=== gray_conv_arbiter_flat ===
gray_conv_arbiter_flat, met3 routing:
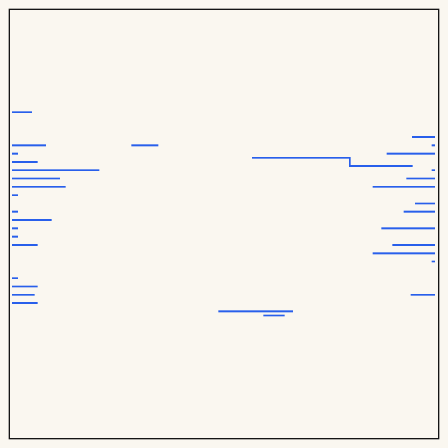

**config.mk**
```make
export PLATFORM = sky130hd
export DESIGN_NAME = gray_conv_arbiter_flat
export DESIGN_NICKNAME = d
export VERILOG_FILES = /design/src/rtl/gray_conv_arbiter_pkg.sv /design/src/rtl/gray_conv_arbiter_if.sv /design/src/rtl/gray_conv_arbiter_rr_arbiter.sv /design/src/rtl/gray_conv_arbiter.sv /design/src/flat_wrapper.sv
export SDC_FILE = /design/constraint.sdc
export NUM_CORES = 1
export LEC_CHECK = 0
export CAP_MARGIN = 20
export CORE_MARGIN = 3
export CORE_UTILIZATION = 39
export CTS_CLUSTER_SIZE = 10
export DETAILED_ROUTE_END_ITERATION = 6
export PLACE_DENSITY = 0.75
export SETUP_SLACK_MARGIN = 0.3
export SLEW_MARGIN = 20
export SYNTH_ARGS = -nofsm -noshare
export SYNTH_HDL_FRONTEND = slang
export SYNTH_SLANG_ARGS = --single-unit
```
**constraint.sdc**
```tcl
create_clock -name clk -period 5.5 [get_ports clk]
set_input_delay 1.1 -clock clk [delete_from_list [all_inputs] [get_ports clk]]
set_output_delay 1.1 -clock clk [all_outputs]
set_load 0.03 [all_outputs]
```
**src/rtl/gray_conv_arbiter_pkg.sv**
```systemverilog
// Shared types and the Gray-to-binary helper
// for the shared conversion block.
package gray_conv_pkg;

  typedef enum logic [1:0] {
    IDLE = 2'd0,
    CONV = 2'd1,
    RESP = 2'd2
  } state_t;

  localparam int DEF_WIDTH = 4;
  localparam int DEF_N_REQ = 4;
  localparam int MAX_W     = 16;

  // Callers zero-extend, so bit i is the XOR of all bits at or above i.
  function automatic logic [MAX_W-1:0] gray2bin(
    input logic [MAX_W-1:0] g
  );
    logic [MAX_W-1:0] b;
    b = '0;
    for (int i = 0; i < MAX_W; i++) begin
      b[i] = ^(g >> i);
    end
    return b;
  endfunction

endpackage

```
**src/rtl/gray_conv_arbiter_if.sv**
```systemverilog
// Request and response channels between
// requesters and the shared converter.
interface gray_conv_arbiter_if
  import gray_conv_pkg::*;
#(
  parameter int N_REQ = DEF_N_REQ,
  parameter int WIDTH = DEF_WIDTH
);
  logic [N_REQ-1:0]         req_valid;
  logic [N_REQ*WIDTH-1:0]   req_gray;
  logic [N_REQ-1:0]         req_ready;
  logic                     rsp_valid;
  logic [WIDTH-1:0]         rsp_bin;
  logic [$clog2(N_REQ)-1:0] rsp_id;
  logic                     rsp_ready;

  modport master (
    output req_valid, req_gray, rsp_ready,
    input  req_ready, rsp_valid, rsp_bin, rsp_id
  );

  modport slave (
    input  req_valid, req_gray, rsp_ready,
    output req_ready, rsp_valid, rsp_bin, rsp_id
  );
endinterface

```
**src/rtl/gray_conv_arbiter_rr_arbiter.sv**
```systemverilog
// Round-robin arbiter: first set request at
// or after ptr, circular, one-hot grant.
module rr_arbiter
  import gray_conv_pkg::*;
#(
  parameter int N_REQ = DEF_N_REQ,
  localparam int PW = $clog2(N_REQ)
) (
  input  logic [N_REQ-1:0] i_req,
  input  logic [PW-1:0]    i_ptr,
  input  logic             i_en,
  output logic [N_REQ-1:0] o_grant
);
  logic [PW-1:0] w_idx;
  logic          w_found;

  always_comb begin
    o_grant = '0;
    w_found = 1'b0;
    w_idx   = '0;
    for (int k = 0; k < N_REQ; k++) begin
      w_idx = PW'((int'(i_ptr) + k) % N_REQ);
      if (i_en && !w_found && i_req[w_idx]) begin
        o_grant[w_idx] = 1'b1;
        w_found        = 1'b1;
      end
    end
  end
endmodule

```
**src/rtl/gray_conv_arbiter.sv**
```systemverilog
// One Gray-to-binary datapath shared by N_REQ
// requesters through a round-robin grant.
module gray_conv_arbiter
  import gray_conv_pkg::*;
#(
  parameter int N_REQ = DEF_N_REQ,
  parameter int WIDTH = DEF_WIDTH,
  parameter int CNT_W = 8
) (
  input  logic                clk,
  input  logic                rst_n,
  gray_conv_arbiter_if.slave  bus,
  output logic                busy,
  output logic [CNT_W-1:0]    done_count
);
  localparam int IDW = $clog2(N_REQ);

  state_t           r_state;
  state_t           w_nxt;
  logic [IDW-1:0]   r_ptr;
  logic [IDW-1:0]   r_id;
  logic [IDW-1:0]   r_rsp_id;
  logic [IDW-1:0]   w_gid;
  logic [WIDTH-1:0] r_gray;
  logic [WIDTH-1:0] r_rsp_bin;
  logic [WIDTH-1:0] w_gsel;
  logic             r_rsp_valid;
  logic [CNT_W-1:0] r_cnt;
  logic [N_REQ-1:0] w_grant;
  logic             w_idle;
  logic             w_take;

  assign w_idle = (r_state == IDLE);

  rr_arbiter #(.N_REQ(N_REQ)) u_arb (
    .i_req   (bus.req_valid),
    .i_ptr   (r_ptr),
    .i_en    (rst_n),
    .o_grant (w_grant)
  );

  assign bus.req_ready = w_grant & {N_REQ{w_idle}};
  assign w_take        = |bus.req_ready;

  always_comb begin
    w_gid = '0;
    for (int i = 0; i < N_REQ; i++) begin
      if (w_grant[i]) w_gid = IDW'(i);
    end
  end

  always_comb begin
    int base;
    base   = int'(w_gid) * WIDTH;
    w_gsel = bus.req_gray[base +: WIDTH];
  end

  always_comb begin
    w_nxt = r_state;
    unique case (r_state)
      IDLE:    if (w_take) w_nxt = CONV;
      CONV:    w_nxt = RESP;
      RESP:    if (bus.rsp_ready) w_nxt = IDLE;
      default: w_nxt = IDLE;
    endcase
  end

  always_ff @(posedge clk) begin
    if (!rst_n) begin
      r_state     <= IDLE;
      r_ptr       <= '0;
      r_id        <= '0;
      r_gray      <= '0;
      r_rsp_valid <= 1'b0;
      r_rsp_bin   <= '0;
      r_rsp_id    <= '0;
      r_cnt       <= '0;
    end else begin
      r_state <= w_nxt;
      if (w_take) begin
        r_gray <= w_gsel;
        r_id   <= w_gid;
      end
      if (r_state == CONV) begin
        r_rsp_bin   <= WIDTH'(gray2bin(MAX_W'(r_gray)));
        r_rsp_id    <= r_id;
        r_rsp_valid <= 1'b1;
      end
      if (r_state == RESP && bus.rsp_ready) begin
        r_rsp_valid <= 1'b0;
        r_ptr <= (r_rsp_id == IDW'(N_REQ - 1))
               ? '0 : r_rsp_id + 1'b1;
        if (r_cnt != '1) r_cnt <= r_cnt + 1'b1;
      end
    end
  end

  assign bus.rsp_valid = r_rsp_valid;
  assign bus.rsp_bin   = r_rsp_bin;
  assign bus.rsp_id    = r_rsp_id;
  assign busy          = !w_idle;
  assign done_count    = r_cnt;
endmodule

```
**src/flat_wrapper.sv**
```systemverilog
// flat-port wrapper written by rule: the top's interface ports become plain ports
module gray_conv_arbiter_flat import gray_conv_pkg::*;
#(
  parameter int N_REQ = DEF_N_REQ,
  parameter int WIDTH = DEF_WIDTH,
  parameter int CNT_W = 8
)
  (clk, rst_n, busy, done_count, bus_req_valid, bus_req_gray, bus_rsp_ready, bus_req_ready, bus_rsp_valid, bus_rsp_bin, bus_rsp_id);
  gray_conv_arbiter_if #(.N_REQ(N_REQ), .WIDTH(WIDTH)) bus_i ();
  input  logic clk;
  input  logic rst_n;
  output logic busy;
  output logic [CNT_W-1:0] done_count;
  input wire logic [$bits(bus_i.req_valid)-1:0] bus_req_valid;
  input wire logic [$bits(bus_i.req_gray)-1:0] bus_req_gray;
  input wire logic [$bits(bus_i.rsp_ready)-1:0] bus_rsp_ready;
  output wire logic [$bits(bus_i.req_ready)-1:0] bus_req_ready;
  output wire logic [$bits(bus_i.rsp_valid)-1:0] bus_rsp_valid;
  output wire logic [$bits(bus_i.rsp_bin)-1:0] bus_rsp_bin;
  output wire logic [$bits(bus_i.rsp_id)-1:0] bus_rsp_id;
  assign bus_i.req_valid = bus_req_valid;
  assign bus_i.req_gray = bus_req_gray;
  assign bus_i.rsp_ready = bus_rsp_ready;
  assign bus_req_ready = bus_i.req_ready;
  assign bus_rsp_valid = bus_i.rsp_valid;
  assign bus_rsp_bin = bus_i.rsp_bin;
  assign bus_rsp_id = bus_i.rsp_id;
  gray_conv_arbiter #(.N_REQ(N_REQ), .WIDTH(WIDTH), .CNT_W(CNT_W)) u_core (.clk(clk), .rst_n(rst_n), .bus(bus_i), .busy(busy), .done_count(done_count));
endmodule
```
=== elevator_ctrl ===
## src/rtl/elevator_pkg.sv

```systemverilog
// rtl/elevator_pkg.sv - shared encodings and state type for the elevator controller
package elevator_pkg;

  localparam logic [1:0] ENG_STOP = 2'b00;
  localparam logic [1:0] ENG_UP   = 2'b01;
  localparam logic [1:0] ENG_DOWN = 2'b10;

  localparam logic [1:0] DOOR_HOLD  = 2'b00;
  localparam logic [1:0] DOOR_OPEN  = 2'b01;
  localparam logic [1:0] DOOR_CLOSE = 2'b10;

  localparam logic [1:0] SD_TRANSIT = 2'b00;
  localparam logic [1:0] SD_OPEN    = 2'b01;
  localparam logic [1:0] SD_CLOSED  = 2'b10;
  localparam logic [1:0] SD_INVALID = 2'b11;

  typedef enum logic [2:0] {
    ST_IDLE,
    ST_CLOSING,
    ST_MOVE_UP,
    ST_MOVE_DOWN,
    ST_OPENING,
    ST_DWELL,
    ST_FAULT
  } state_t;

endpackage

```

## src/rtl/elevator_ctrl_request_scan.sv

```systemverilog
// rtl/elevator_ctrl_request_scan.sv - classifies pending calls relative to the current floor
module request_scan #(
  parameter int BUTTONS_WIDTH = 8,
  parameter int FLOOR_WIDTH   = 3
) (
  input  logic [BUTTONS_WIDTH-1:0] pending,
  input  logic [FLOOR_WIDTH-1:0]   floor,
  output logic                     req_here,
  output logic                     req_above,
  output logic                     req_below
);

  always_comb begin
    req_here  = 1'b0;
    req_above = 1'b0;
    req_below = 1'b0;
    for (int i = 0; i < BUTTONS_WIDTH; i++) begin
      if (pending[i]) begin
        if (i == int'(floor))     req_here  = 1'b1;
        else if (i > int'(floor)) req_above = 1'b1;
        else                      req_below = 1'b1;
      end
    end
  end

endmodule

```

## src/rtl/elevator_ctrl.sv

```systemverilog
// rtl/elevator_ctrl.sv - collective (SCAN) cabin controller with door/engine watchdog
module elevator_ctrl
  import elevator_pkg::*;
#(
  parameter int BUTTONS_WIDTH  = 8,
  parameter int FLOOR_WIDTH    = 3,
  parameter int DWELL_CYCLES   = 20,
  parameter int TIMEOUT_CYCLES = 64
) (
  input  logic                     clock,
  input  logic                     reset,
  input  logic [BUTTONS_WIDTH-1:0] buttons,
  input  logic [1:0]               sensor_door,
  input  logic                     sensor_up,
  input  logic                     sensor_down,
  output logic [1:0]               engine,
  output logic [1:0]               door,
  output logic [FLOOR_WIDTH-1:0]   floor,
  output logic [BUTTONS_WIDTH-1:0] pending,
  output logic                     fault
);

  localparam int DWELL_W = $clog2(DWELL_CYCLES + 1);
  localparam int WD_W    = $clog2(TIMEOUT_CYCLES + 1);
  localparam logic [DWELL_W-1:0]     DWELL_LAST = DWELL_W'(DWELL_CYCLES - 1);
  localparam logic [WD_W-1:0]        WD_LAST    = WD_W'(TIMEOUT_CYCLES - 1);
  localparam logic [FLOOR_WIDTH-1:0] TOP_FLOOR  = FLOOR_WIDTH'(BUTTONS_WIDTH - 1);

  state_t                   state;
  logic                     dir_up;
  logic [DWELL_W-1:0]       dwell_cnt;
  logic [WD_W-1:0]          wd_cnt;
  logic                     req_here, req_above, req_below;
  logic                     moving, timed, floor_pulse, stop_next, go_up, fault_now;
  logic [FLOOR_WIDTH-1:0]   next_floor;
  logic [BUTTONS_WIDTH-1:0] served, next_pending;

  request_scan #(
    .BUTTONS_WIDTH(BUTTONS_WIDTH),
    .FLOOR_WIDTH  (FLOOR_WIDTH)
  ) u_scan (
    .pending  (pending),
    .floor    (floor),
    .req_here (req_here),
    .req_above(req_above),
    .req_below(req_below)
  );

  always_comb begin
    moving      = (state == ST_MOVE_UP) || (state == ST_MOVE_DOWN);
    timed       = moving || (state == ST_CLOSING) || (state == ST_OPENING);
    floor_pulse = ((state == ST_MOVE_UP) && sensor_up) || ((state == ST_MOVE_DOWN) && sensor_down);
    next_floor  = (state == ST_MOVE_UP) ? floor + FLOOR_WIDTH'(1) : floor - FLOOR_WIDTH'(1);
    stop_next   = floor_pulse && pending[next_floor];
    // Keep sweeping in the current direction while calls remain ahead.
    go_up       = req_above && (dir_up || !req_below);
    fault_now   = (sensor_door == SD_INVALID)
               || (sensor_up && (floor == TOP_FLOOR))
               || (sensor_down && (floor == '0))
               || (moving && (sensor_door != SD_CLOSED))
               || ((state == ST_MOVE_UP) && sensor_down)
               || ((state == ST_MOVE_DOWN) && sensor_up)
               || (timed && (wd_cnt == WD_LAST));
    served = '0;
    for (int i = 0; i < BUTTONS_WIDTH; i++) begin
      if (stop_next)
        served[i] = (i == int'(next_floor));
      else if ((state == ST_IDLE) || (state == ST_OPENING) || (state == ST_DWELL))
        served[i] = (i == int'(floor));
    end
    next_pending = (pending | buttons) & ~served;
  end

  always_ff @(posedge clock) begin
    if (reset) begin
      state     <= ST_IDLE;
      engine    <= ENG_STOP;
      door      <= DOOR_HOLD;
      floor     <= '0;
      pending   <= '0;
      fault     <= 1'b0;
      dir_up    <= 1'b1;
      dwell_cnt <= '0;
      wd_cnt    <= '0;
    end else if ((state == ST_FAULT) || fault_now) begin
      state  <= ST_FAULT;
      engine <= ENG_STOP;
      door   <= DOOR_OPEN;
      fault  <= 1'b1;
    end else begin
      pending <= next_pending;
      wd_cnt  <= timed ? wd_cnt + WD_W'(1) : '0;
      case (state)
        ST_IDLE: begin
          door <= DOOR_HOLD;
          if (req_here || buttons[floor]) begin
            state <= ST_OPENING;
            door  <= DOOR_OPEN;
          end else if (req_above || req_below) begin
            state <= ST_CLOSING;
            door  <= DOOR_CLOSE;
          end
        end
        ST_CLOSING: begin
          if (sensor_door == SD_CLOSED) begin
            wd_cnt <= '0;
            door   <= DOOR_HOLD;
            if (go_up) begin
              state  <= ST_MOVE_UP;
              engine <= ENG_UP;
              dir_up <= 1'b1;
            end else if (req_below) begin
              state  <= ST_MOVE_DOWN;
              engine <= ENG_DOWN;
              dir_up <= 1'b0;
            end else begin
              state <= ST_IDLE;
            end
          end else begin
            door <= DOOR_CLOSE;
          end
        end
        ST_MOVE_UP, ST_MOVE_DOWN: begin
          door <= DOOR_HOLD;
          if (floor_pulse) begin
            floor  <= next_floor;
            wd_cnt <= '0;
            if (stop_next) begin
              state  <= ST_OPENING;
              engine <= ENG_STOP;
            end
          end
        end
        ST_OPENING: begin
          if (sensor_door == SD_OPEN) begin
            state     <= ST_DWELL;
            door      <= DOOR_HOLD;
            dwell_cnt <= '0;
            wd_cnt    <= '0;
          end else begin
            door <= DOOR_OPEN;
          end
        end
        ST_DWELL: begin
          if (buttons[floor]) begin
            dwell_cnt <= '0;
          end else if (dwell_cnt == DWELL_LAST) begin
            dwell_cnt <= '0;
            if (req_above || req_below) begin
              state <= ST_CLOSING;
              door  <= DOOR_CLOSE;
            end else begin
              state <= ST_IDLE;
            end
          end else begin
            dwell_cnt <= dwell_cnt + DWELL_W'(1);
          end
        end
        default: state <= ST_FAULT;
      endcase
    end
  end

endmodule

```

## config.mk

```make
export PLATFORM = sky130hd
export DESIGN_NAME = elevator_ctrl
export DESIGN_NICKNAME = d
export VERILOG_FILES = /design/src/rtl/elevator_pkg.sv /design/src/rtl/elevator_ctrl_request_scan.sv /design/src/rtl/elevator_ctrl.sv
export SDC_FILE = /design/constraint.sdc
export NUM_CORES = 1
export LEC_CHECK = 0
export ABC_AREA = 1
export ABC_CLOCK_PERIOD_IN_PS = 2100
export CAP_MARGIN = 20
export CORE_ASPECT_RATIO = 0.75
export CORE_UTILIZATION = 55
export DETAILED_ROUTE_END_ITERATION = 16
export GPL_TIMING_DRIVEN = 0
export PLACE_DENSITY = 0.89
export SYNTH_ARGS = -nofsm -noshare
export SYNTH_HDL_FRONTEND = slang
export SYNTH_SLANG_ARGS = --single-unit
```

## constraint.sdc

```tcl
create_clock -name clock -period 2.1 [get_ports clock]
set_input_delay 0.21 -clock clock [delete_from_list [all_inputs] [get_ports clock]]
set_output_delay 0.21 -clock clock [all_outputs]
set_load 0.02 [all_outputs]
```

=== ysyx_25030093_bus_arbiter ===
===== src/rtl/ysyx_25030093_bus_arbiter.sv =====
// Merges the core's IFU and LSU request ports onto one memory port, one transaction in flight.
// Optional wait timeout with error response: define YSYX_ARB_TIMEOUT_EN.
module ysyx_25030093_bus_arbiter #(
  parameter int ADDR_W         = 32,
  parameter int DATA_W         = 32,
  parameter int LSU_PRIO       = 1,
  parameter int TIMEOUT_CYCLES = 255
) (
  input  logic                clock,
  input  logic                reset,
  input  logic                ifu_reqValid,
  input  logic [ADDR_W-1:0]   ifu_addr,
  output logic                ifu_respValid,
  output logic [DATA_W-1:0]   ifu_rdata,
  output logic                ifu_err,
  input  logic                lsu_reqValid,
  input  logic [ADDR_W-1:0]   lsu_addr,
  input  logic [1:0]          lsu_size,
  input  logic                lsu_wen,
  input  logic [DATA_W-1:0]   lsu_wdata,
  input  logic [DATA_W/8-1:0] lsu_wmask,
  output logic                lsu_respValid,
  output logic [DATA_W-1:0]   lsu_rdata,
  output logic                lsu_err,
  output logic                mem_reqValid,
  output logic [ADDR_W-1:0]   mem_addr,
  output logic [1:0]          mem_size,
  output logic                mem_wen,
  output logic [DATA_W-1:0]   mem_wdata,
  output logic [DATA_W/8-1:0] mem_wmask,
  input  logic                mem_respValid,
  input  logic [DATA_W-1:0]   mem_rdata
);

  typedef enum logic [1:0] {S_IDLE, S_ISSUE, S_WAIT} state_t;

  state_t              r_state;
  state_t              w_state_nxt;
  logic                r_gnt;
  logic                r_last_lsu;
  logic [ADDR_W-1:0]   r_mem_addr;
  logic [1:0]          r_mem_size;
  logic                r_mem_wen;
  logic [DATA_W-1:0]   r_mem_wdata;
  logic [DATA_W/8-1:0] r_mem_wmask;

  logic w_any_req;
  logic w_pick_lsu;
  logic w_resp;
  logic w_timeout;
  logic w_done;

`ifdef YSYX_ARB_TIMEOUT_EN
  localparam int CNT_W = $clog2(TIMEOUT_CYCLES + 1);
  logic [CNT_W-1:0] r_cnt;

  // Counter idles at zero outside WAIT, so it is clear on every WAIT entry.
  always_ff @(posedge clock) begin
    if (reset || r_state != S_WAIT) r_cnt <= '0;
    else                            r_cnt <= r_cnt + 1'b1;
  end

  assign w_timeout = (r_state == S_WAIT) && !mem_respValid &&
                     (r_cnt == CNT_W'(TIMEOUT_CYCLES - 1));
`else
  logic w_unused_timeout;
  assign w_unused_timeout = (TIMEOUT_CYCLES == 0);
  assign w_timeout        = 1'b0;
`endif

  always_ff @(posedge clock) begin
    if (reset) r_state <= S_IDLE;
    else       r_state <= w_state_nxt;
  end

  always_comb begin
    w_state_nxt   = r_state;
    w_any_req     = ifu_reqValid || lsu_reqValid;
    // On a tie: fixed LSU priority, or LSU only if IFU owned the last transaction.
    w_pick_lsu    = lsu_reqValid && (!ifu_reqValid || (LSU_PRIO != 0) || !r_last_lsu);
    w_resp        = (r_state == S_WAIT) && mem_respValid;
    w_done        = w_resp || w_timeout;
    ifu_respValid = w_done && !r_gnt;
    lsu_respValid = w_done && r_gnt;
    ifu_rdata     = (w_resp && !r_gnt) ? mem_rdata : '0;
    lsu_rdata     = (w_resp && r_gnt) ? mem_rdata : '0;
    ifu_err       = w_timeout && !r_gnt;
    lsu_err       = w_timeout && r_gnt;
    mem_reqValid  = (r_state == S_ISSUE);
    case (r_state)
      S_IDLE:  if (w_any_req) w_state_nxt = S_ISSUE;
      S_ISSUE: w_state_nxt = S_WAIT;
      S_WAIT:  if (w_done) w_state_nxt = S_IDLE;
      default: w_state_nxt = S_IDLE;
    endcase
  end

  always_ff @(posedge clock) begin
    if (reset) begin
      r_gnt       <= 1'b0;
      r_last_lsu  <= 1'b0;
      r_mem_addr  <= '0;
      r_mem_size  <= '0;
      r_mem_wen   <= 1'b0;
      r_mem_wdata <= '0;
      r_mem_wmask <= '0;
    end else begin
      if (r_state == S_IDLE && w_any_req) begin
        r_gnt <= w_pick_lsu;
        if (w_pick_lsu) begin
          r_mem_addr  <= lsu_addr;
          r_mem_size  <= lsu_size;
          r_mem_wen   <= lsu_wen;
          r_mem_wdata <= lsu_wdata;
          r_mem_wmask <= lsu_wmask;
        end else begin
          r_mem_addr  <= ifu_addr;
          r_mem_size  <= 2'd2;
          r_mem_wen   <= 1'b0;
          r_mem_wdata <= '0;
          r_mem_wmask <= '0;
        end
      end
      if (w_done) r_last_lsu <= r_gnt;
    end
  end

  assign mem_addr  = r_mem_addr;
  assign mem_size  = r_mem_size;
  assign mem_wen   = r_mem_wen;
  assign mem_wdata = r_mem_wdata;
  assign mem_wmask = r_mem_wmask;

endmodule


===== config.mk =====
export PLATFORM = sky130hd
export DESIGN_NAME = ysyx_25030093_bus_arbiter
export DESIGN_NICKNAME = d
export VERILOG_FILES = /design/src/rtl/ysyx_25030093_bus_arbiter.sv
export SDC_FILE = /design/constraint.sdc
export NUM_CORES = 1
export LEC_CHECK = 0
export CORE_AREA = 2 2 109 111
export DETAILED_ROUTE_END_ITERATION = 8
export DIE_AREA = 0 0 111 113
export GPL_TIMING_DRIVEN = 0
export HOLD_SLACK_MARGIN = 0.15
export PLACE_DENSITY = 0.83
export SETUP_SLACK_MARGIN = 0.4
export SLEW_MARGIN = 0
export SYNTH_ARGS = -nofsm -noshare
export SYNTH_HDL_FRONTEND = slang
export SYNTH_SLANG_ARGS = --single-unit

===== constraint.sdc =====
create_clock -name clock -period 3.7 [get_ports clock]
set_input_delay 0.555 -clock clock [delete_from_list [all_inputs] [get_ports clock]]
set_output_delay 0.555 -clock clock [all_outputs]
set_load 0.02 [all_outputs]

ysyx_25030093_bus_arbiter, met3 routing:
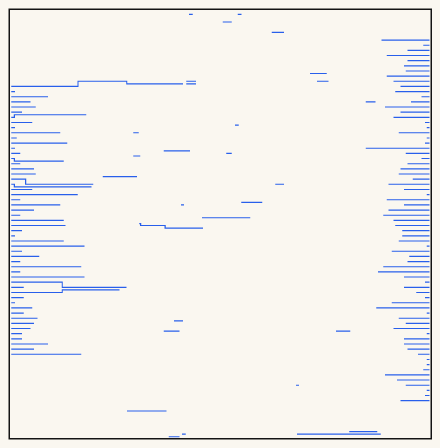
main direction	horizontal
wire length on this layer	1060 um
share of all routed wire	7.5%
nets with wire on the layer	140

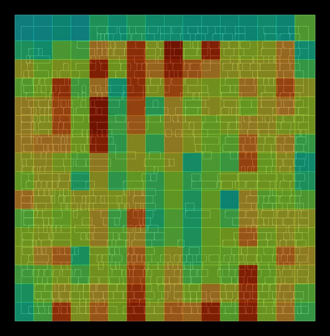
ysyx_25030093_bus_arbiter: congestion heat map
total global-route track usage: 21.7%
global routing met2 resource utilization: 37.6%
Global Route met1 Usage: 25.9%
utilization of the core after routing: 61.5%

==> summary.txt, ysyx_25030093_bus_arbiter <==
The flow completed. The run finished with clean final reports. Per the layout area report, the combinational gate area comes to 1920 um2. For the combinational group, total power comes out at 747 uW.

Shortest period the worst path allows landed at 2.97 ns. The most critical setup path has its endpoint at lsu_rdata[21]. The synthesized instance count is 409. Average wire per cell in the routed design landed at 16.8 um. Number of top-level pins landed at 280. The overall die size recorded for this design is 12500 um2. Number of DRC violations after detailed routing landed at 0.

Per STA, the startpoint of the critical path is mem_respValid. Compound-gate portion of the synthesized area landed at 25.9%. TritonCTS built the clock tree. Fraction of layout cells with a size suffix above 1 landed at 12.1%. After synthesis, the share of flip-flops with an asynchronous set or reset is 0%. Post-route clock skew landed at 0.00920 ns. The most used flip-flop cell after synthesis is sky130_fd_sc_hd__dfxtp_1. For this run, the chip area from Yosys synthesis comes to 3660 um2. Sequential cells placed in the final layout were counted as 74. The worst setup path is launched from an input port.
-- ysyx_25030093_bus_arbiter: cells in the final DEF (no fill, tap or decap), drive strengths merged --
cell | Yosys | layout
buf | 33 | 33
clkdlybuf4s50 | 0 | 275
and4bb | 1 | 1
and2 | 64 | 64
nor2b | 1 | 1
conb | 1 | 2
a211oi | 32 | 32
nor3b | 2 | 2
or2 | 2 | 2
nor3 | 1 | 1
inv | 1 | 3
o221a | 1 | 1
clkbuf | 9 | 19
a21oi | 71 | 71
mux2i | 32 | 32
nor2 | 5 | 5
bufinv | 0 | 2
clkinv | 0 | 2
nand2 | 39 | 39
and4b | 1 | 1
dfxtp | 74 | 74
o21ai | 39 | 39
-- ysyx_25030093_bus_arbiter: per-layer routing --
| layer | vias up | global-route usage (%) | part of all wire (%) | wire, um |
|---|---|---|---|---|
| li1 | 1988 | - | - | - |
| met1 | 1901 | 25.9 | 42 | 5960 |
| met2 | 161 | 37.6 | 48 | 6880 |
| met3 | 22 | 6.53 | 7.5 | 1060 |
| met4 | 0 | 7.00 | 2.0 | 281 |
| met5 | - | 0 | 0 | 0 |
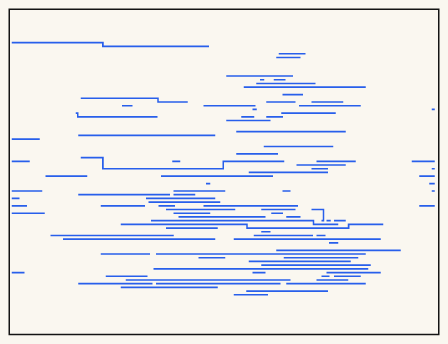
elevator_ctrl: met3 routing
wire length on this layer	1020 um
main direction	horizontal
longest straight run	39.1 um
share of all routed wire	13%
nets with wire on the layer	78

==> summary.txt, elevator_ctrl <==
The flow completed. Yosys synthesis warning count landed at 0. Number of global-route vias before repair landed at 2381. The routed layout reports a DRC error count of 0.

Looking at the clock tree report, the root buffer type is sky130_fd_sc_hd__clkbuf_8. RePlAce ended its routability-driven mode at a weighted congestion of 1.02. For this run, the script counts the antenna cells in the layout as 0. Fill cells in the final layout number 313. Count of H-tree levels built during CTS landed at 2. Clock network power landed at 615 uW.

The slowest stage of the critical path is the sky130_fd_sc_hd__dfxtp_4 cell. Sorting the synthesis cell report by count puts at the top sky130_fd_sc_hd__nand2_1. Max-capacitance violation count landed at 0. The group that draws the most power in this run is combinational cells. Post-CTS repair changed the size of 17 cells.

Die area landed at 4660 um2. Gate count after technology mapping landed at 402. Per the synth stats, the flop cell with the highest instance count is sky130_fd_sc_hd__dfxtp_1.

Synthesized netlist net count landed at 425. The first detailed-routing pass ran for 6 iterations. The most common logic cell in the final layout is sky130_fd_sc_hd__nand2_1. The clock net in this run drives a total of 32 sinks.

Wire length on met3 landed at 1.02 mm. Number of cell rows landed at 20. Compound-gate portion of the synthesized area landed at 15.6%.

Post-synthesis, Yosys gives the total cell area as 2410 um2. Per report_power, the sequential group accounts for 33.4% of the total. Yosys stat cell total landed at 402. Worst path buffer plus inverter count landed at 5. Worst-case vdd ir drop landed at 574 uV. Total count of hold-check failures in the final report landed at 0.

Final worst-path cycle share landed at 99.6%. In this run the tools logged warnings totalling 32. The flow ran to the end, and the final reports show no timing, DRC or antenna violations.
==> elevator_ctrl: through the flow <==
stage | instance area, um2 | cells
after floorplan | 2410 | 402
after global placement | 2760 | 485
after detailed placement | 2760 | 485
after CTS | 2960 | 497
after global routing | 3150 | 503
final | 3150 | 503
==> elevator_ctrl: layout make-up <==
type                       count  area (um2)  share of cell area (%)
clock inverter                 3        42.5                    1.35
tap                           55        68.8                    2.19
buffer                         9        72.6                    2.30
timing repair buffer          38         357                    11.3
clock buffer                   5        68.8                    2.19
multi-input combinational    299        1640                    51.9
sequential                    32         652                    20.7
inverter                      62         253                    8.03
==> elevator_ctrl: path summary, 6_finish.rpt <==
path | slack (ns) | start | depth (start not counted) | end
worst max-delay path | 0.009 | floor[0] | 16 | door[1]
worst min-delay path | 0.49 | reset | 2 | dwell_cnt[1]
worst max register to register | 0.009 | floor[0] | 16 | door[1]
worst min register to register | 0.49 | dir_up | 2 | dir_up
==> elevator_ctrl: flip-flops by register name (all words and copies together) (netlist names) <==
signal / count
dir_up: 1
door: 2
dwell_cnt: 5
engine: 2
fault: 1
floor: 3
pending: 8
state: 3
wd_cnt: 7
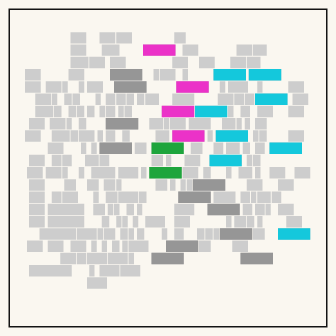
gray_conv_arbiter_flat: sequential cells coloured by netlist name
Other sequential cells in the stronger grey, the rest of the logic in the fainter grey.
name in the netlist	colour	placed flops
u_core.bus.rsp_bin	magenta	4
u_core.done_count	cyan	8
u_core.r_id	green	2
not coloured	11

Notes on 'met3 routing' of gray_conv_arbiter_flat above:
longest straight run	15.9 um
nets with wire on the layer	33
wire length on this layer	177 um
main direction	horizontal

==> summary.txt, gray_conv_arbiter_flat <==
The flow completed. The flow ran to the end, and the final reports show no timing, DRC or antenna violations. The worst path meets setup with 0.683 ns of slack. Once the floorplan was initialized, standard cells occupied 42.2% of the core.

For the worst reg-to-reg path, the startpoint reported by OpenROAD is u_core.r_ptr[1]. First-pass iteration count of the detailed router landed at 4. Relative slew slack landed at 45.1%. Placed instance count landed at 265. Placed cell area landed at 2020 um2. The first global-routing pass estimated 6.04 mm of wire. The biggest slice of the area belongs to logic gates. Routed length on met2 landed at 1.69 mm.

Simple-gate portion of the synthesized area landed at 18.8%. The final timing report lists a hold violation count of 0. For reference, full adder, half adder and majority cells occupy 7.81% of the area reported after synthesis.

There are 25 flip-flops and latches. The clock tree has to reach 25 sinks. Area of the mapped netlist landed at 1600 um2. Summed over all layers, the global routing overflow is 0. Maximum clock frequency landed at 0.208 GHz. According to the floorplan report, the total die area is 4910 um2. Detailed routing placed a total of 177 um of wire on met3. In this run the tool buffered the top-level ports with 42 buffer cells. The share of total power dissipated in sequential elements is 39.5%.

Counting every net in the synthesized netlist gives 216. OpenROAD reports that the post-layout worst path occupies 87.6% of the period. Total wirelength of the detailed-routed design landed at 3.53 mm. Looking at the max-slew report, the worst-margin pin has a slew of 0.822 ns. The min-delay analysis places its worst path in the category flop to flop. The detailed router used layers up to and including met4. Yosys printed 0 warnings.

Fraction of layout cells with a size suffix above 1 landed at 8.60%. The worst setup path is captured at an output pin. The number of global-route vias before repair came to 1360. By instance count, the leading cell after synthesis is sky130_fd_sc_hd__dfxtp_1. Buffer levels on the longest clock path landed at 2.
gray_conv_arbiter_flat: layer usage:
layer	vias up	track usage, %
li1	715	-
met1	629	17.9
met3	2	3.31
met5	-	0
met4	0	3.83
met2	36	25.4
gray_conv_arbiter_flat: path summary, 6_finish.rpt:
path                                              end  slack [ns]  cells past startpoint
worst max-delay path                 bus_req_ready[3]        0.68                      7
worst min-delay path            u_core.bus.rsp_bin[3]        0.50                      2
worst max register to register       u_core.r_gray[3]        2.25                      9
worst min register to register  u_core.bus.rsp_bin[3]        0.50                      2
gray_conv_arbiter_flat: critical path: stages:
cell	delay (ns)
sky130_fd_sc_hd__clkdlybuf4s50_1	0.49
sky130_fd_sc_hd__mux4_2	0.58
sky130_fd_sc_hd__nand3b_1	0.19
sky130_fd_sc_hd__a21oi_1	0.23
sky130_fd_sc_hd__or2_2	0.26
sky130_fd_sc_hd__nor2b_1	0.17
sky130_fd_sc_hd__clkdlybuf4s50_1	0.68

==> screenshots <==
Ports around the boundary.
Pins as bars across the die edge, other pins in grey.
shot_01.png
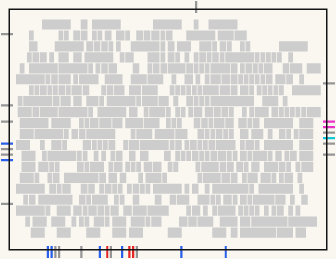
shot_02.png
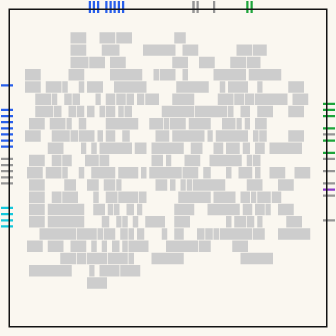
shot_03.png
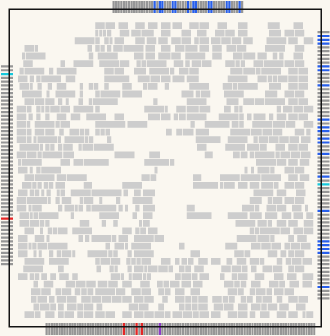
ysyx_25030093_bus_arbiter is shot_03.png.
elevator_ctrl is shot_01.png.
gray_conv_arbiter_flat is shot_02.png.


=== gpio_lite_initiator19_flat ===
gpio_lite_initiator19_flat, signal wires by layer:
Only two layers are drawn.
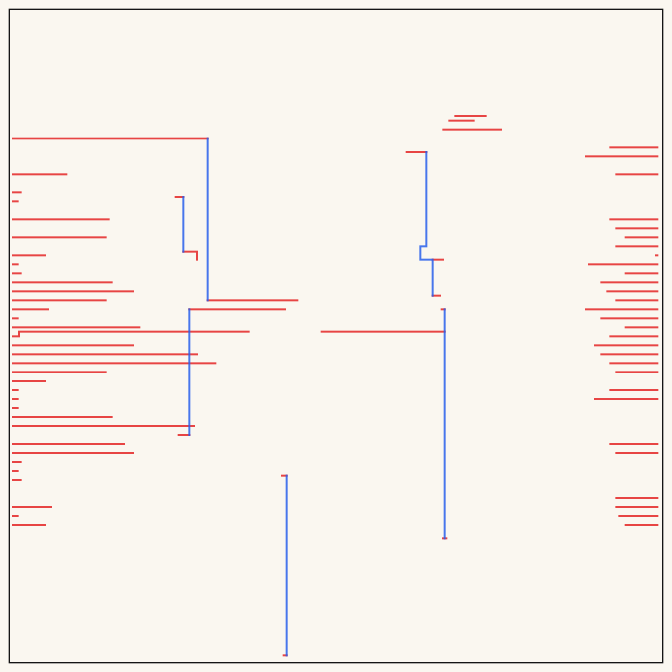

--- config.mk ---
export PLATFORM = sky130hd
export DESIGN_NAME = gpio_lite_initiator19_flat
export DESIGN_NICKNAME = d
export VERILOG_FILES = /design/src/rtl/gpio_lite_initiator19_if.sv /design/src/rtl/gpio_lite_initiator19.sv /design/src/flat_wrapper.sv
export SDC_FILE = /design/constraint.sdc
export NUM_CORES = 1
export LEC_CHECK = 0
export CORE_MARGIN = 5
export CORE_UTILIZATION = 42
export DETAILED_ROUTE_END_ITERATION = 8
export GPL_TIMING_DRIVEN = 0
export PLACE_DENSITY = 0.8
export SLEW_MARGIN = 10
export SYNTH_ARGS = -nofsm -noshare
export SYNTH_HDL_FRONTEND = slang
export SYNTH_SLANG_ARGS = --single-unit
export TNS_END_PERCENT = 1
--- constraint.sdc ---
create_clock -name pclk19 -period 3.3 [get_ports pclk19]
set_input_delay 0.66 -clock pclk19 [delete_from_list [all_inputs] [get_ports pclk19]]
set_output_delay 0.66 -clock pclk19 [all_outputs]
set_load 0.02 [all_outputs]
--- src/rtl/gpio_lite_initiator19_if.sv ---
// gpio_lite_initiator19_if
// Register port of the 16-bit GPIO lite subunit, as seen by its bus initiator.
//   read      : read strobe, one cycle per access
//   write     : write strobe, one cycle per access (never together with read)
//   addr      : register address, 0 when idle
//   wdata     : write data, 0 when idle
//   rdata     : registered read data, valid the cycle after read=1, else 0
//   interrupt : per-pin interrupt status bits from the subunit
interface gpio_lite_initiator19_if #(
  parameter int ADDR_W = 6,
  parameter int DATA_W = 16
) ();
  logic              read;
  logic              write;
  logic [ADDR_W-1:0] addr;
  logic [DATA_W-1:0] wdata;
  logic [DATA_W-1:0] rdata;
  logic [DATA_W-1:0] interrupt;

  modport master (
    output read, write, addr, wdata,
    input  rdata, interrupt
  );

  modport slave (
    input  read, write, addr, wdata,
    output rdata, interrupt
  );
endinterface

--- src/rtl/gpio_lite_initiator19.sv ---
// gpio_lite_initiator19
// Bus initiator for the GPIO lite subunit. Multiplexes host configuration
// accesses and an autonomous interrupt-service engine onto one register port.
// The engine reads INT_STATUS (read-clear) then INPUT_VALUE and delivers both
// as one event on a valid/ready channel.
// Ports:
//   pclk19, reset19          : clock, asynchronous active-high reset
//   cfg_req/we/addr/wdata    : host request, held stable until cfg_ack
//   cfg_ack, cfg_rdata       : one-cycle completion pulse, held read data
//   svc_enable               : gates new interrupt-service grants
//   bus                      : subunit register port (master side)
//   evt_valid/ready          : event handshake
//   evt_status, evt_value    : captured INT_STATUS and INPUT_VALUE
//   svc_count                : events delivered, wraps 255->0
module gpio_lite_initiator19 #(
  parameter int                ADDR_W        = 6,
  parameter int                DATA_W        = 16,
  parameter logic [ADDR_W-1:0] A_INT_STATUS  = 6'h20,
  parameter logic [ADDR_W-1:0] A_INPUT_VALUE = 6'h10
) (
  input  logic                    pclk19,
  input  logic                    reset19,
  input  logic                    cfg_req,
  input  logic                    cfg_we,
  input  logic [ADDR_W-1:0]       cfg_addr,
  input  logic [DATA_W-1:0]       cfg_wdata,
  output logic                    cfg_ack,
  output logic [DATA_W-1:0]       cfg_rdata,
  input  logic                    svc_enable,
  gpio_lite_initiator19_if.master bus,
  output logic                    evt_valid,
  input  logic                    evt_ready,
  output logic [DATA_W-1:0]       evt_status,
  output logic [DATA_W-1:0]       evt_value,
  output logic [7:0]              svc_count
);

  typedef enum logic [2:0] {
    IDLE, H_WR, H_RD, H_CAP, S_STAT, S_IN, S_CAP
  } state_t;

  localparam logic GRANT_HOST = 1'b0;
  localparam logic GRANT_SVC  = 1'b1;

  state_t            state, state_next;
  logic              last_grant, last_grant_next;
  logic              read_next, write_next, ack_next;
  logic [ADDR_W-1:0] addr_next;
  logic [DATA_W-1:0] wdata_next;
  logic              host_pend, svc_pend;

  // A request already acknowledged this cycle is not counted again, and no
  // service may start while an undelivered event is still held.
  assign host_pend = cfg_req & ~cfg_ack;
  assign svc_pend  = svc_enable & (|bus.interrupt) & ~evt_valid;

  // Next-state logic. Bus strobes are computed for the state being entered so
  // that the registered outputs line up with that state.
  always_comb begin
    state_next      = state;
    last_grant_next = last_grant;
    read_next       = 1'b0;
    write_next      = 1'b0;
    ack_next        = 1'b0;
    addr_next       = '0;
    wdata_next      = '0;
    case (state)
      IDLE: begin
        // Round robin only matters when both sources want the bus.
        if (host_pend && (!svc_pend || last_grant == GRANT_SVC)) begin
          last_grant_next = GRANT_HOST;
          addr_next       = cfg_addr;
          if (cfg_we) begin
            state_next = H_WR;
            write_next = 1'b1;
            wdata_next = cfg_wdata;
          end else begin
            state_next = H_RD;
            read_next  = 1'b1;
          end
        end else if (svc_pend) begin
          last_grant_next = GRANT_SVC;
          state_next      = S_STAT;
          read_next       = 1'b1;
          addr_next       = A_INT_STATUS;
        end
      end
      H_WR: begin
        ack_next   = 1'b1;
        state_next = IDLE;
      end
      H_RD:  state_next = H_CAP;
      H_CAP: begin
        ack_next   = 1'b1;
        state_next = IDLE;
      end
      S_STAT: begin
        state_next = S_IN;
        read_next  = 1'b1;
        addr_next  = A_INPUT_VALUE;
      end
      S_IN:    state_next = S_CAP;
      S_CAP:   state_next = IDLE;
      default: state_next = IDLE;
    endcase
  end

  // State, arbitration history and registered bus outputs.
  always_ff @(posedge pclk19 or posedge reset19) begin
    if (reset19) begin
      state      <= IDLE;
      last_grant <= GRANT_HOST;
      bus.read   <= 1'b0;
      bus.write  <= 1'b0;
      bus.addr   <= '0;
      bus.wdata  <= '0;
      cfg_ack    <= 1'b0;
    end else begin
      state      <= state_next;
      last_grant <= last_grant_next;
      bus.read   <= read_next;
      bus.write  <= write_next;
      bus.addr   <= addr_next;
      bus.wdata  <= wdata_next;
      cfg_ack    <= ack_next;
    end
  end

  // Read data capture and event delivery. Status arrives while in S_IN and the
  // input value while in S_CAP; a zero status means the interrupt was already
  // cleared (e.g. by a host read), so no event is raised for it.
  always_ff @(posedge pclk19 or posedge reset19) begin
    if (reset19) begin
      cfg_rdata  <= '0;
      evt_valid  <= 1'b0;
      evt_status <= '0;
      evt_value  <= '0;
      svc_count  <= '0;
    end else begin
      if (state == H_CAP) begin
        cfg_rdata <= bus.rdata;
      end
      if (state == S_IN) begin
        evt_status <= bus.rdata;
      end
      if (state == S_CAP) begin
        evt_value <= bus.rdata;
        if (evt_status != '0) begin
          evt_valid <= 1'b1;
          svc_count <= svc_count + 8'd1;
        end
      end else if (evt_valid && evt_ready) begin
        evt_valid <= 1'b0;
      end
    end
  end

endmodule

--- src/flat_wrapper.sv ---
// flat-port wrapper written by rule: the top's interface ports become plain ports
module gpio_lite_initiator19_flat 
#(
  parameter int                ADDR_W        = 6,
  parameter int                DATA_W        = 16,
  parameter logic [ADDR_W-1:0] A_INT_STATUS  = 6'h20,
  parameter logic [ADDR_W-1:0] A_INPUT_VALUE = 6'h10
)
  (pclk19, reset19, cfg_req, cfg_we, cfg_addr, cfg_wdata, cfg_ack, cfg_rdata, svc_enable, evt_valid, evt_ready, evt_status, evt_value, svc_count, bus_read, bus_write, bus_addr, bus_wdata, bus_rdata, bus_interrupt);
  gpio_lite_initiator19_if #(.ADDR_W(ADDR_W), .DATA_W(DATA_W)) bus_i ();
  input  logic pclk19;
  input  logic reset19;
  input  logic cfg_req;
  input  logic cfg_we;
  input  logic [ADDR_W-1:0] cfg_addr;
  input  logic [DATA_W-1:0] cfg_wdata;
  output logic cfg_ack;
  output logic [DATA_W-1:0] cfg_rdata;
  input  logic svc_enable;
  output logic evt_valid;
  input  logic evt_ready;
  output logic [DATA_W-1:0] evt_status;
  output logic [DATA_W-1:0] evt_value;
  output logic [7:0] svc_count;
  output wire logic [$bits(bus_i.read)-1:0] bus_read;
  output wire logic [$bits(bus_i.write)-1:0] bus_write;
  output wire logic [$bits(bus_i.addr)-1:0] bus_addr;
  output wire logic [$bits(bus_i.wdata)-1:0] bus_wdata;
  input wire logic [$bits(bus_i.rdata)-1:0] bus_rdata;
  input wire logic [$bits(bus_i.interrupt)-1:0] bus_interrupt;
  assign bus_read = bus_i.read;
  assign bus_write = bus_i.write;
  assign bus_addr = bus_i.addr;
  assign bus_wdata = bus_i.wdata;
  assign bus_i.rdata = bus_rdata;
  assign bus_i.interrupt = bus_interrupt;
  gpio_lite_initiator19 #(.ADDR_W(ADDR_W), .DATA_W(DATA_W), .A_INT_STATUS(A_INT_STATUS), .A_INPUT_VALUE(A_INPUT_VALUE)) u_core (.pclk19(pclk19), .reset19(reset19), .cfg_req(cfg_req), .cfg_we(cfg_we), .cfg_addr(cfg_addr), .cfg_wdata(cfg_wdata), .cfg_ack(cfg_ack), .cfg_rdata(cfg_rdata), .svc_enable(svc_enable), .bus(bus_i), .evt_valid(evt_valid), .evt_ready(evt_ready), .evt_status(evt_status), .evt_value(evt_value), .svc_count(svc_count));
endmodule
=== comp_share_arbiter ===
==> config.mk <==
export PLATFORM = sky130hd
export DESIGN_NAME = comp_share_arbiter
export DESIGN_NICKNAME = d
export VERILOG_FILES = /design/src/rtl/comp_share_pkg.sv /design/src/rtl/comp_seg7_dec.sv /design/src/rtl/comp_share_arbiter.sv
export SDC_FILE = /design/constraint.sdc
export NUM_CORES = 1
export LEC_CHECK = 0
export ABC_AREA = 1
export CAP_MARGIN = 5
export CORE_UTILIZATION = 55
export CTS_CLUSTER_SIZE = 25
export DETAILED_ROUTE_END_ITERATION = 8
export PLACE_DENSITY_LB_ADDON = 0.3
export SYNTH_ARGS = -nofsm -noshare
export SYNTH_HDL_FRONTEND = slang
export SYNTH_HIERARCHICAL = 1
export SYNTH_SLANG_ARGS = --single-unit
==> constraint.sdc <==
create_clock -name clk -period 5 [get_ports clk]
set_input_delay 1 -clock clk [delete_from_list [all_inputs] [get_ports clk]]
set_output_delay 1 -clock clk [all_outputs]
set_load 0.005 [all_outputs]
==> src/rtl/comp_share_pkg.sv <==
// Shared encodings for the lab resource arbiter: FSM states, 7-segment patterns
// and the round-robin winner search.
package comp_share_pkg;

    localparam logic [1:0] ST_IDLE  = 2'd0;
    localparam logic [1:0] ST_GRANT = 2'd1;
    localparam logic [1:0] ST_GAP   = 2'd2;

    // Segment order {a,b,c,d,e,f,g}, active-high
    localparam logic [6:0] SEG_0 = 7'b1111110;
    localparam logic [6:0] SEG_1 = 7'b0110000;
    localparam logic [6:0] SEG_2 = 7'b1101101;
    localparam logic [6:0] SEG_3 = 7'b1111001;
    localparam logic [6:0] SEG_4 = 7'b0110011;
    localparam logic [6:0] SEG_5 = 7'b1011011;
    localparam logic [6:0] SEG_6 = 7'b1011111;
    localparam logic [6:0] SEG_7 = 7'b1110000;

    // First set bit after 'last', wrapping within n requesters; returns last if none.
    function automatic logic [2:0] rr_pick(input logic [7:0] reqv, input logic [2:0] last,
                                           input int n);
        logic [2:0] pick;
        logic       found;
        int         idx;
        pick  = last;
        found = 1'b0;
        for (int k = 1; k <= 7; k++) begin
            idx = int'(last) + k;
            if (idx >= n) idx = idx - n;
            if (k <= n && !found && reqv[idx[2:0]]) begin
                pick  = idx[2:0];
                found = 1'b1;
            end
        end
        return pick;
    endfunction

endpackage

==> src/rtl/comp_seg7_dec.sv <==
// Purpose: 3-bit value to 7-segment pattern for the lab panel display.
// Latency: combinational; the parent registers the result.
// Backpressure: none, pure decode.
module comp_seg7_dec
    import comp_share_pkg::*;
(
    input  logic [2:0] val,
    output logic [6:0] segs
);

    always_comb begin
        segs = SEG_0;
        case (val)
            3'd0: segs = SEG_0;
            3'd1: segs = SEG_1;
            3'd2: segs = SEG_2;
            3'd3: segs = SEG_3;
            3'd4: segs = SEG_4;
            3'd5: segs = SEG_5;
            3'd6: segs = SEG_6;
            3'd7: segs = SEG_7;
            default: segs = SEG_0;
        endcase
    end

endmodule

==> src/rtl/comp_share_arbiter.sv <==
// Purpose: round-robin owner of one shared resource among N_COMPS computers, quantum-bounded.
// Latency: 1 cycle req->grant; one idle gap cycle between successive owners.
// Backpressure: requests are levels, not latched; a contended owner is preempted after MAX_HOLD.
module comp_share_arbiter
    import comp_share_pkg::*;
#(
    parameter int N_COMPS  = 5,
    parameter int MAX_HOLD = 8,
    parameter int HOLD_W   = 4
) (
    input  logic               clk,
    input  logic               rst,
    input  logic [N_COMPS-1:0] req,
    output logic [N_COMPS-1:0] grant,
    output logic               busy,
    output logic [2:0]         pend_cnt,
    output logic [6:0]         segs
);

    localparam logic [HOLD_W-1:0] HOLD_LAST = HOLD_W'(MAX_HOLD - 1);

    logic [1:0]         state, state_n;
    logic [N_COMPS-1:0] grant_n;
    logic [2:0]         last, last_n;
    logic [HOLD_W-1:0]  hold, hold_n;
    logic [2:0]         pick;
    logic [2:0]         pend_n;
    logic [2:0]         seg_val_n;
    logic [6:0]         segs_n;

    always_comb begin
        state_n = state;
        grant_n = grant;
        last_n  = last;
        hold_n  = hold;
        pick    = rr_pick(8'(req), last, N_COMPS);
        case (state)
            ST_GRANT: begin
                // Voluntary release is checked first so it wins over preemption
                if ((req & grant) == '0) begin
                    grant_n = '0;
                    hold_n  = '0;
                    state_n = ST_GAP;
                end else if (hold == HOLD_LAST) begin
                    hold_n = '0;
                    if ((req & ~grant) != '0) begin
                        grant_n = '0;
                        state_n = ST_GAP;
                    end
                end else begin
                    hold_n = hold + HOLD_W'(1);
                end
            end
            default: begin
                if (req != '0) begin
                    grant_n = N_COMPS'(1) << pick;
                    last_n  = pick;
                    hold_n  = '0;
                    state_n = ST_GRANT;
                end else begin
                    grant_n = '0;
                    state_n = ST_IDLE;
                end
            end
        endcase
    end

    // Pending count is taken against the grant being registered, so it lines up with it
    always_comb begin
        logic [3:0] cnt;
        cnt = '0;
        for (int i = 0; i < N_COMPS; i++) begin
            cnt = cnt + 4'(req[i] & ~grant_n[i]);
        end
        pend_n = (cnt > 4'd7) ? 3'd7 : cnt[2:0];
    end

    assign seg_val_n = (grant_n != '0) ? last_n + 3'd1 : 3'd0;

    comp_seg7_dec u_seg (
        .val  (seg_val_n),
        .segs (segs_n)
    );

    always_ff @(posedge clk or posedge rst) begin
        if (rst) begin
            state    <= ST_IDLE;
            grant    <= '0;
            busy     <= 1'b0;
            pend_cnt <= 3'd0;
            hold     <= '0;
            last     <= 3'(N_COMPS - 1);
            segs     <= SEG_0;
        end else begin
            state    <= state_n;
            grant    <= grant_n;
            busy     <= (grant_n != '0);
            pend_cnt <= pend_n;
            hold     <= hold_n;
            last     <= last_n;
            segs     <= segs_n;
        end
    end

endmodule

=== seq_mul_unsigned_r4 ===
$ cat config.mk
export PLATFORM = sky130hd
export DESIGN_NAME = seq_mul_unsigned_r4
export DESIGN_NICKNAME = d
export VERILOG_FILES = /design/src/rtl/seq_mul_pkg.sv /design/src/rtl/seq_mul_unsigned_r4_layer.sv /design/src/rtl/seq_mul_unsigned_r4.sv
export SDC_FILE = /design/constraint.sdc
export NUM_CORES = 1
export LEC_CHECK = 0
export CAP_MARGIN = 20
export CORE_MARGIN = 2
export CORE_UTILIZATION = 45
export CTS_BUF_LIST = sky130_fd_sc_hd__clkbuf_4 sky130_fd_sc_hd__clkbuf_8
export DETAILED_ROUTE_END_ITERATION = 10
export PLACE_DENSITY = 0.71
export SYNTH_ARGS = -nofsm -noshare
export SYNTH_HDL_FRONTEND = slang
export SYNTH_HIERARCHICAL = 1
export SYNTH_SLANG_ARGS = --single-unit
$ cat constraint.sdc
create_clock -name clk -period 6.41 [get_ports clk]
set_input_delay 1.6025 -clock clk [delete_from_list [all_inputs] [get_ports clk]]
set_output_delay 1.6025 -clock clk [all_outputs]
set_load 0.05 [all_outputs]
$ cat src/rtl/seq_mul_pkg.sv
// Shared types and elaboration helpers for the sequential radix-4 multiplier.
package seq_mul_pkg;

    typedef enum logic [1:0] {
        IDLE = 2'd0,
        RUN  = 2'd1,
        DONE = 2'd2
    } state_t;

    // Radix-4 retires two multiplier bits per iteration, so WIDTH_B must be even.
    function automatic bit width_b_ok(input int w);
        return (w >= 2) && ((w % 2) == 0);
    endfunction

endpackage

$ cat src/rtl/seq_mul_unsigned_r4_layer.sv
// Two-bit accumulation layer: layer_sum = a*{b_high,b_low} + cin, purely combinational.
module acc_layer_unsigned_x2 #(
    parameter int WIDTH_A = 8
) (
    input  logic [WIDTH_A-1:0] a,
    input  logic               b_low,
    input  logic               b_high,
    input  logic               cin,
    output logic [WIDTH_A+1:0] layer_sum
);

    logic [WIDTH_A+1:0] pp0;
    logic [WIDTH_A+1:0] pp1;

    always_comb begin
        pp0       = b_low  ? {2'b00, a}       : '0;
        pp1       = b_high ? {1'b0, a, 1'b0}  : '0;
        layer_sum = pp0 + pp1 + {{(WIDTH_A+1){1'b0}}, cin};
    end

endmodule

$ cat src/rtl/seq_mul_unsigned_r4.sv
// Sequential radix-4 unsigned shift-add multiplier with valid/ready on both sides.
module seq_mul_unsigned_r4
    import seq_mul_pkg::*;
#(
    parameter int WIDTH_A = 8,
    parameter int WIDTH_B = 8,
    parameter int CNT_W   = $clog2(WIDTH_B/2) + 1
) (
    input  logic                       clk,
    input  logic                       rst_n,
    input  logic                       in_valid,
    output logic                       in_ready,
    input  logic [WIDTH_A-1:0]         a,
    input  logic [WIDTH_B-1:0]         b,
    output logic                       out_valid,
    input  logic                       out_ready,
    output logic [WIDTH_A+WIDTH_B-1:0] product,
    output logic                       busy,
    output state_t                     dbg_state
);

    localparam int PW = WIDTH_A + WIDTH_B;
    localparam logic [CNT_W-1:0] LAST = CNT_W'(WIDTH_B/2 - 1);

    if (!width_b_ok(WIDTH_B) || (WIDTH_A < 2)) begin : g_bad_width
        $error("seq_mul_unsigned_r4: WIDTH_B must be even and >= 2, WIDTH_A >= 2");
    end

    state_t             state;
    state_t             state_nxt;
    logic [PW-1:0]      p;
    logic [PW-1:0]      p_next;
    logic [WIDTH_A-1:0] a_reg;
    logic [CNT_W-1:0]   cnt;
    logic               load;
    logic [WIDTH_A-1:0] hi;
    logic [WIDTH_A+1:0] layer_sum;
    logic [WIDTH_A+1:0] sum;

    acc_layer_unsigned_x2 #(.WIDTH_A(WIDTH_A)) u_layer (
        .a        (a_reg),
        .b_low    (p[0]),
        .b_high   (p[1]),
        .cin      (1'b0),
        .layer_sum(layer_sum)
    );

    // Cannot overflow: hi + 3*A_max <= 4*(2^WIDTH_A - 1).
    assign hi  = p[PW-1:WIDTH_B];
    assign sum = {2'b00, hi} + layer_sum;

    if (WIDTH_B == 2) begin : g_shift_narrow
        assign p_next = sum;
    end else begin : g_shift_wide
        assign p_next = {sum, p[WIDTH_B-1:2]};
    end

    // Handshake: a transfer happens on a rising edge where valid && ready are both
    // high; valid holds its data until taken, and ready never looks at valid.
    always_comb begin
        state_nxt = state;
        load      = 1'b0;
        in_ready  = 1'b0;
        out_valid = 1'b0;
        unique case (state)
            IDLE: begin
                in_ready = 1'b1;
                if (in_valid) begin
                    load      = 1'b1;
                    state_nxt = RUN;
                end
            end
            RUN: begin
                if (cnt == LAST) state_nxt = DONE;
            end
            DONE: begin
                out_valid = 1'b1;
                in_ready  = out_ready;
                if (out_ready) begin
                    if (in_valid) begin
                        load      = 1'b1;
                        state_nxt = RUN;
                    end else begin
                        state_nxt = IDLE;
                    end
                end
            end
            default: state_nxt = IDLE;
        endcase
    end

    always_ff @(posedge clk or negedge rst_n) begin
        if (!rst_n) begin
            state <= IDLE;
            p     <= '0;
            a_reg <= '0;
            cnt   <= '0;
        end else begin
            state <= state_nxt;
            if (load) begin
                a_reg <= a;
                p     <= {{WIDTH_A{1'b0}}, b};
                cnt   <= '0;
            end else if (state == RUN) begin
                p   <= p_next;
                cnt <= cnt + CNT_W'(1);
            end
        end
    end

    assign product   = p;
    assign busy      = (state == RUN);
    assign dbg_state = state;

endmodule

=== vga_pic_timing ===
==> src/rtl/vga_pic_timing.sv <==
// VGA raster timing with a picture window fetched from a 1-clk-latency memory.
// Two-stage flag pipeline keeps syncs, DE and RGB aligned with the memory read data.
module vga_pic_timing #(
    parameter int H_ACTIVE = 640,
    parameter int H_FP     = 16,
    parameter int H_SYNC   = 96,
    parameter int H_BP     = 48,
    parameter int V_ACTIVE = 480,
    parameter int V_FP     = 10,
    parameter int V_SYNC   = 2,
    parameter int V_BP     = 33,
    parameter bit HS_POL   = 1'b0,
    parameter bit VS_POL   = 1'b0,
    parameter int CLK_DIV  = 2,
    parameter int PIC_X    = 220,
    parameter int PIC_Y    = 158,
    parameter int PIC_W    = 200,
    parameter int PIC_H    = 164,
    parameter int RGB_W    = 8,
    parameter logic [RGB_W-1:0] BG_COLOR = '0,
    parameter int ADDR_W   = 16
) (
    input  logic              clk,
    input  logic              rst,
    input  logic              pic_en,
    input  logic [RGB_W-1:0]  pic_data,
    output logic [ADDR_W-1:0] pic_addr,
    output logic              vga_hs,
    output logic              vga_vs,
    output logic              vga_de,
    output logic [RGB_W-1:0]  rgb,
    output logic              frame_start
);
    localparam int H_TOTAL = H_ACTIVE + H_FP + H_SYNC + H_BP;
    localparam int V_TOTAL = V_ACTIVE + V_FP + V_SYNC + V_BP;
    localparam int HW      = $clog2(H_TOTAL + 1);
    localparam int VW      = $clog2(V_TOTAL + 1);
    localparam int DW      = $clog2(CLK_DIV + 1);

    logic [DW-1:0]     r_div;
    logic [HW-1:0]     r_h_cnt;
    logic [VW-1:0]     r_v_cnt;
    logic [ADDR_W-1:0] r_row_base;
    logic              r_frame_en;

    logic r_s1_tick, r_s1_active, r_s1_hs, r_s1_vs, r_s1_pic, r_s1_origin;
    logic r_s2_tick, r_s2_active, r_s2_hs, r_s2_vs, r_s2_pic, r_s2_origin;

    int                w_h;
    int                w_v;
    int                w_v_nxt;
    logic              w_tick;
    logic              w_h_last;
    logic              w_v_last;
    logic              w_active;
    logic              w_hsync;
    logic              w_vsync;
    logic              w_in_win;
    logic              w_origin;
    logic              w_frame_en_nxt;
    logic [ADDR_W-1:0] w_col;

    assign w_h      = int'(r_h_cnt);
    assign w_v      = int'(r_v_cnt);
    assign w_tick   = (int'(r_div) == CLK_DIV - 1);
    assign w_h_last = (w_h == H_TOTAL - 1);
    assign w_v_last = (w_v == V_TOTAL - 1);
    assign w_v_nxt  = w_v_last ? 0 : w_v + 1;

    assign w_active = (w_h < H_ACTIVE) && (w_v < V_ACTIVE);
    assign w_hsync  = (w_h >= H_ACTIVE + H_FP) && (w_h < H_ACTIVE + H_FP + H_SYNC);
    assign w_vsync  = (w_v >= V_ACTIVE + V_FP) && (w_v < V_ACTIVE + V_FP + V_SYNC);
    assign w_in_win = w_active && (w_h >= PIC_X) && (w_h < PIC_X + PIC_W)
                      && (w_v >= PIC_Y) && (w_v < PIC_Y + PIC_H);
    assign w_origin = (w_h == 0) && (w_v == 0);

    // pic_en is only sampled at the frame origin so a frame is never torn
    assign w_frame_en_nxt = (w_tick && w_origin) ? pic_en : r_frame_en;
    // row base accumulates PIC_W per line, so the address needs only an adder
    assign w_col = ADDR_W'(w_h - PIC_X);

    always_ff @(posedge clk) begin
        if (rst) begin
            r_div       <= '0;
            r_h_cnt     <= '0;
            r_v_cnt     <= '0;
            r_row_base  <= '0;
            r_frame_en  <= 1'b0;
            pic_addr    <= '0;
            r_s1_tick   <= 1'b0;
            r_s1_active <= 1'b0;
            r_s1_hs     <= 1'b0;
            r_s1_vs     <= 1'b0;
            r_s1_pic    <= 1'b0;
            r_s1_origin <= 1'b0;
            r_s2_tick   <= 1'b0;
            r_s2_active <= 1'b0;
            r_s2_hs     <= 1'b0;
            r_s2_vs     <= 1'b0;
            r_s2_pic    <= 1'b0;
            r_s2_origin <= 1'b0;
            vga_hs      <= ~HS_POL;
            vga_vs      <= ~VS_POL;
            vga_de      <= 1'b0;
            rgb         <= '0;
            frame_start <= 1'b0;
        end else begin
            r_div <= w_tick ? '0 : r_div + DW'(1);
            if (w_tick) begin
                r_h_cnt <= w_h_last ? '0 : r_h_cnt + HW'(1);
                if (w_h_last) begin
                    r_v_cnt    <= w_v_last ? '0 : r_v_cnt + VW'(1);
                    r_row_base <= (w_v_nxt == PIC_Y) ? '0 : r_row_base + ADDR_W'(PIC_W);
                end
                r_frame_en  <= w_frame_en_nxt;
                r_s1_active <= w_active;
                r_s1_hs     <= w_hsync;
                r_s1_vs     <= w_vsync;
                r_s1_pic    <= w_in_win && w_frame_en_nxt;
                r_s1_origin <= w_origin;
                if (w_in_win) begin
                    pic_addr <= r_row_base + w_col;
                end
            end
            r_s1_tick   <= w_tick;
            r_s2_tick   <= r_s1_tick;
            r_s2_active <= r_s1_active;
            r_s2_hs     <= r_s1_hs;
            r_s2_vs     <= r_s1_vs;
            r_s2_pic    <= r_s1_pic;
            r_s2_origin <= r_s1_origin;
            // pic_data for the stage-2 pixel is valid here, one clk after its address
            vga_hs      <= r_s2_hs ? HS_POL : ~HS_POL;
            vga_vs      <= r_s2_vs ? VS_POL : ~VS_POL;
            vga_de      <= r_s2_active;
            rgb         <= r_s2_pic ? pic_data : (r_s2_active ? BG_COLOR : '0);
            frame_start <= r_s2_tick && r_s2_origin;
        end
    end
endmodule

==> config.mk <==
export PLATFORM = sky130hd
export DESIGN_NAME = vga_pic_timing
export DESIGN_NICKNAME = d
export VERILOG_FILES = /design/src/rtl/vga_pic_timing.sv
export SDC_FILE = /design/constraint.sdc
export NUM_CORES = 1
export LEC_CHECK = 0
export ABC_AREA = 1
export ABC_CLOCK_PERIOD_IN_PS = 2360
export CORE_MARGIN = 2
export CORE_UTILIZATION = 45
export DETAILED_ROUTE_END_ITERATION = 10
export PLACE_DENSITY_LB_ADDON = 0.05
export SLEW_MARGIN = 0
export SYNTH_ARGS = -nofsm -noshare
export SYNTH_HDL_FRONTEND = slang
export SYNTH_SLANG_ARGS = --single-unit
==> constraint.sdc <==
create_clock -name clk -period 2.36 [get_ports clk]
set_input_delay 0.354 -clock clk [delete_from_list [all_inputs] [get_ports clk]]
set_output_delay 0.354 -clock clk [all_outputs]
set_load 0.05 [all_outputs]
seq_mul_unsigned_r4, ports around the boundary:
Pins as bars across the die edge, other pins in grey.
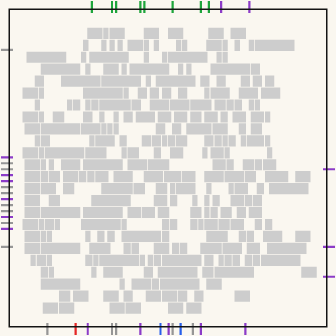
port	colour	pins	direction	edge
busy	red	1	output	bottom
dbg_state	blue	2	output	bottom
product	purple	16	output	6 left, 5 bottom, 3 right, 2 top
a	green	8	input	top
all pins by edge	15 left, 13 bottom, 10 top, 3 right

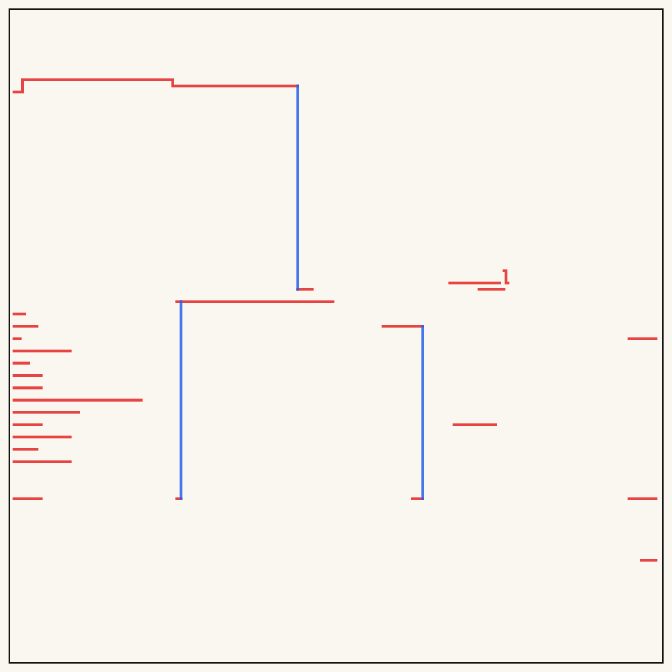
seq_mul_unsigned_r4: signal wires by layer
Only two layers are drawn.
layer	colour	wire length
met3	red	140 um
met4	blue	63.2 um

==> summary.txt, seq_mul_unsigned_r4 <==
The flow completed. Number of max-slew violations in the final report landed at 0. In the synthesis report, Yosys lists the chip area as 2080 um2. The biggest area contributor in the post-synthesis netlist is sky130_fd_sc_hd__dfrtp_1.

Quantity of gates resized following cts landed at 0. In the Yosys report, the sequential cells make up 34.9% of the chip area. The transition time recorded at the tightest slew-check pin is 0.983 ns. For this design, the CTS-stage hold fixing added 0 buffers.

Remaining number of nets flagged by the antenna check after routing landed at 0. The number of antenna violations at the first check in global routing is 0. The core region is 4410 um2.

Number of post-CTS setup repair buffers landed at 0. Worst path buffer plus inverter count landed at 2. For met1 alone, demand over resource in global routing was 24.5%.

Per the detail_route report, routed wire per instance is 13.4 um. Per STA, the library cell used most along the worst path is sky130_fd_sc_hd__clkdlybuf4s50_1. Synthesized netlist net count landed at 282. Hold is met by 0.499 ns. Of the available clock period, the critical path in the final layout requires 74.9%. The run finished with clean final reports. For this run, the slowest stage of the critical path takes 0.83 ns. Total wirelength of the detailed-routed design landed at 4.51 mm. Vias after detailed routing landed at 1841. The script logs the ratio of routed vias to standard cells as 5.50.

In the final design database the tool counted 323 nets.
[seq_mul_unsigned_r4: layout make-up]
cell class | instances | area (um2) | area share [%]
Inverter | 11 | 41.3 | 1.59
Clock buffer | 6 | 82.6 | 3.19
Multi-Input combinational cell | 194 | 1250 | 48.4
Tap cell | 52 | 65.1 | 2.51
Clock inverter | 1 | 7.51 | 0.290
Timing Repair Buffer | 42 | 415 | 16.0
Sequential cell | 29 | 726 | 28.0
[seq_mul_unsigned_r4: kinds of logic (layout without fill, tap and decap cells)]
| family | Yosys count | in the layout | share of synthesized area (%) |
|---|---|---|---|
| AND/OR/NAND/NOR | 104 | 104 | 23.1 |
| AND-OR/OR-AND | 59 | 59 | 20.0 |
| XOR/XNOR | 10 | 10 | 4.21 |
| other | 1 | 1 | 0.180 |
| buffers and inverters | 19 | 60 | 4.82 |
| adder cells (fa/ha/maj) | 20 | 20 | 12.8 |
| flip-flops | 29 | 29 | 34.9 |
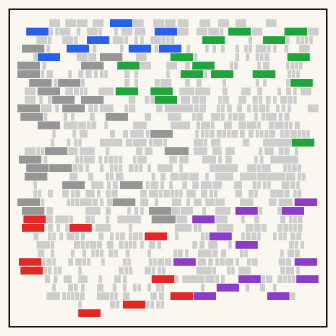
vga_pic_timing: sequential cells coloured by netlist name
Other sequential cells in the stronger grey, the rest of the logic in the fainter grey.
name in the netlist	colour	placed flops
rgb	blue	8
r_v_cnt	red	10
r_row_base	purple	13
pic_addr	green	16
not coloured	29

==> summary.txt, vga_pic_timing <==
The flow completed. Number of standard cells in the final layout excluding fillers landed at 784. Flip-flop and latch count landed at 76. Counting every instance in the synthesized netlist gives 611. The final hold violation count recorded for this run is 0. In this run the standard cell core region covers 9150 um2.

Count of library flops with an enable pin landed at 0. Looking at the reg2reg group, the worst path starts from r_h_cnt[3]. Die area landed at 10100 um2. Dividing the detail-routed wire length by the instance count gives 13.3 um. Number of DRC violations after detailed routing landed at 0. Number of flip-flops in the largest register landed at 16.

The flow ran to the end, and the final reports show no timing, DRC or antenna violations. Slack of the worst reg-to-reg path landed at 0.12 ns. Detailed placement reports a standard cell area of 4780 um2. In the floorplan report the effective utilization is 46.0%. After Yosys synthesis, full adders, half adders and majority gates account for 6.84% of the synthesized area.

Final net count landed at 702. The synth_stat.txt file lists the number of cells as 611. Final tally of setup violations landed at 0. The final layout report lists a filler cell count of 909. Mean instance size in the synthesized netlist landed at 6.89 um2. Yosys synthesis warning count landed at 0. Count of H-tree levels built during CTS landed at 3. Finished layout cell area landed at 5140 um2. Slew of the pin with the lowest slew margin landed at 0.510 ns. At floorplan, the net count of the design was reported as 645. Post-route period utilization is reported as 94.9%. Total number of clock tree sinks landed at 76. Per the cell usage report, the commonest logic cell in the layout is sky130_fd_sc_hd__nand2_1. Looking at the reg2reg group, the worst path ends at pic_addr[15]. The synthesized netlist devotes 35.9% of its cell area to simple gates. Entering global routing, the biggest net connects 27 pins.
[vga_pic_timing: cells in the mapped netlist (all sizes together) (8+ instances only)]
cell | number | share of area (%)
nor2 | 98 | 10
nand3 | 53 | 6.7
buf | 9 | 1.5
xor2 | 12 | 2.5
inv | 91 | 8.1
o22ai | 8 | 1.2
nand2 | 146 | 13
nand4 | 20 | 3.3
dfxtp | 76 | 36
o21ai | 15 | 1.8
a21oi | 35 | 4.2
ha | 23 | 6.8
nor3 | 8 | 1.1
[vga_pic_timing: what timing repair did]
action,in CTS,in global routing
resized,2,38
pin swaps,0,7
setup buffers,0,2
setup endpoints to repair,4,8
[vga_pic_timing: worst min path at each step]
stage,depth (start not counted),to,from
4_1_cts,1,vga_hs,r_s2_hs
3_3_place_gp,1,vga_hs,r_s2_hs
3_5_place_dp,1,vga_hs,r_s2_hs
6_report,1,vga_vs,r_s2_vs
5_1_grt,1,vga_hs,r_s2_hs
2_1_floorplan,1,vga_hs,r_s2_hs
[vga_pic_timing: layer usage]
| layer | wire [um] | track usage (%) |
|---|---|---|
| met1 | 4870 | 27.5 |
| met2 | 5190 | 36.1 |
| met3 | 222 | 2.84 |
| met4 | 172 | 8.54 |
| met5 | 0 | 0 |
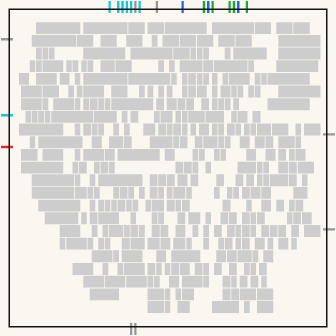
comp_share_arbiter: ports around the boundary
Pins as bars across the die edge, other pins in grey.
port	colour	pins	direction	edge
busy	red	1	output	left
pend_cnt	blue	3	output	top
grant	green	5	output	top
segs	cyan	7	output	6 top, 1 left

==> summary.txt, comp_share_arbiter <==
The flow completed. The flow ran to the end, and the final reports show no timing, DRC or antenna violations. Count of state elements after synthesis landed at 25. Die width landed at 67.8 um. Diode insertion count for antenna repair landed at 0.

Post-cts hold-fix buffer tally landed at 0. The final layout reports a setup TNS of 0 ns.

The cell type that accounts for the most area after synthesis is sky130_fd_sc_hd__dfrtp_1. Yosys stat cell total landed at 338. According to the timing report, the critical path is launched from last[1].

The worst register-to-register path begins at last[1]. Total overflow reported by the global router landed at 0. In the post-synthesis netlist, the cell with the most instances is sky130_fd_sc_hd__nand2_1. Hold analysis lists the worst path endpoint as hold[2]. Hold slack landed at 0.580 ns. First-pass iteration count of the detailed router landed at 7. For this sky-water flow run, the detailed-routed wirelength per cell is reported as 14.2 um. Violation tally from detailed-route iteration zero landed at 232. Of all nets on the critical path, the largest fanout is 8. Count of library flops with an enable pin landed at 0. Per the final layout report, the fraction of cells sized above drive strength 1 comes to 15.9%. In the synthesized netlist, the cells that appear most often are sky130_fd_sc_hd__nand2_1, sky130_fd_sc_hd__inv_1, sky130_fd_sc_hd__nand3_1, sky130_fd_sc_hd__nor2_1, sky130_fd_sc_hd__ha_1. Vias after detailed routing landed at 2346.
## comp_share_arbiter: worst max-delay path, delay by kind of cell (launching register included)
kind	cells	cell delay, ns
buf+inv	3	0.34
compound gates	2	0.26
fa+ha+maj	5	1.76
flops	1	0.54
simple gates	15	1.45
## comp_share_arbiter: logic make-up after synthesis
logic type	synth area share [%]
and+or+nand+nor	40.9
DFF	26.6
adders and majority gates	12.5
buffers and inverters	9.35
AOI/OAI and AO/OA	8.82
xor gates and xnor gates	1.79
## comp_share_arbiter: final cells by class
class / count / area (um2) / area share (%)
Timing Repair Buffer: 25 / 243 / 8.94
Tap cell: 50 / 62.6 / 2.31
Sequential cell: 25 / 634 / 23.4
Clock buffer: 3 / 41.3 / 1.52
Inverter: 54 / 203 / 7.47
Clock inverter: 1 / 5.00 / 0.184
Multi-Input combinational cell: 256 / 1530 / 56.2
## comp_share_arbiter: sequential cells by signal, indices dropped and copies added (netlist names)
register,flops
busy,1
hold,4
pend_cnt,3
last,3
state,2
grant,5
segs,7
## comp_share_arbiter: per-layer routing
metal	GRT usage, %	vias to the layer above	share of wire (%)
met4	8.07	0	1.8
met3	3.83	14	7.3
met5	0	-	0
met1	39.2	1081	46
li1	-	1146	-
met2	45.2	105	45
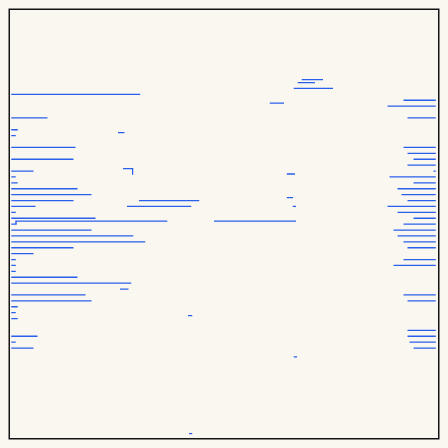
gpio_lite_initiator19_flat: met3 routing
wire length on this layer	651 um
share of all routed wire	7.9%
longest straight run	34.7 um
nets with wire on the layer	68

Notes on 'signal wires by layer' of gpio_lite_initiator19_flat above:
layer	colour	wire length
met3	red	651 um
met4	blue	138 um

==> summary.txt, gpio_lite_initiator19_flat <==
The flow completed. For this run, the total global-route usage over all layers was measured as 17.3%. Setup repair after global routing left no endpoint under its margin. Worst hold path stage count landed at 1. Global routing consumed, on the met1 layer, 20.7% of the routing resources.

The chip occupies 9730 um2. TritonCTS built the clock tree. The run finished with clean final reports. The slowest stage of the critical path belongs to the cell sky130_fd_sc_hd__or4_1. Number of standard cells in the final layout excluding fillers landed at 524. The script logs the mean routed wire length per placed instance as 15.8 um.

The script reports the combined buffer and inverter count of the critical path as 2. Number of cell rows landed at 32. Yosys stat counts 264 cells in the synthesized netlist. Count of state elements after synthesis landed at 86.

Routed length on met2 landed at 4.11 mm. Cell depth of the worst flop-to-flop path landed at 5. Post-cts hold-fix buffer tally landed at 0. The number of global-route vias before repair is 2658.

Detailed routing placed a total of 650 um of wire on met3. Last weighted congestion value of the routability-driven placer landed at 0.779. The capture point of the critical path was reported as u_core.bus.wdata[7]. Latest clock arrival within the worst-skew pair landed at 0.35 ns. In this run the horizontal extent of the chip is 98.7 um. Using the TritonRoute via totals, the vias-per-cell ratio works out to 4.83. Total wirelength of the detailed-routed design landed at 8.26 mm. Warning total across the stage logs landed at 26. In this run, post-CTS repair resized a total of 0 instances.

Placed instance count landed at 508. Before placement the cells fill 43.0% of the core. After clock tree synthesis, the clock-pin slew on the worst setup and hold paths is 0.09 ns. At the pin with the least slew margin, the transition time is 0.684 ns. The critical path endpoint has a required time of 3.60 ns. The routed wirelength on the met1 layer is recorded as 3.36 mm.
## gpio_lite_initiator19_flat: through the flow
step	hold WS, ns	setup slack [ns]	setup TNS, ns	utilization, %
finish	0.471	0.766	0	65.9
global route	0.492	0.647	0	65.9
CTS	0.478	0.758	0	65.9
detailed placement	0.462	0.396	0	63.3
global placement	0.458	-0.885	-75.78	63.0
floorplan	0.473	0.418	0	-
## gpio_lite_initiator19_flat: cells by family (layout without fill, tap and decap cells)
family / Yosys count / in the layout / share of synthesized area [%]
AOI/OAI and AO/OA: 15 / 15 / 3.41
xor gates and xnor gates: 7 / 7 / 1.86
adders and majority gates: 1 / 1 / 0.379
buffers and inverters: 13 / 171 / 1.59
DFF: 86 / 86 / 65.2
muxes: 33 / 33 / 11.3
and+or+nand+nor: 109 / 109 / 16.3
## gpio_lite_initiator19_flat: area by class of cell
class	instances	area, um2	area share [%]
flip-flops and latches	86	2150	42.5
repair buffers	142	1430	28.3
multi-input cells	165	1100	21.7
clock buffers	11	141	2.79
well taps	102	128	2.52
clock inverters	5	58.8	1.16
plain buffers	10	41.3	0.815
inverters	3	13.8	0.272


==> notes/layouts.md <==
Pictures saved along the way, in no particular order.

Sequential cells coloured by netlist name.
image #1
Other sequential cells in the stronger grey, the rest of the logic in the fainter grey.
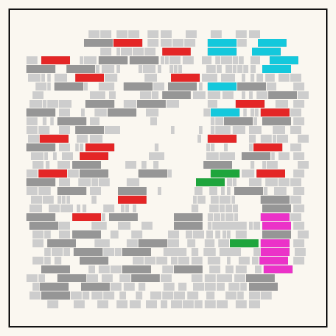
image #2
Other sequential cells in the stronger grey, the rest of the logic in the fainter grey.
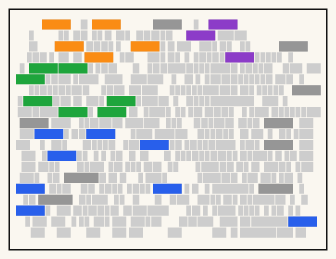
image #3
Other cells in grey.
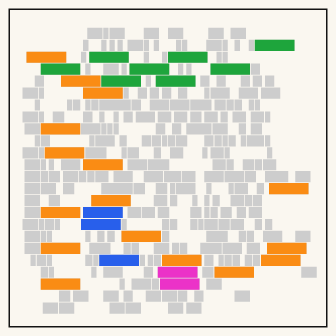
image #4
Other sequential cells in the stronger grey, the rest of the logic in the fainter grey.
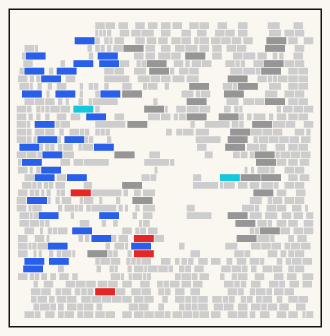
image #5
Other sequential cells in the stronger grey, the rest of the logic in the fainter grey.
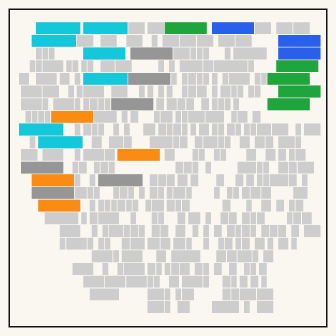
The one with the fewest cells is image #3.
seq_mul_unsigned_r4 -> image #3
elevator_ctrl -> image #2
comp_share_arbiter -> image #5
gpio_lite_initiator19_flat -> image #1
ysyx_25030093_bus_arbiter -> image #4


==> layout pictures side by side <==
Signal wires by layer.
Only two layers are drawn.
Plate I
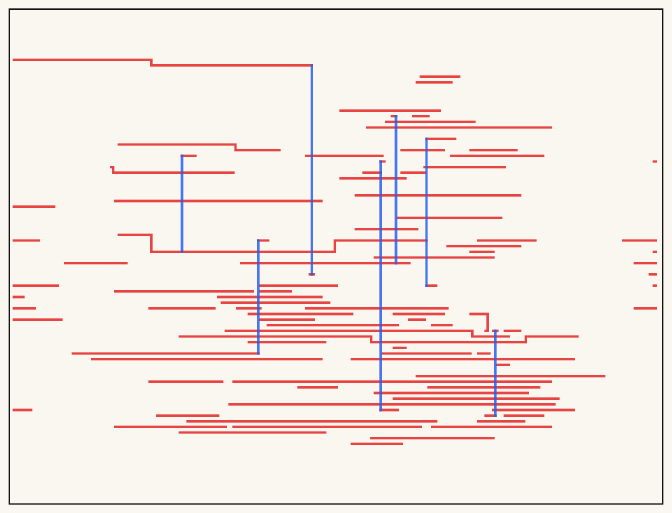
Plate II
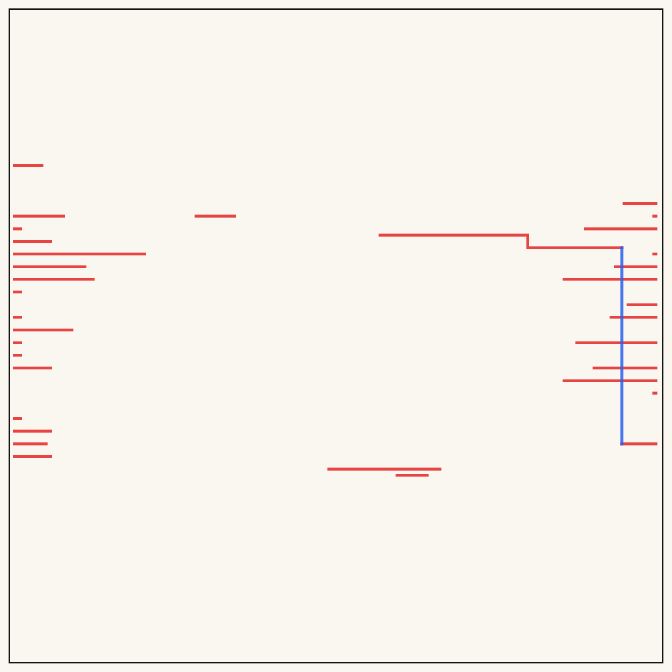
Plate III
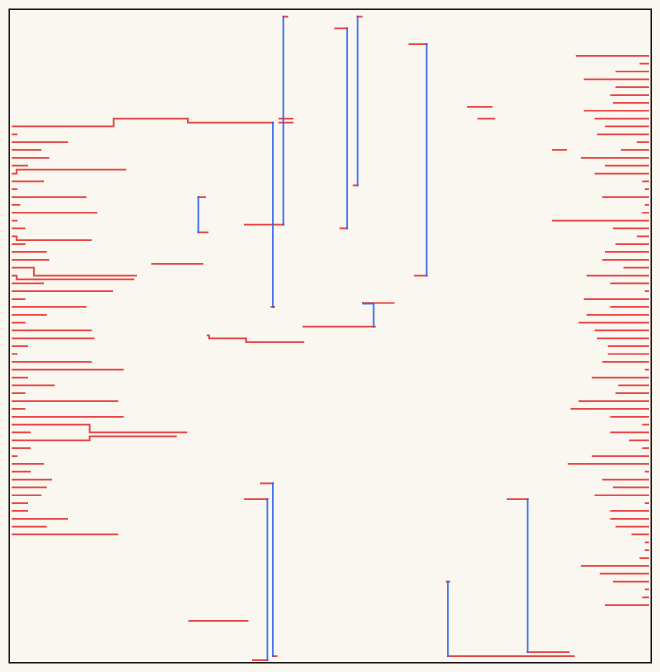
Plate IV
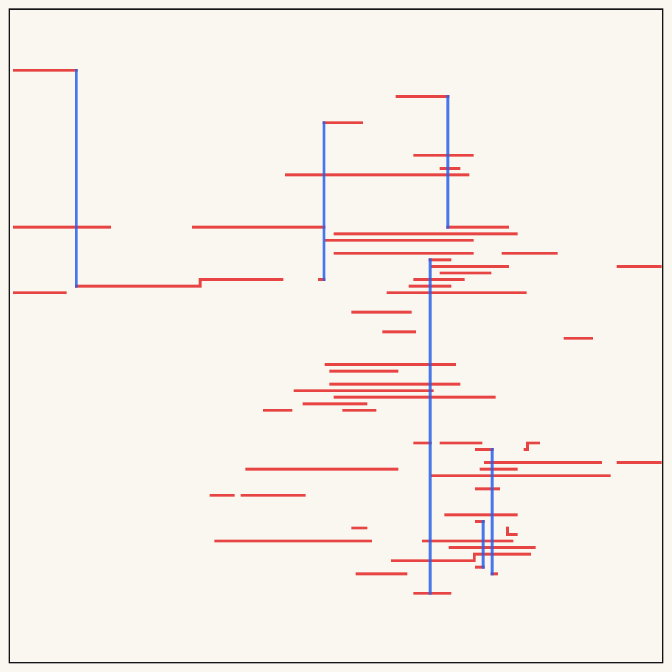
Plate V
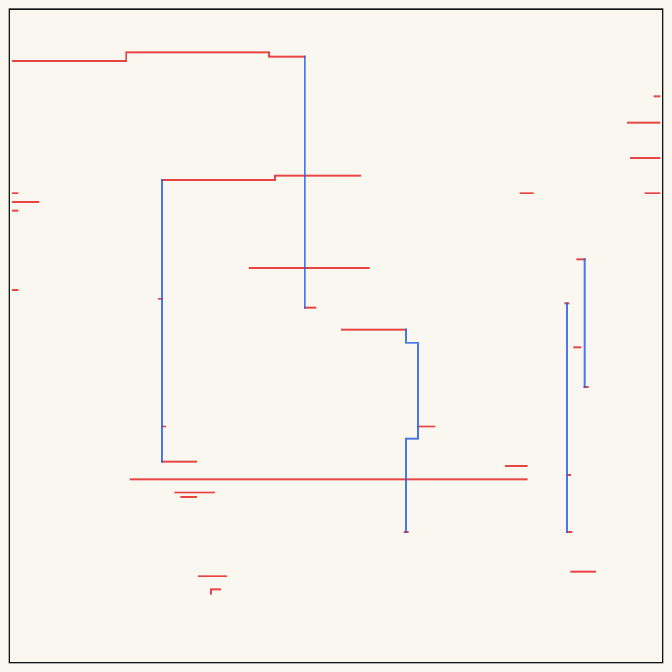
- vga_pic_timing = Plate V
- ysyx_25030093_bus_arbiter = Plate III
- elevator_ctrl = Plate I
- comp_share_arbiter = Plate IV
- gray_conv_arbiter_flat = Plate II

Key to Plate II:
layer	colour	wire length
met4	blue	21.1 um
met3	red	177 um

Power and IR drop assume default switching activity.
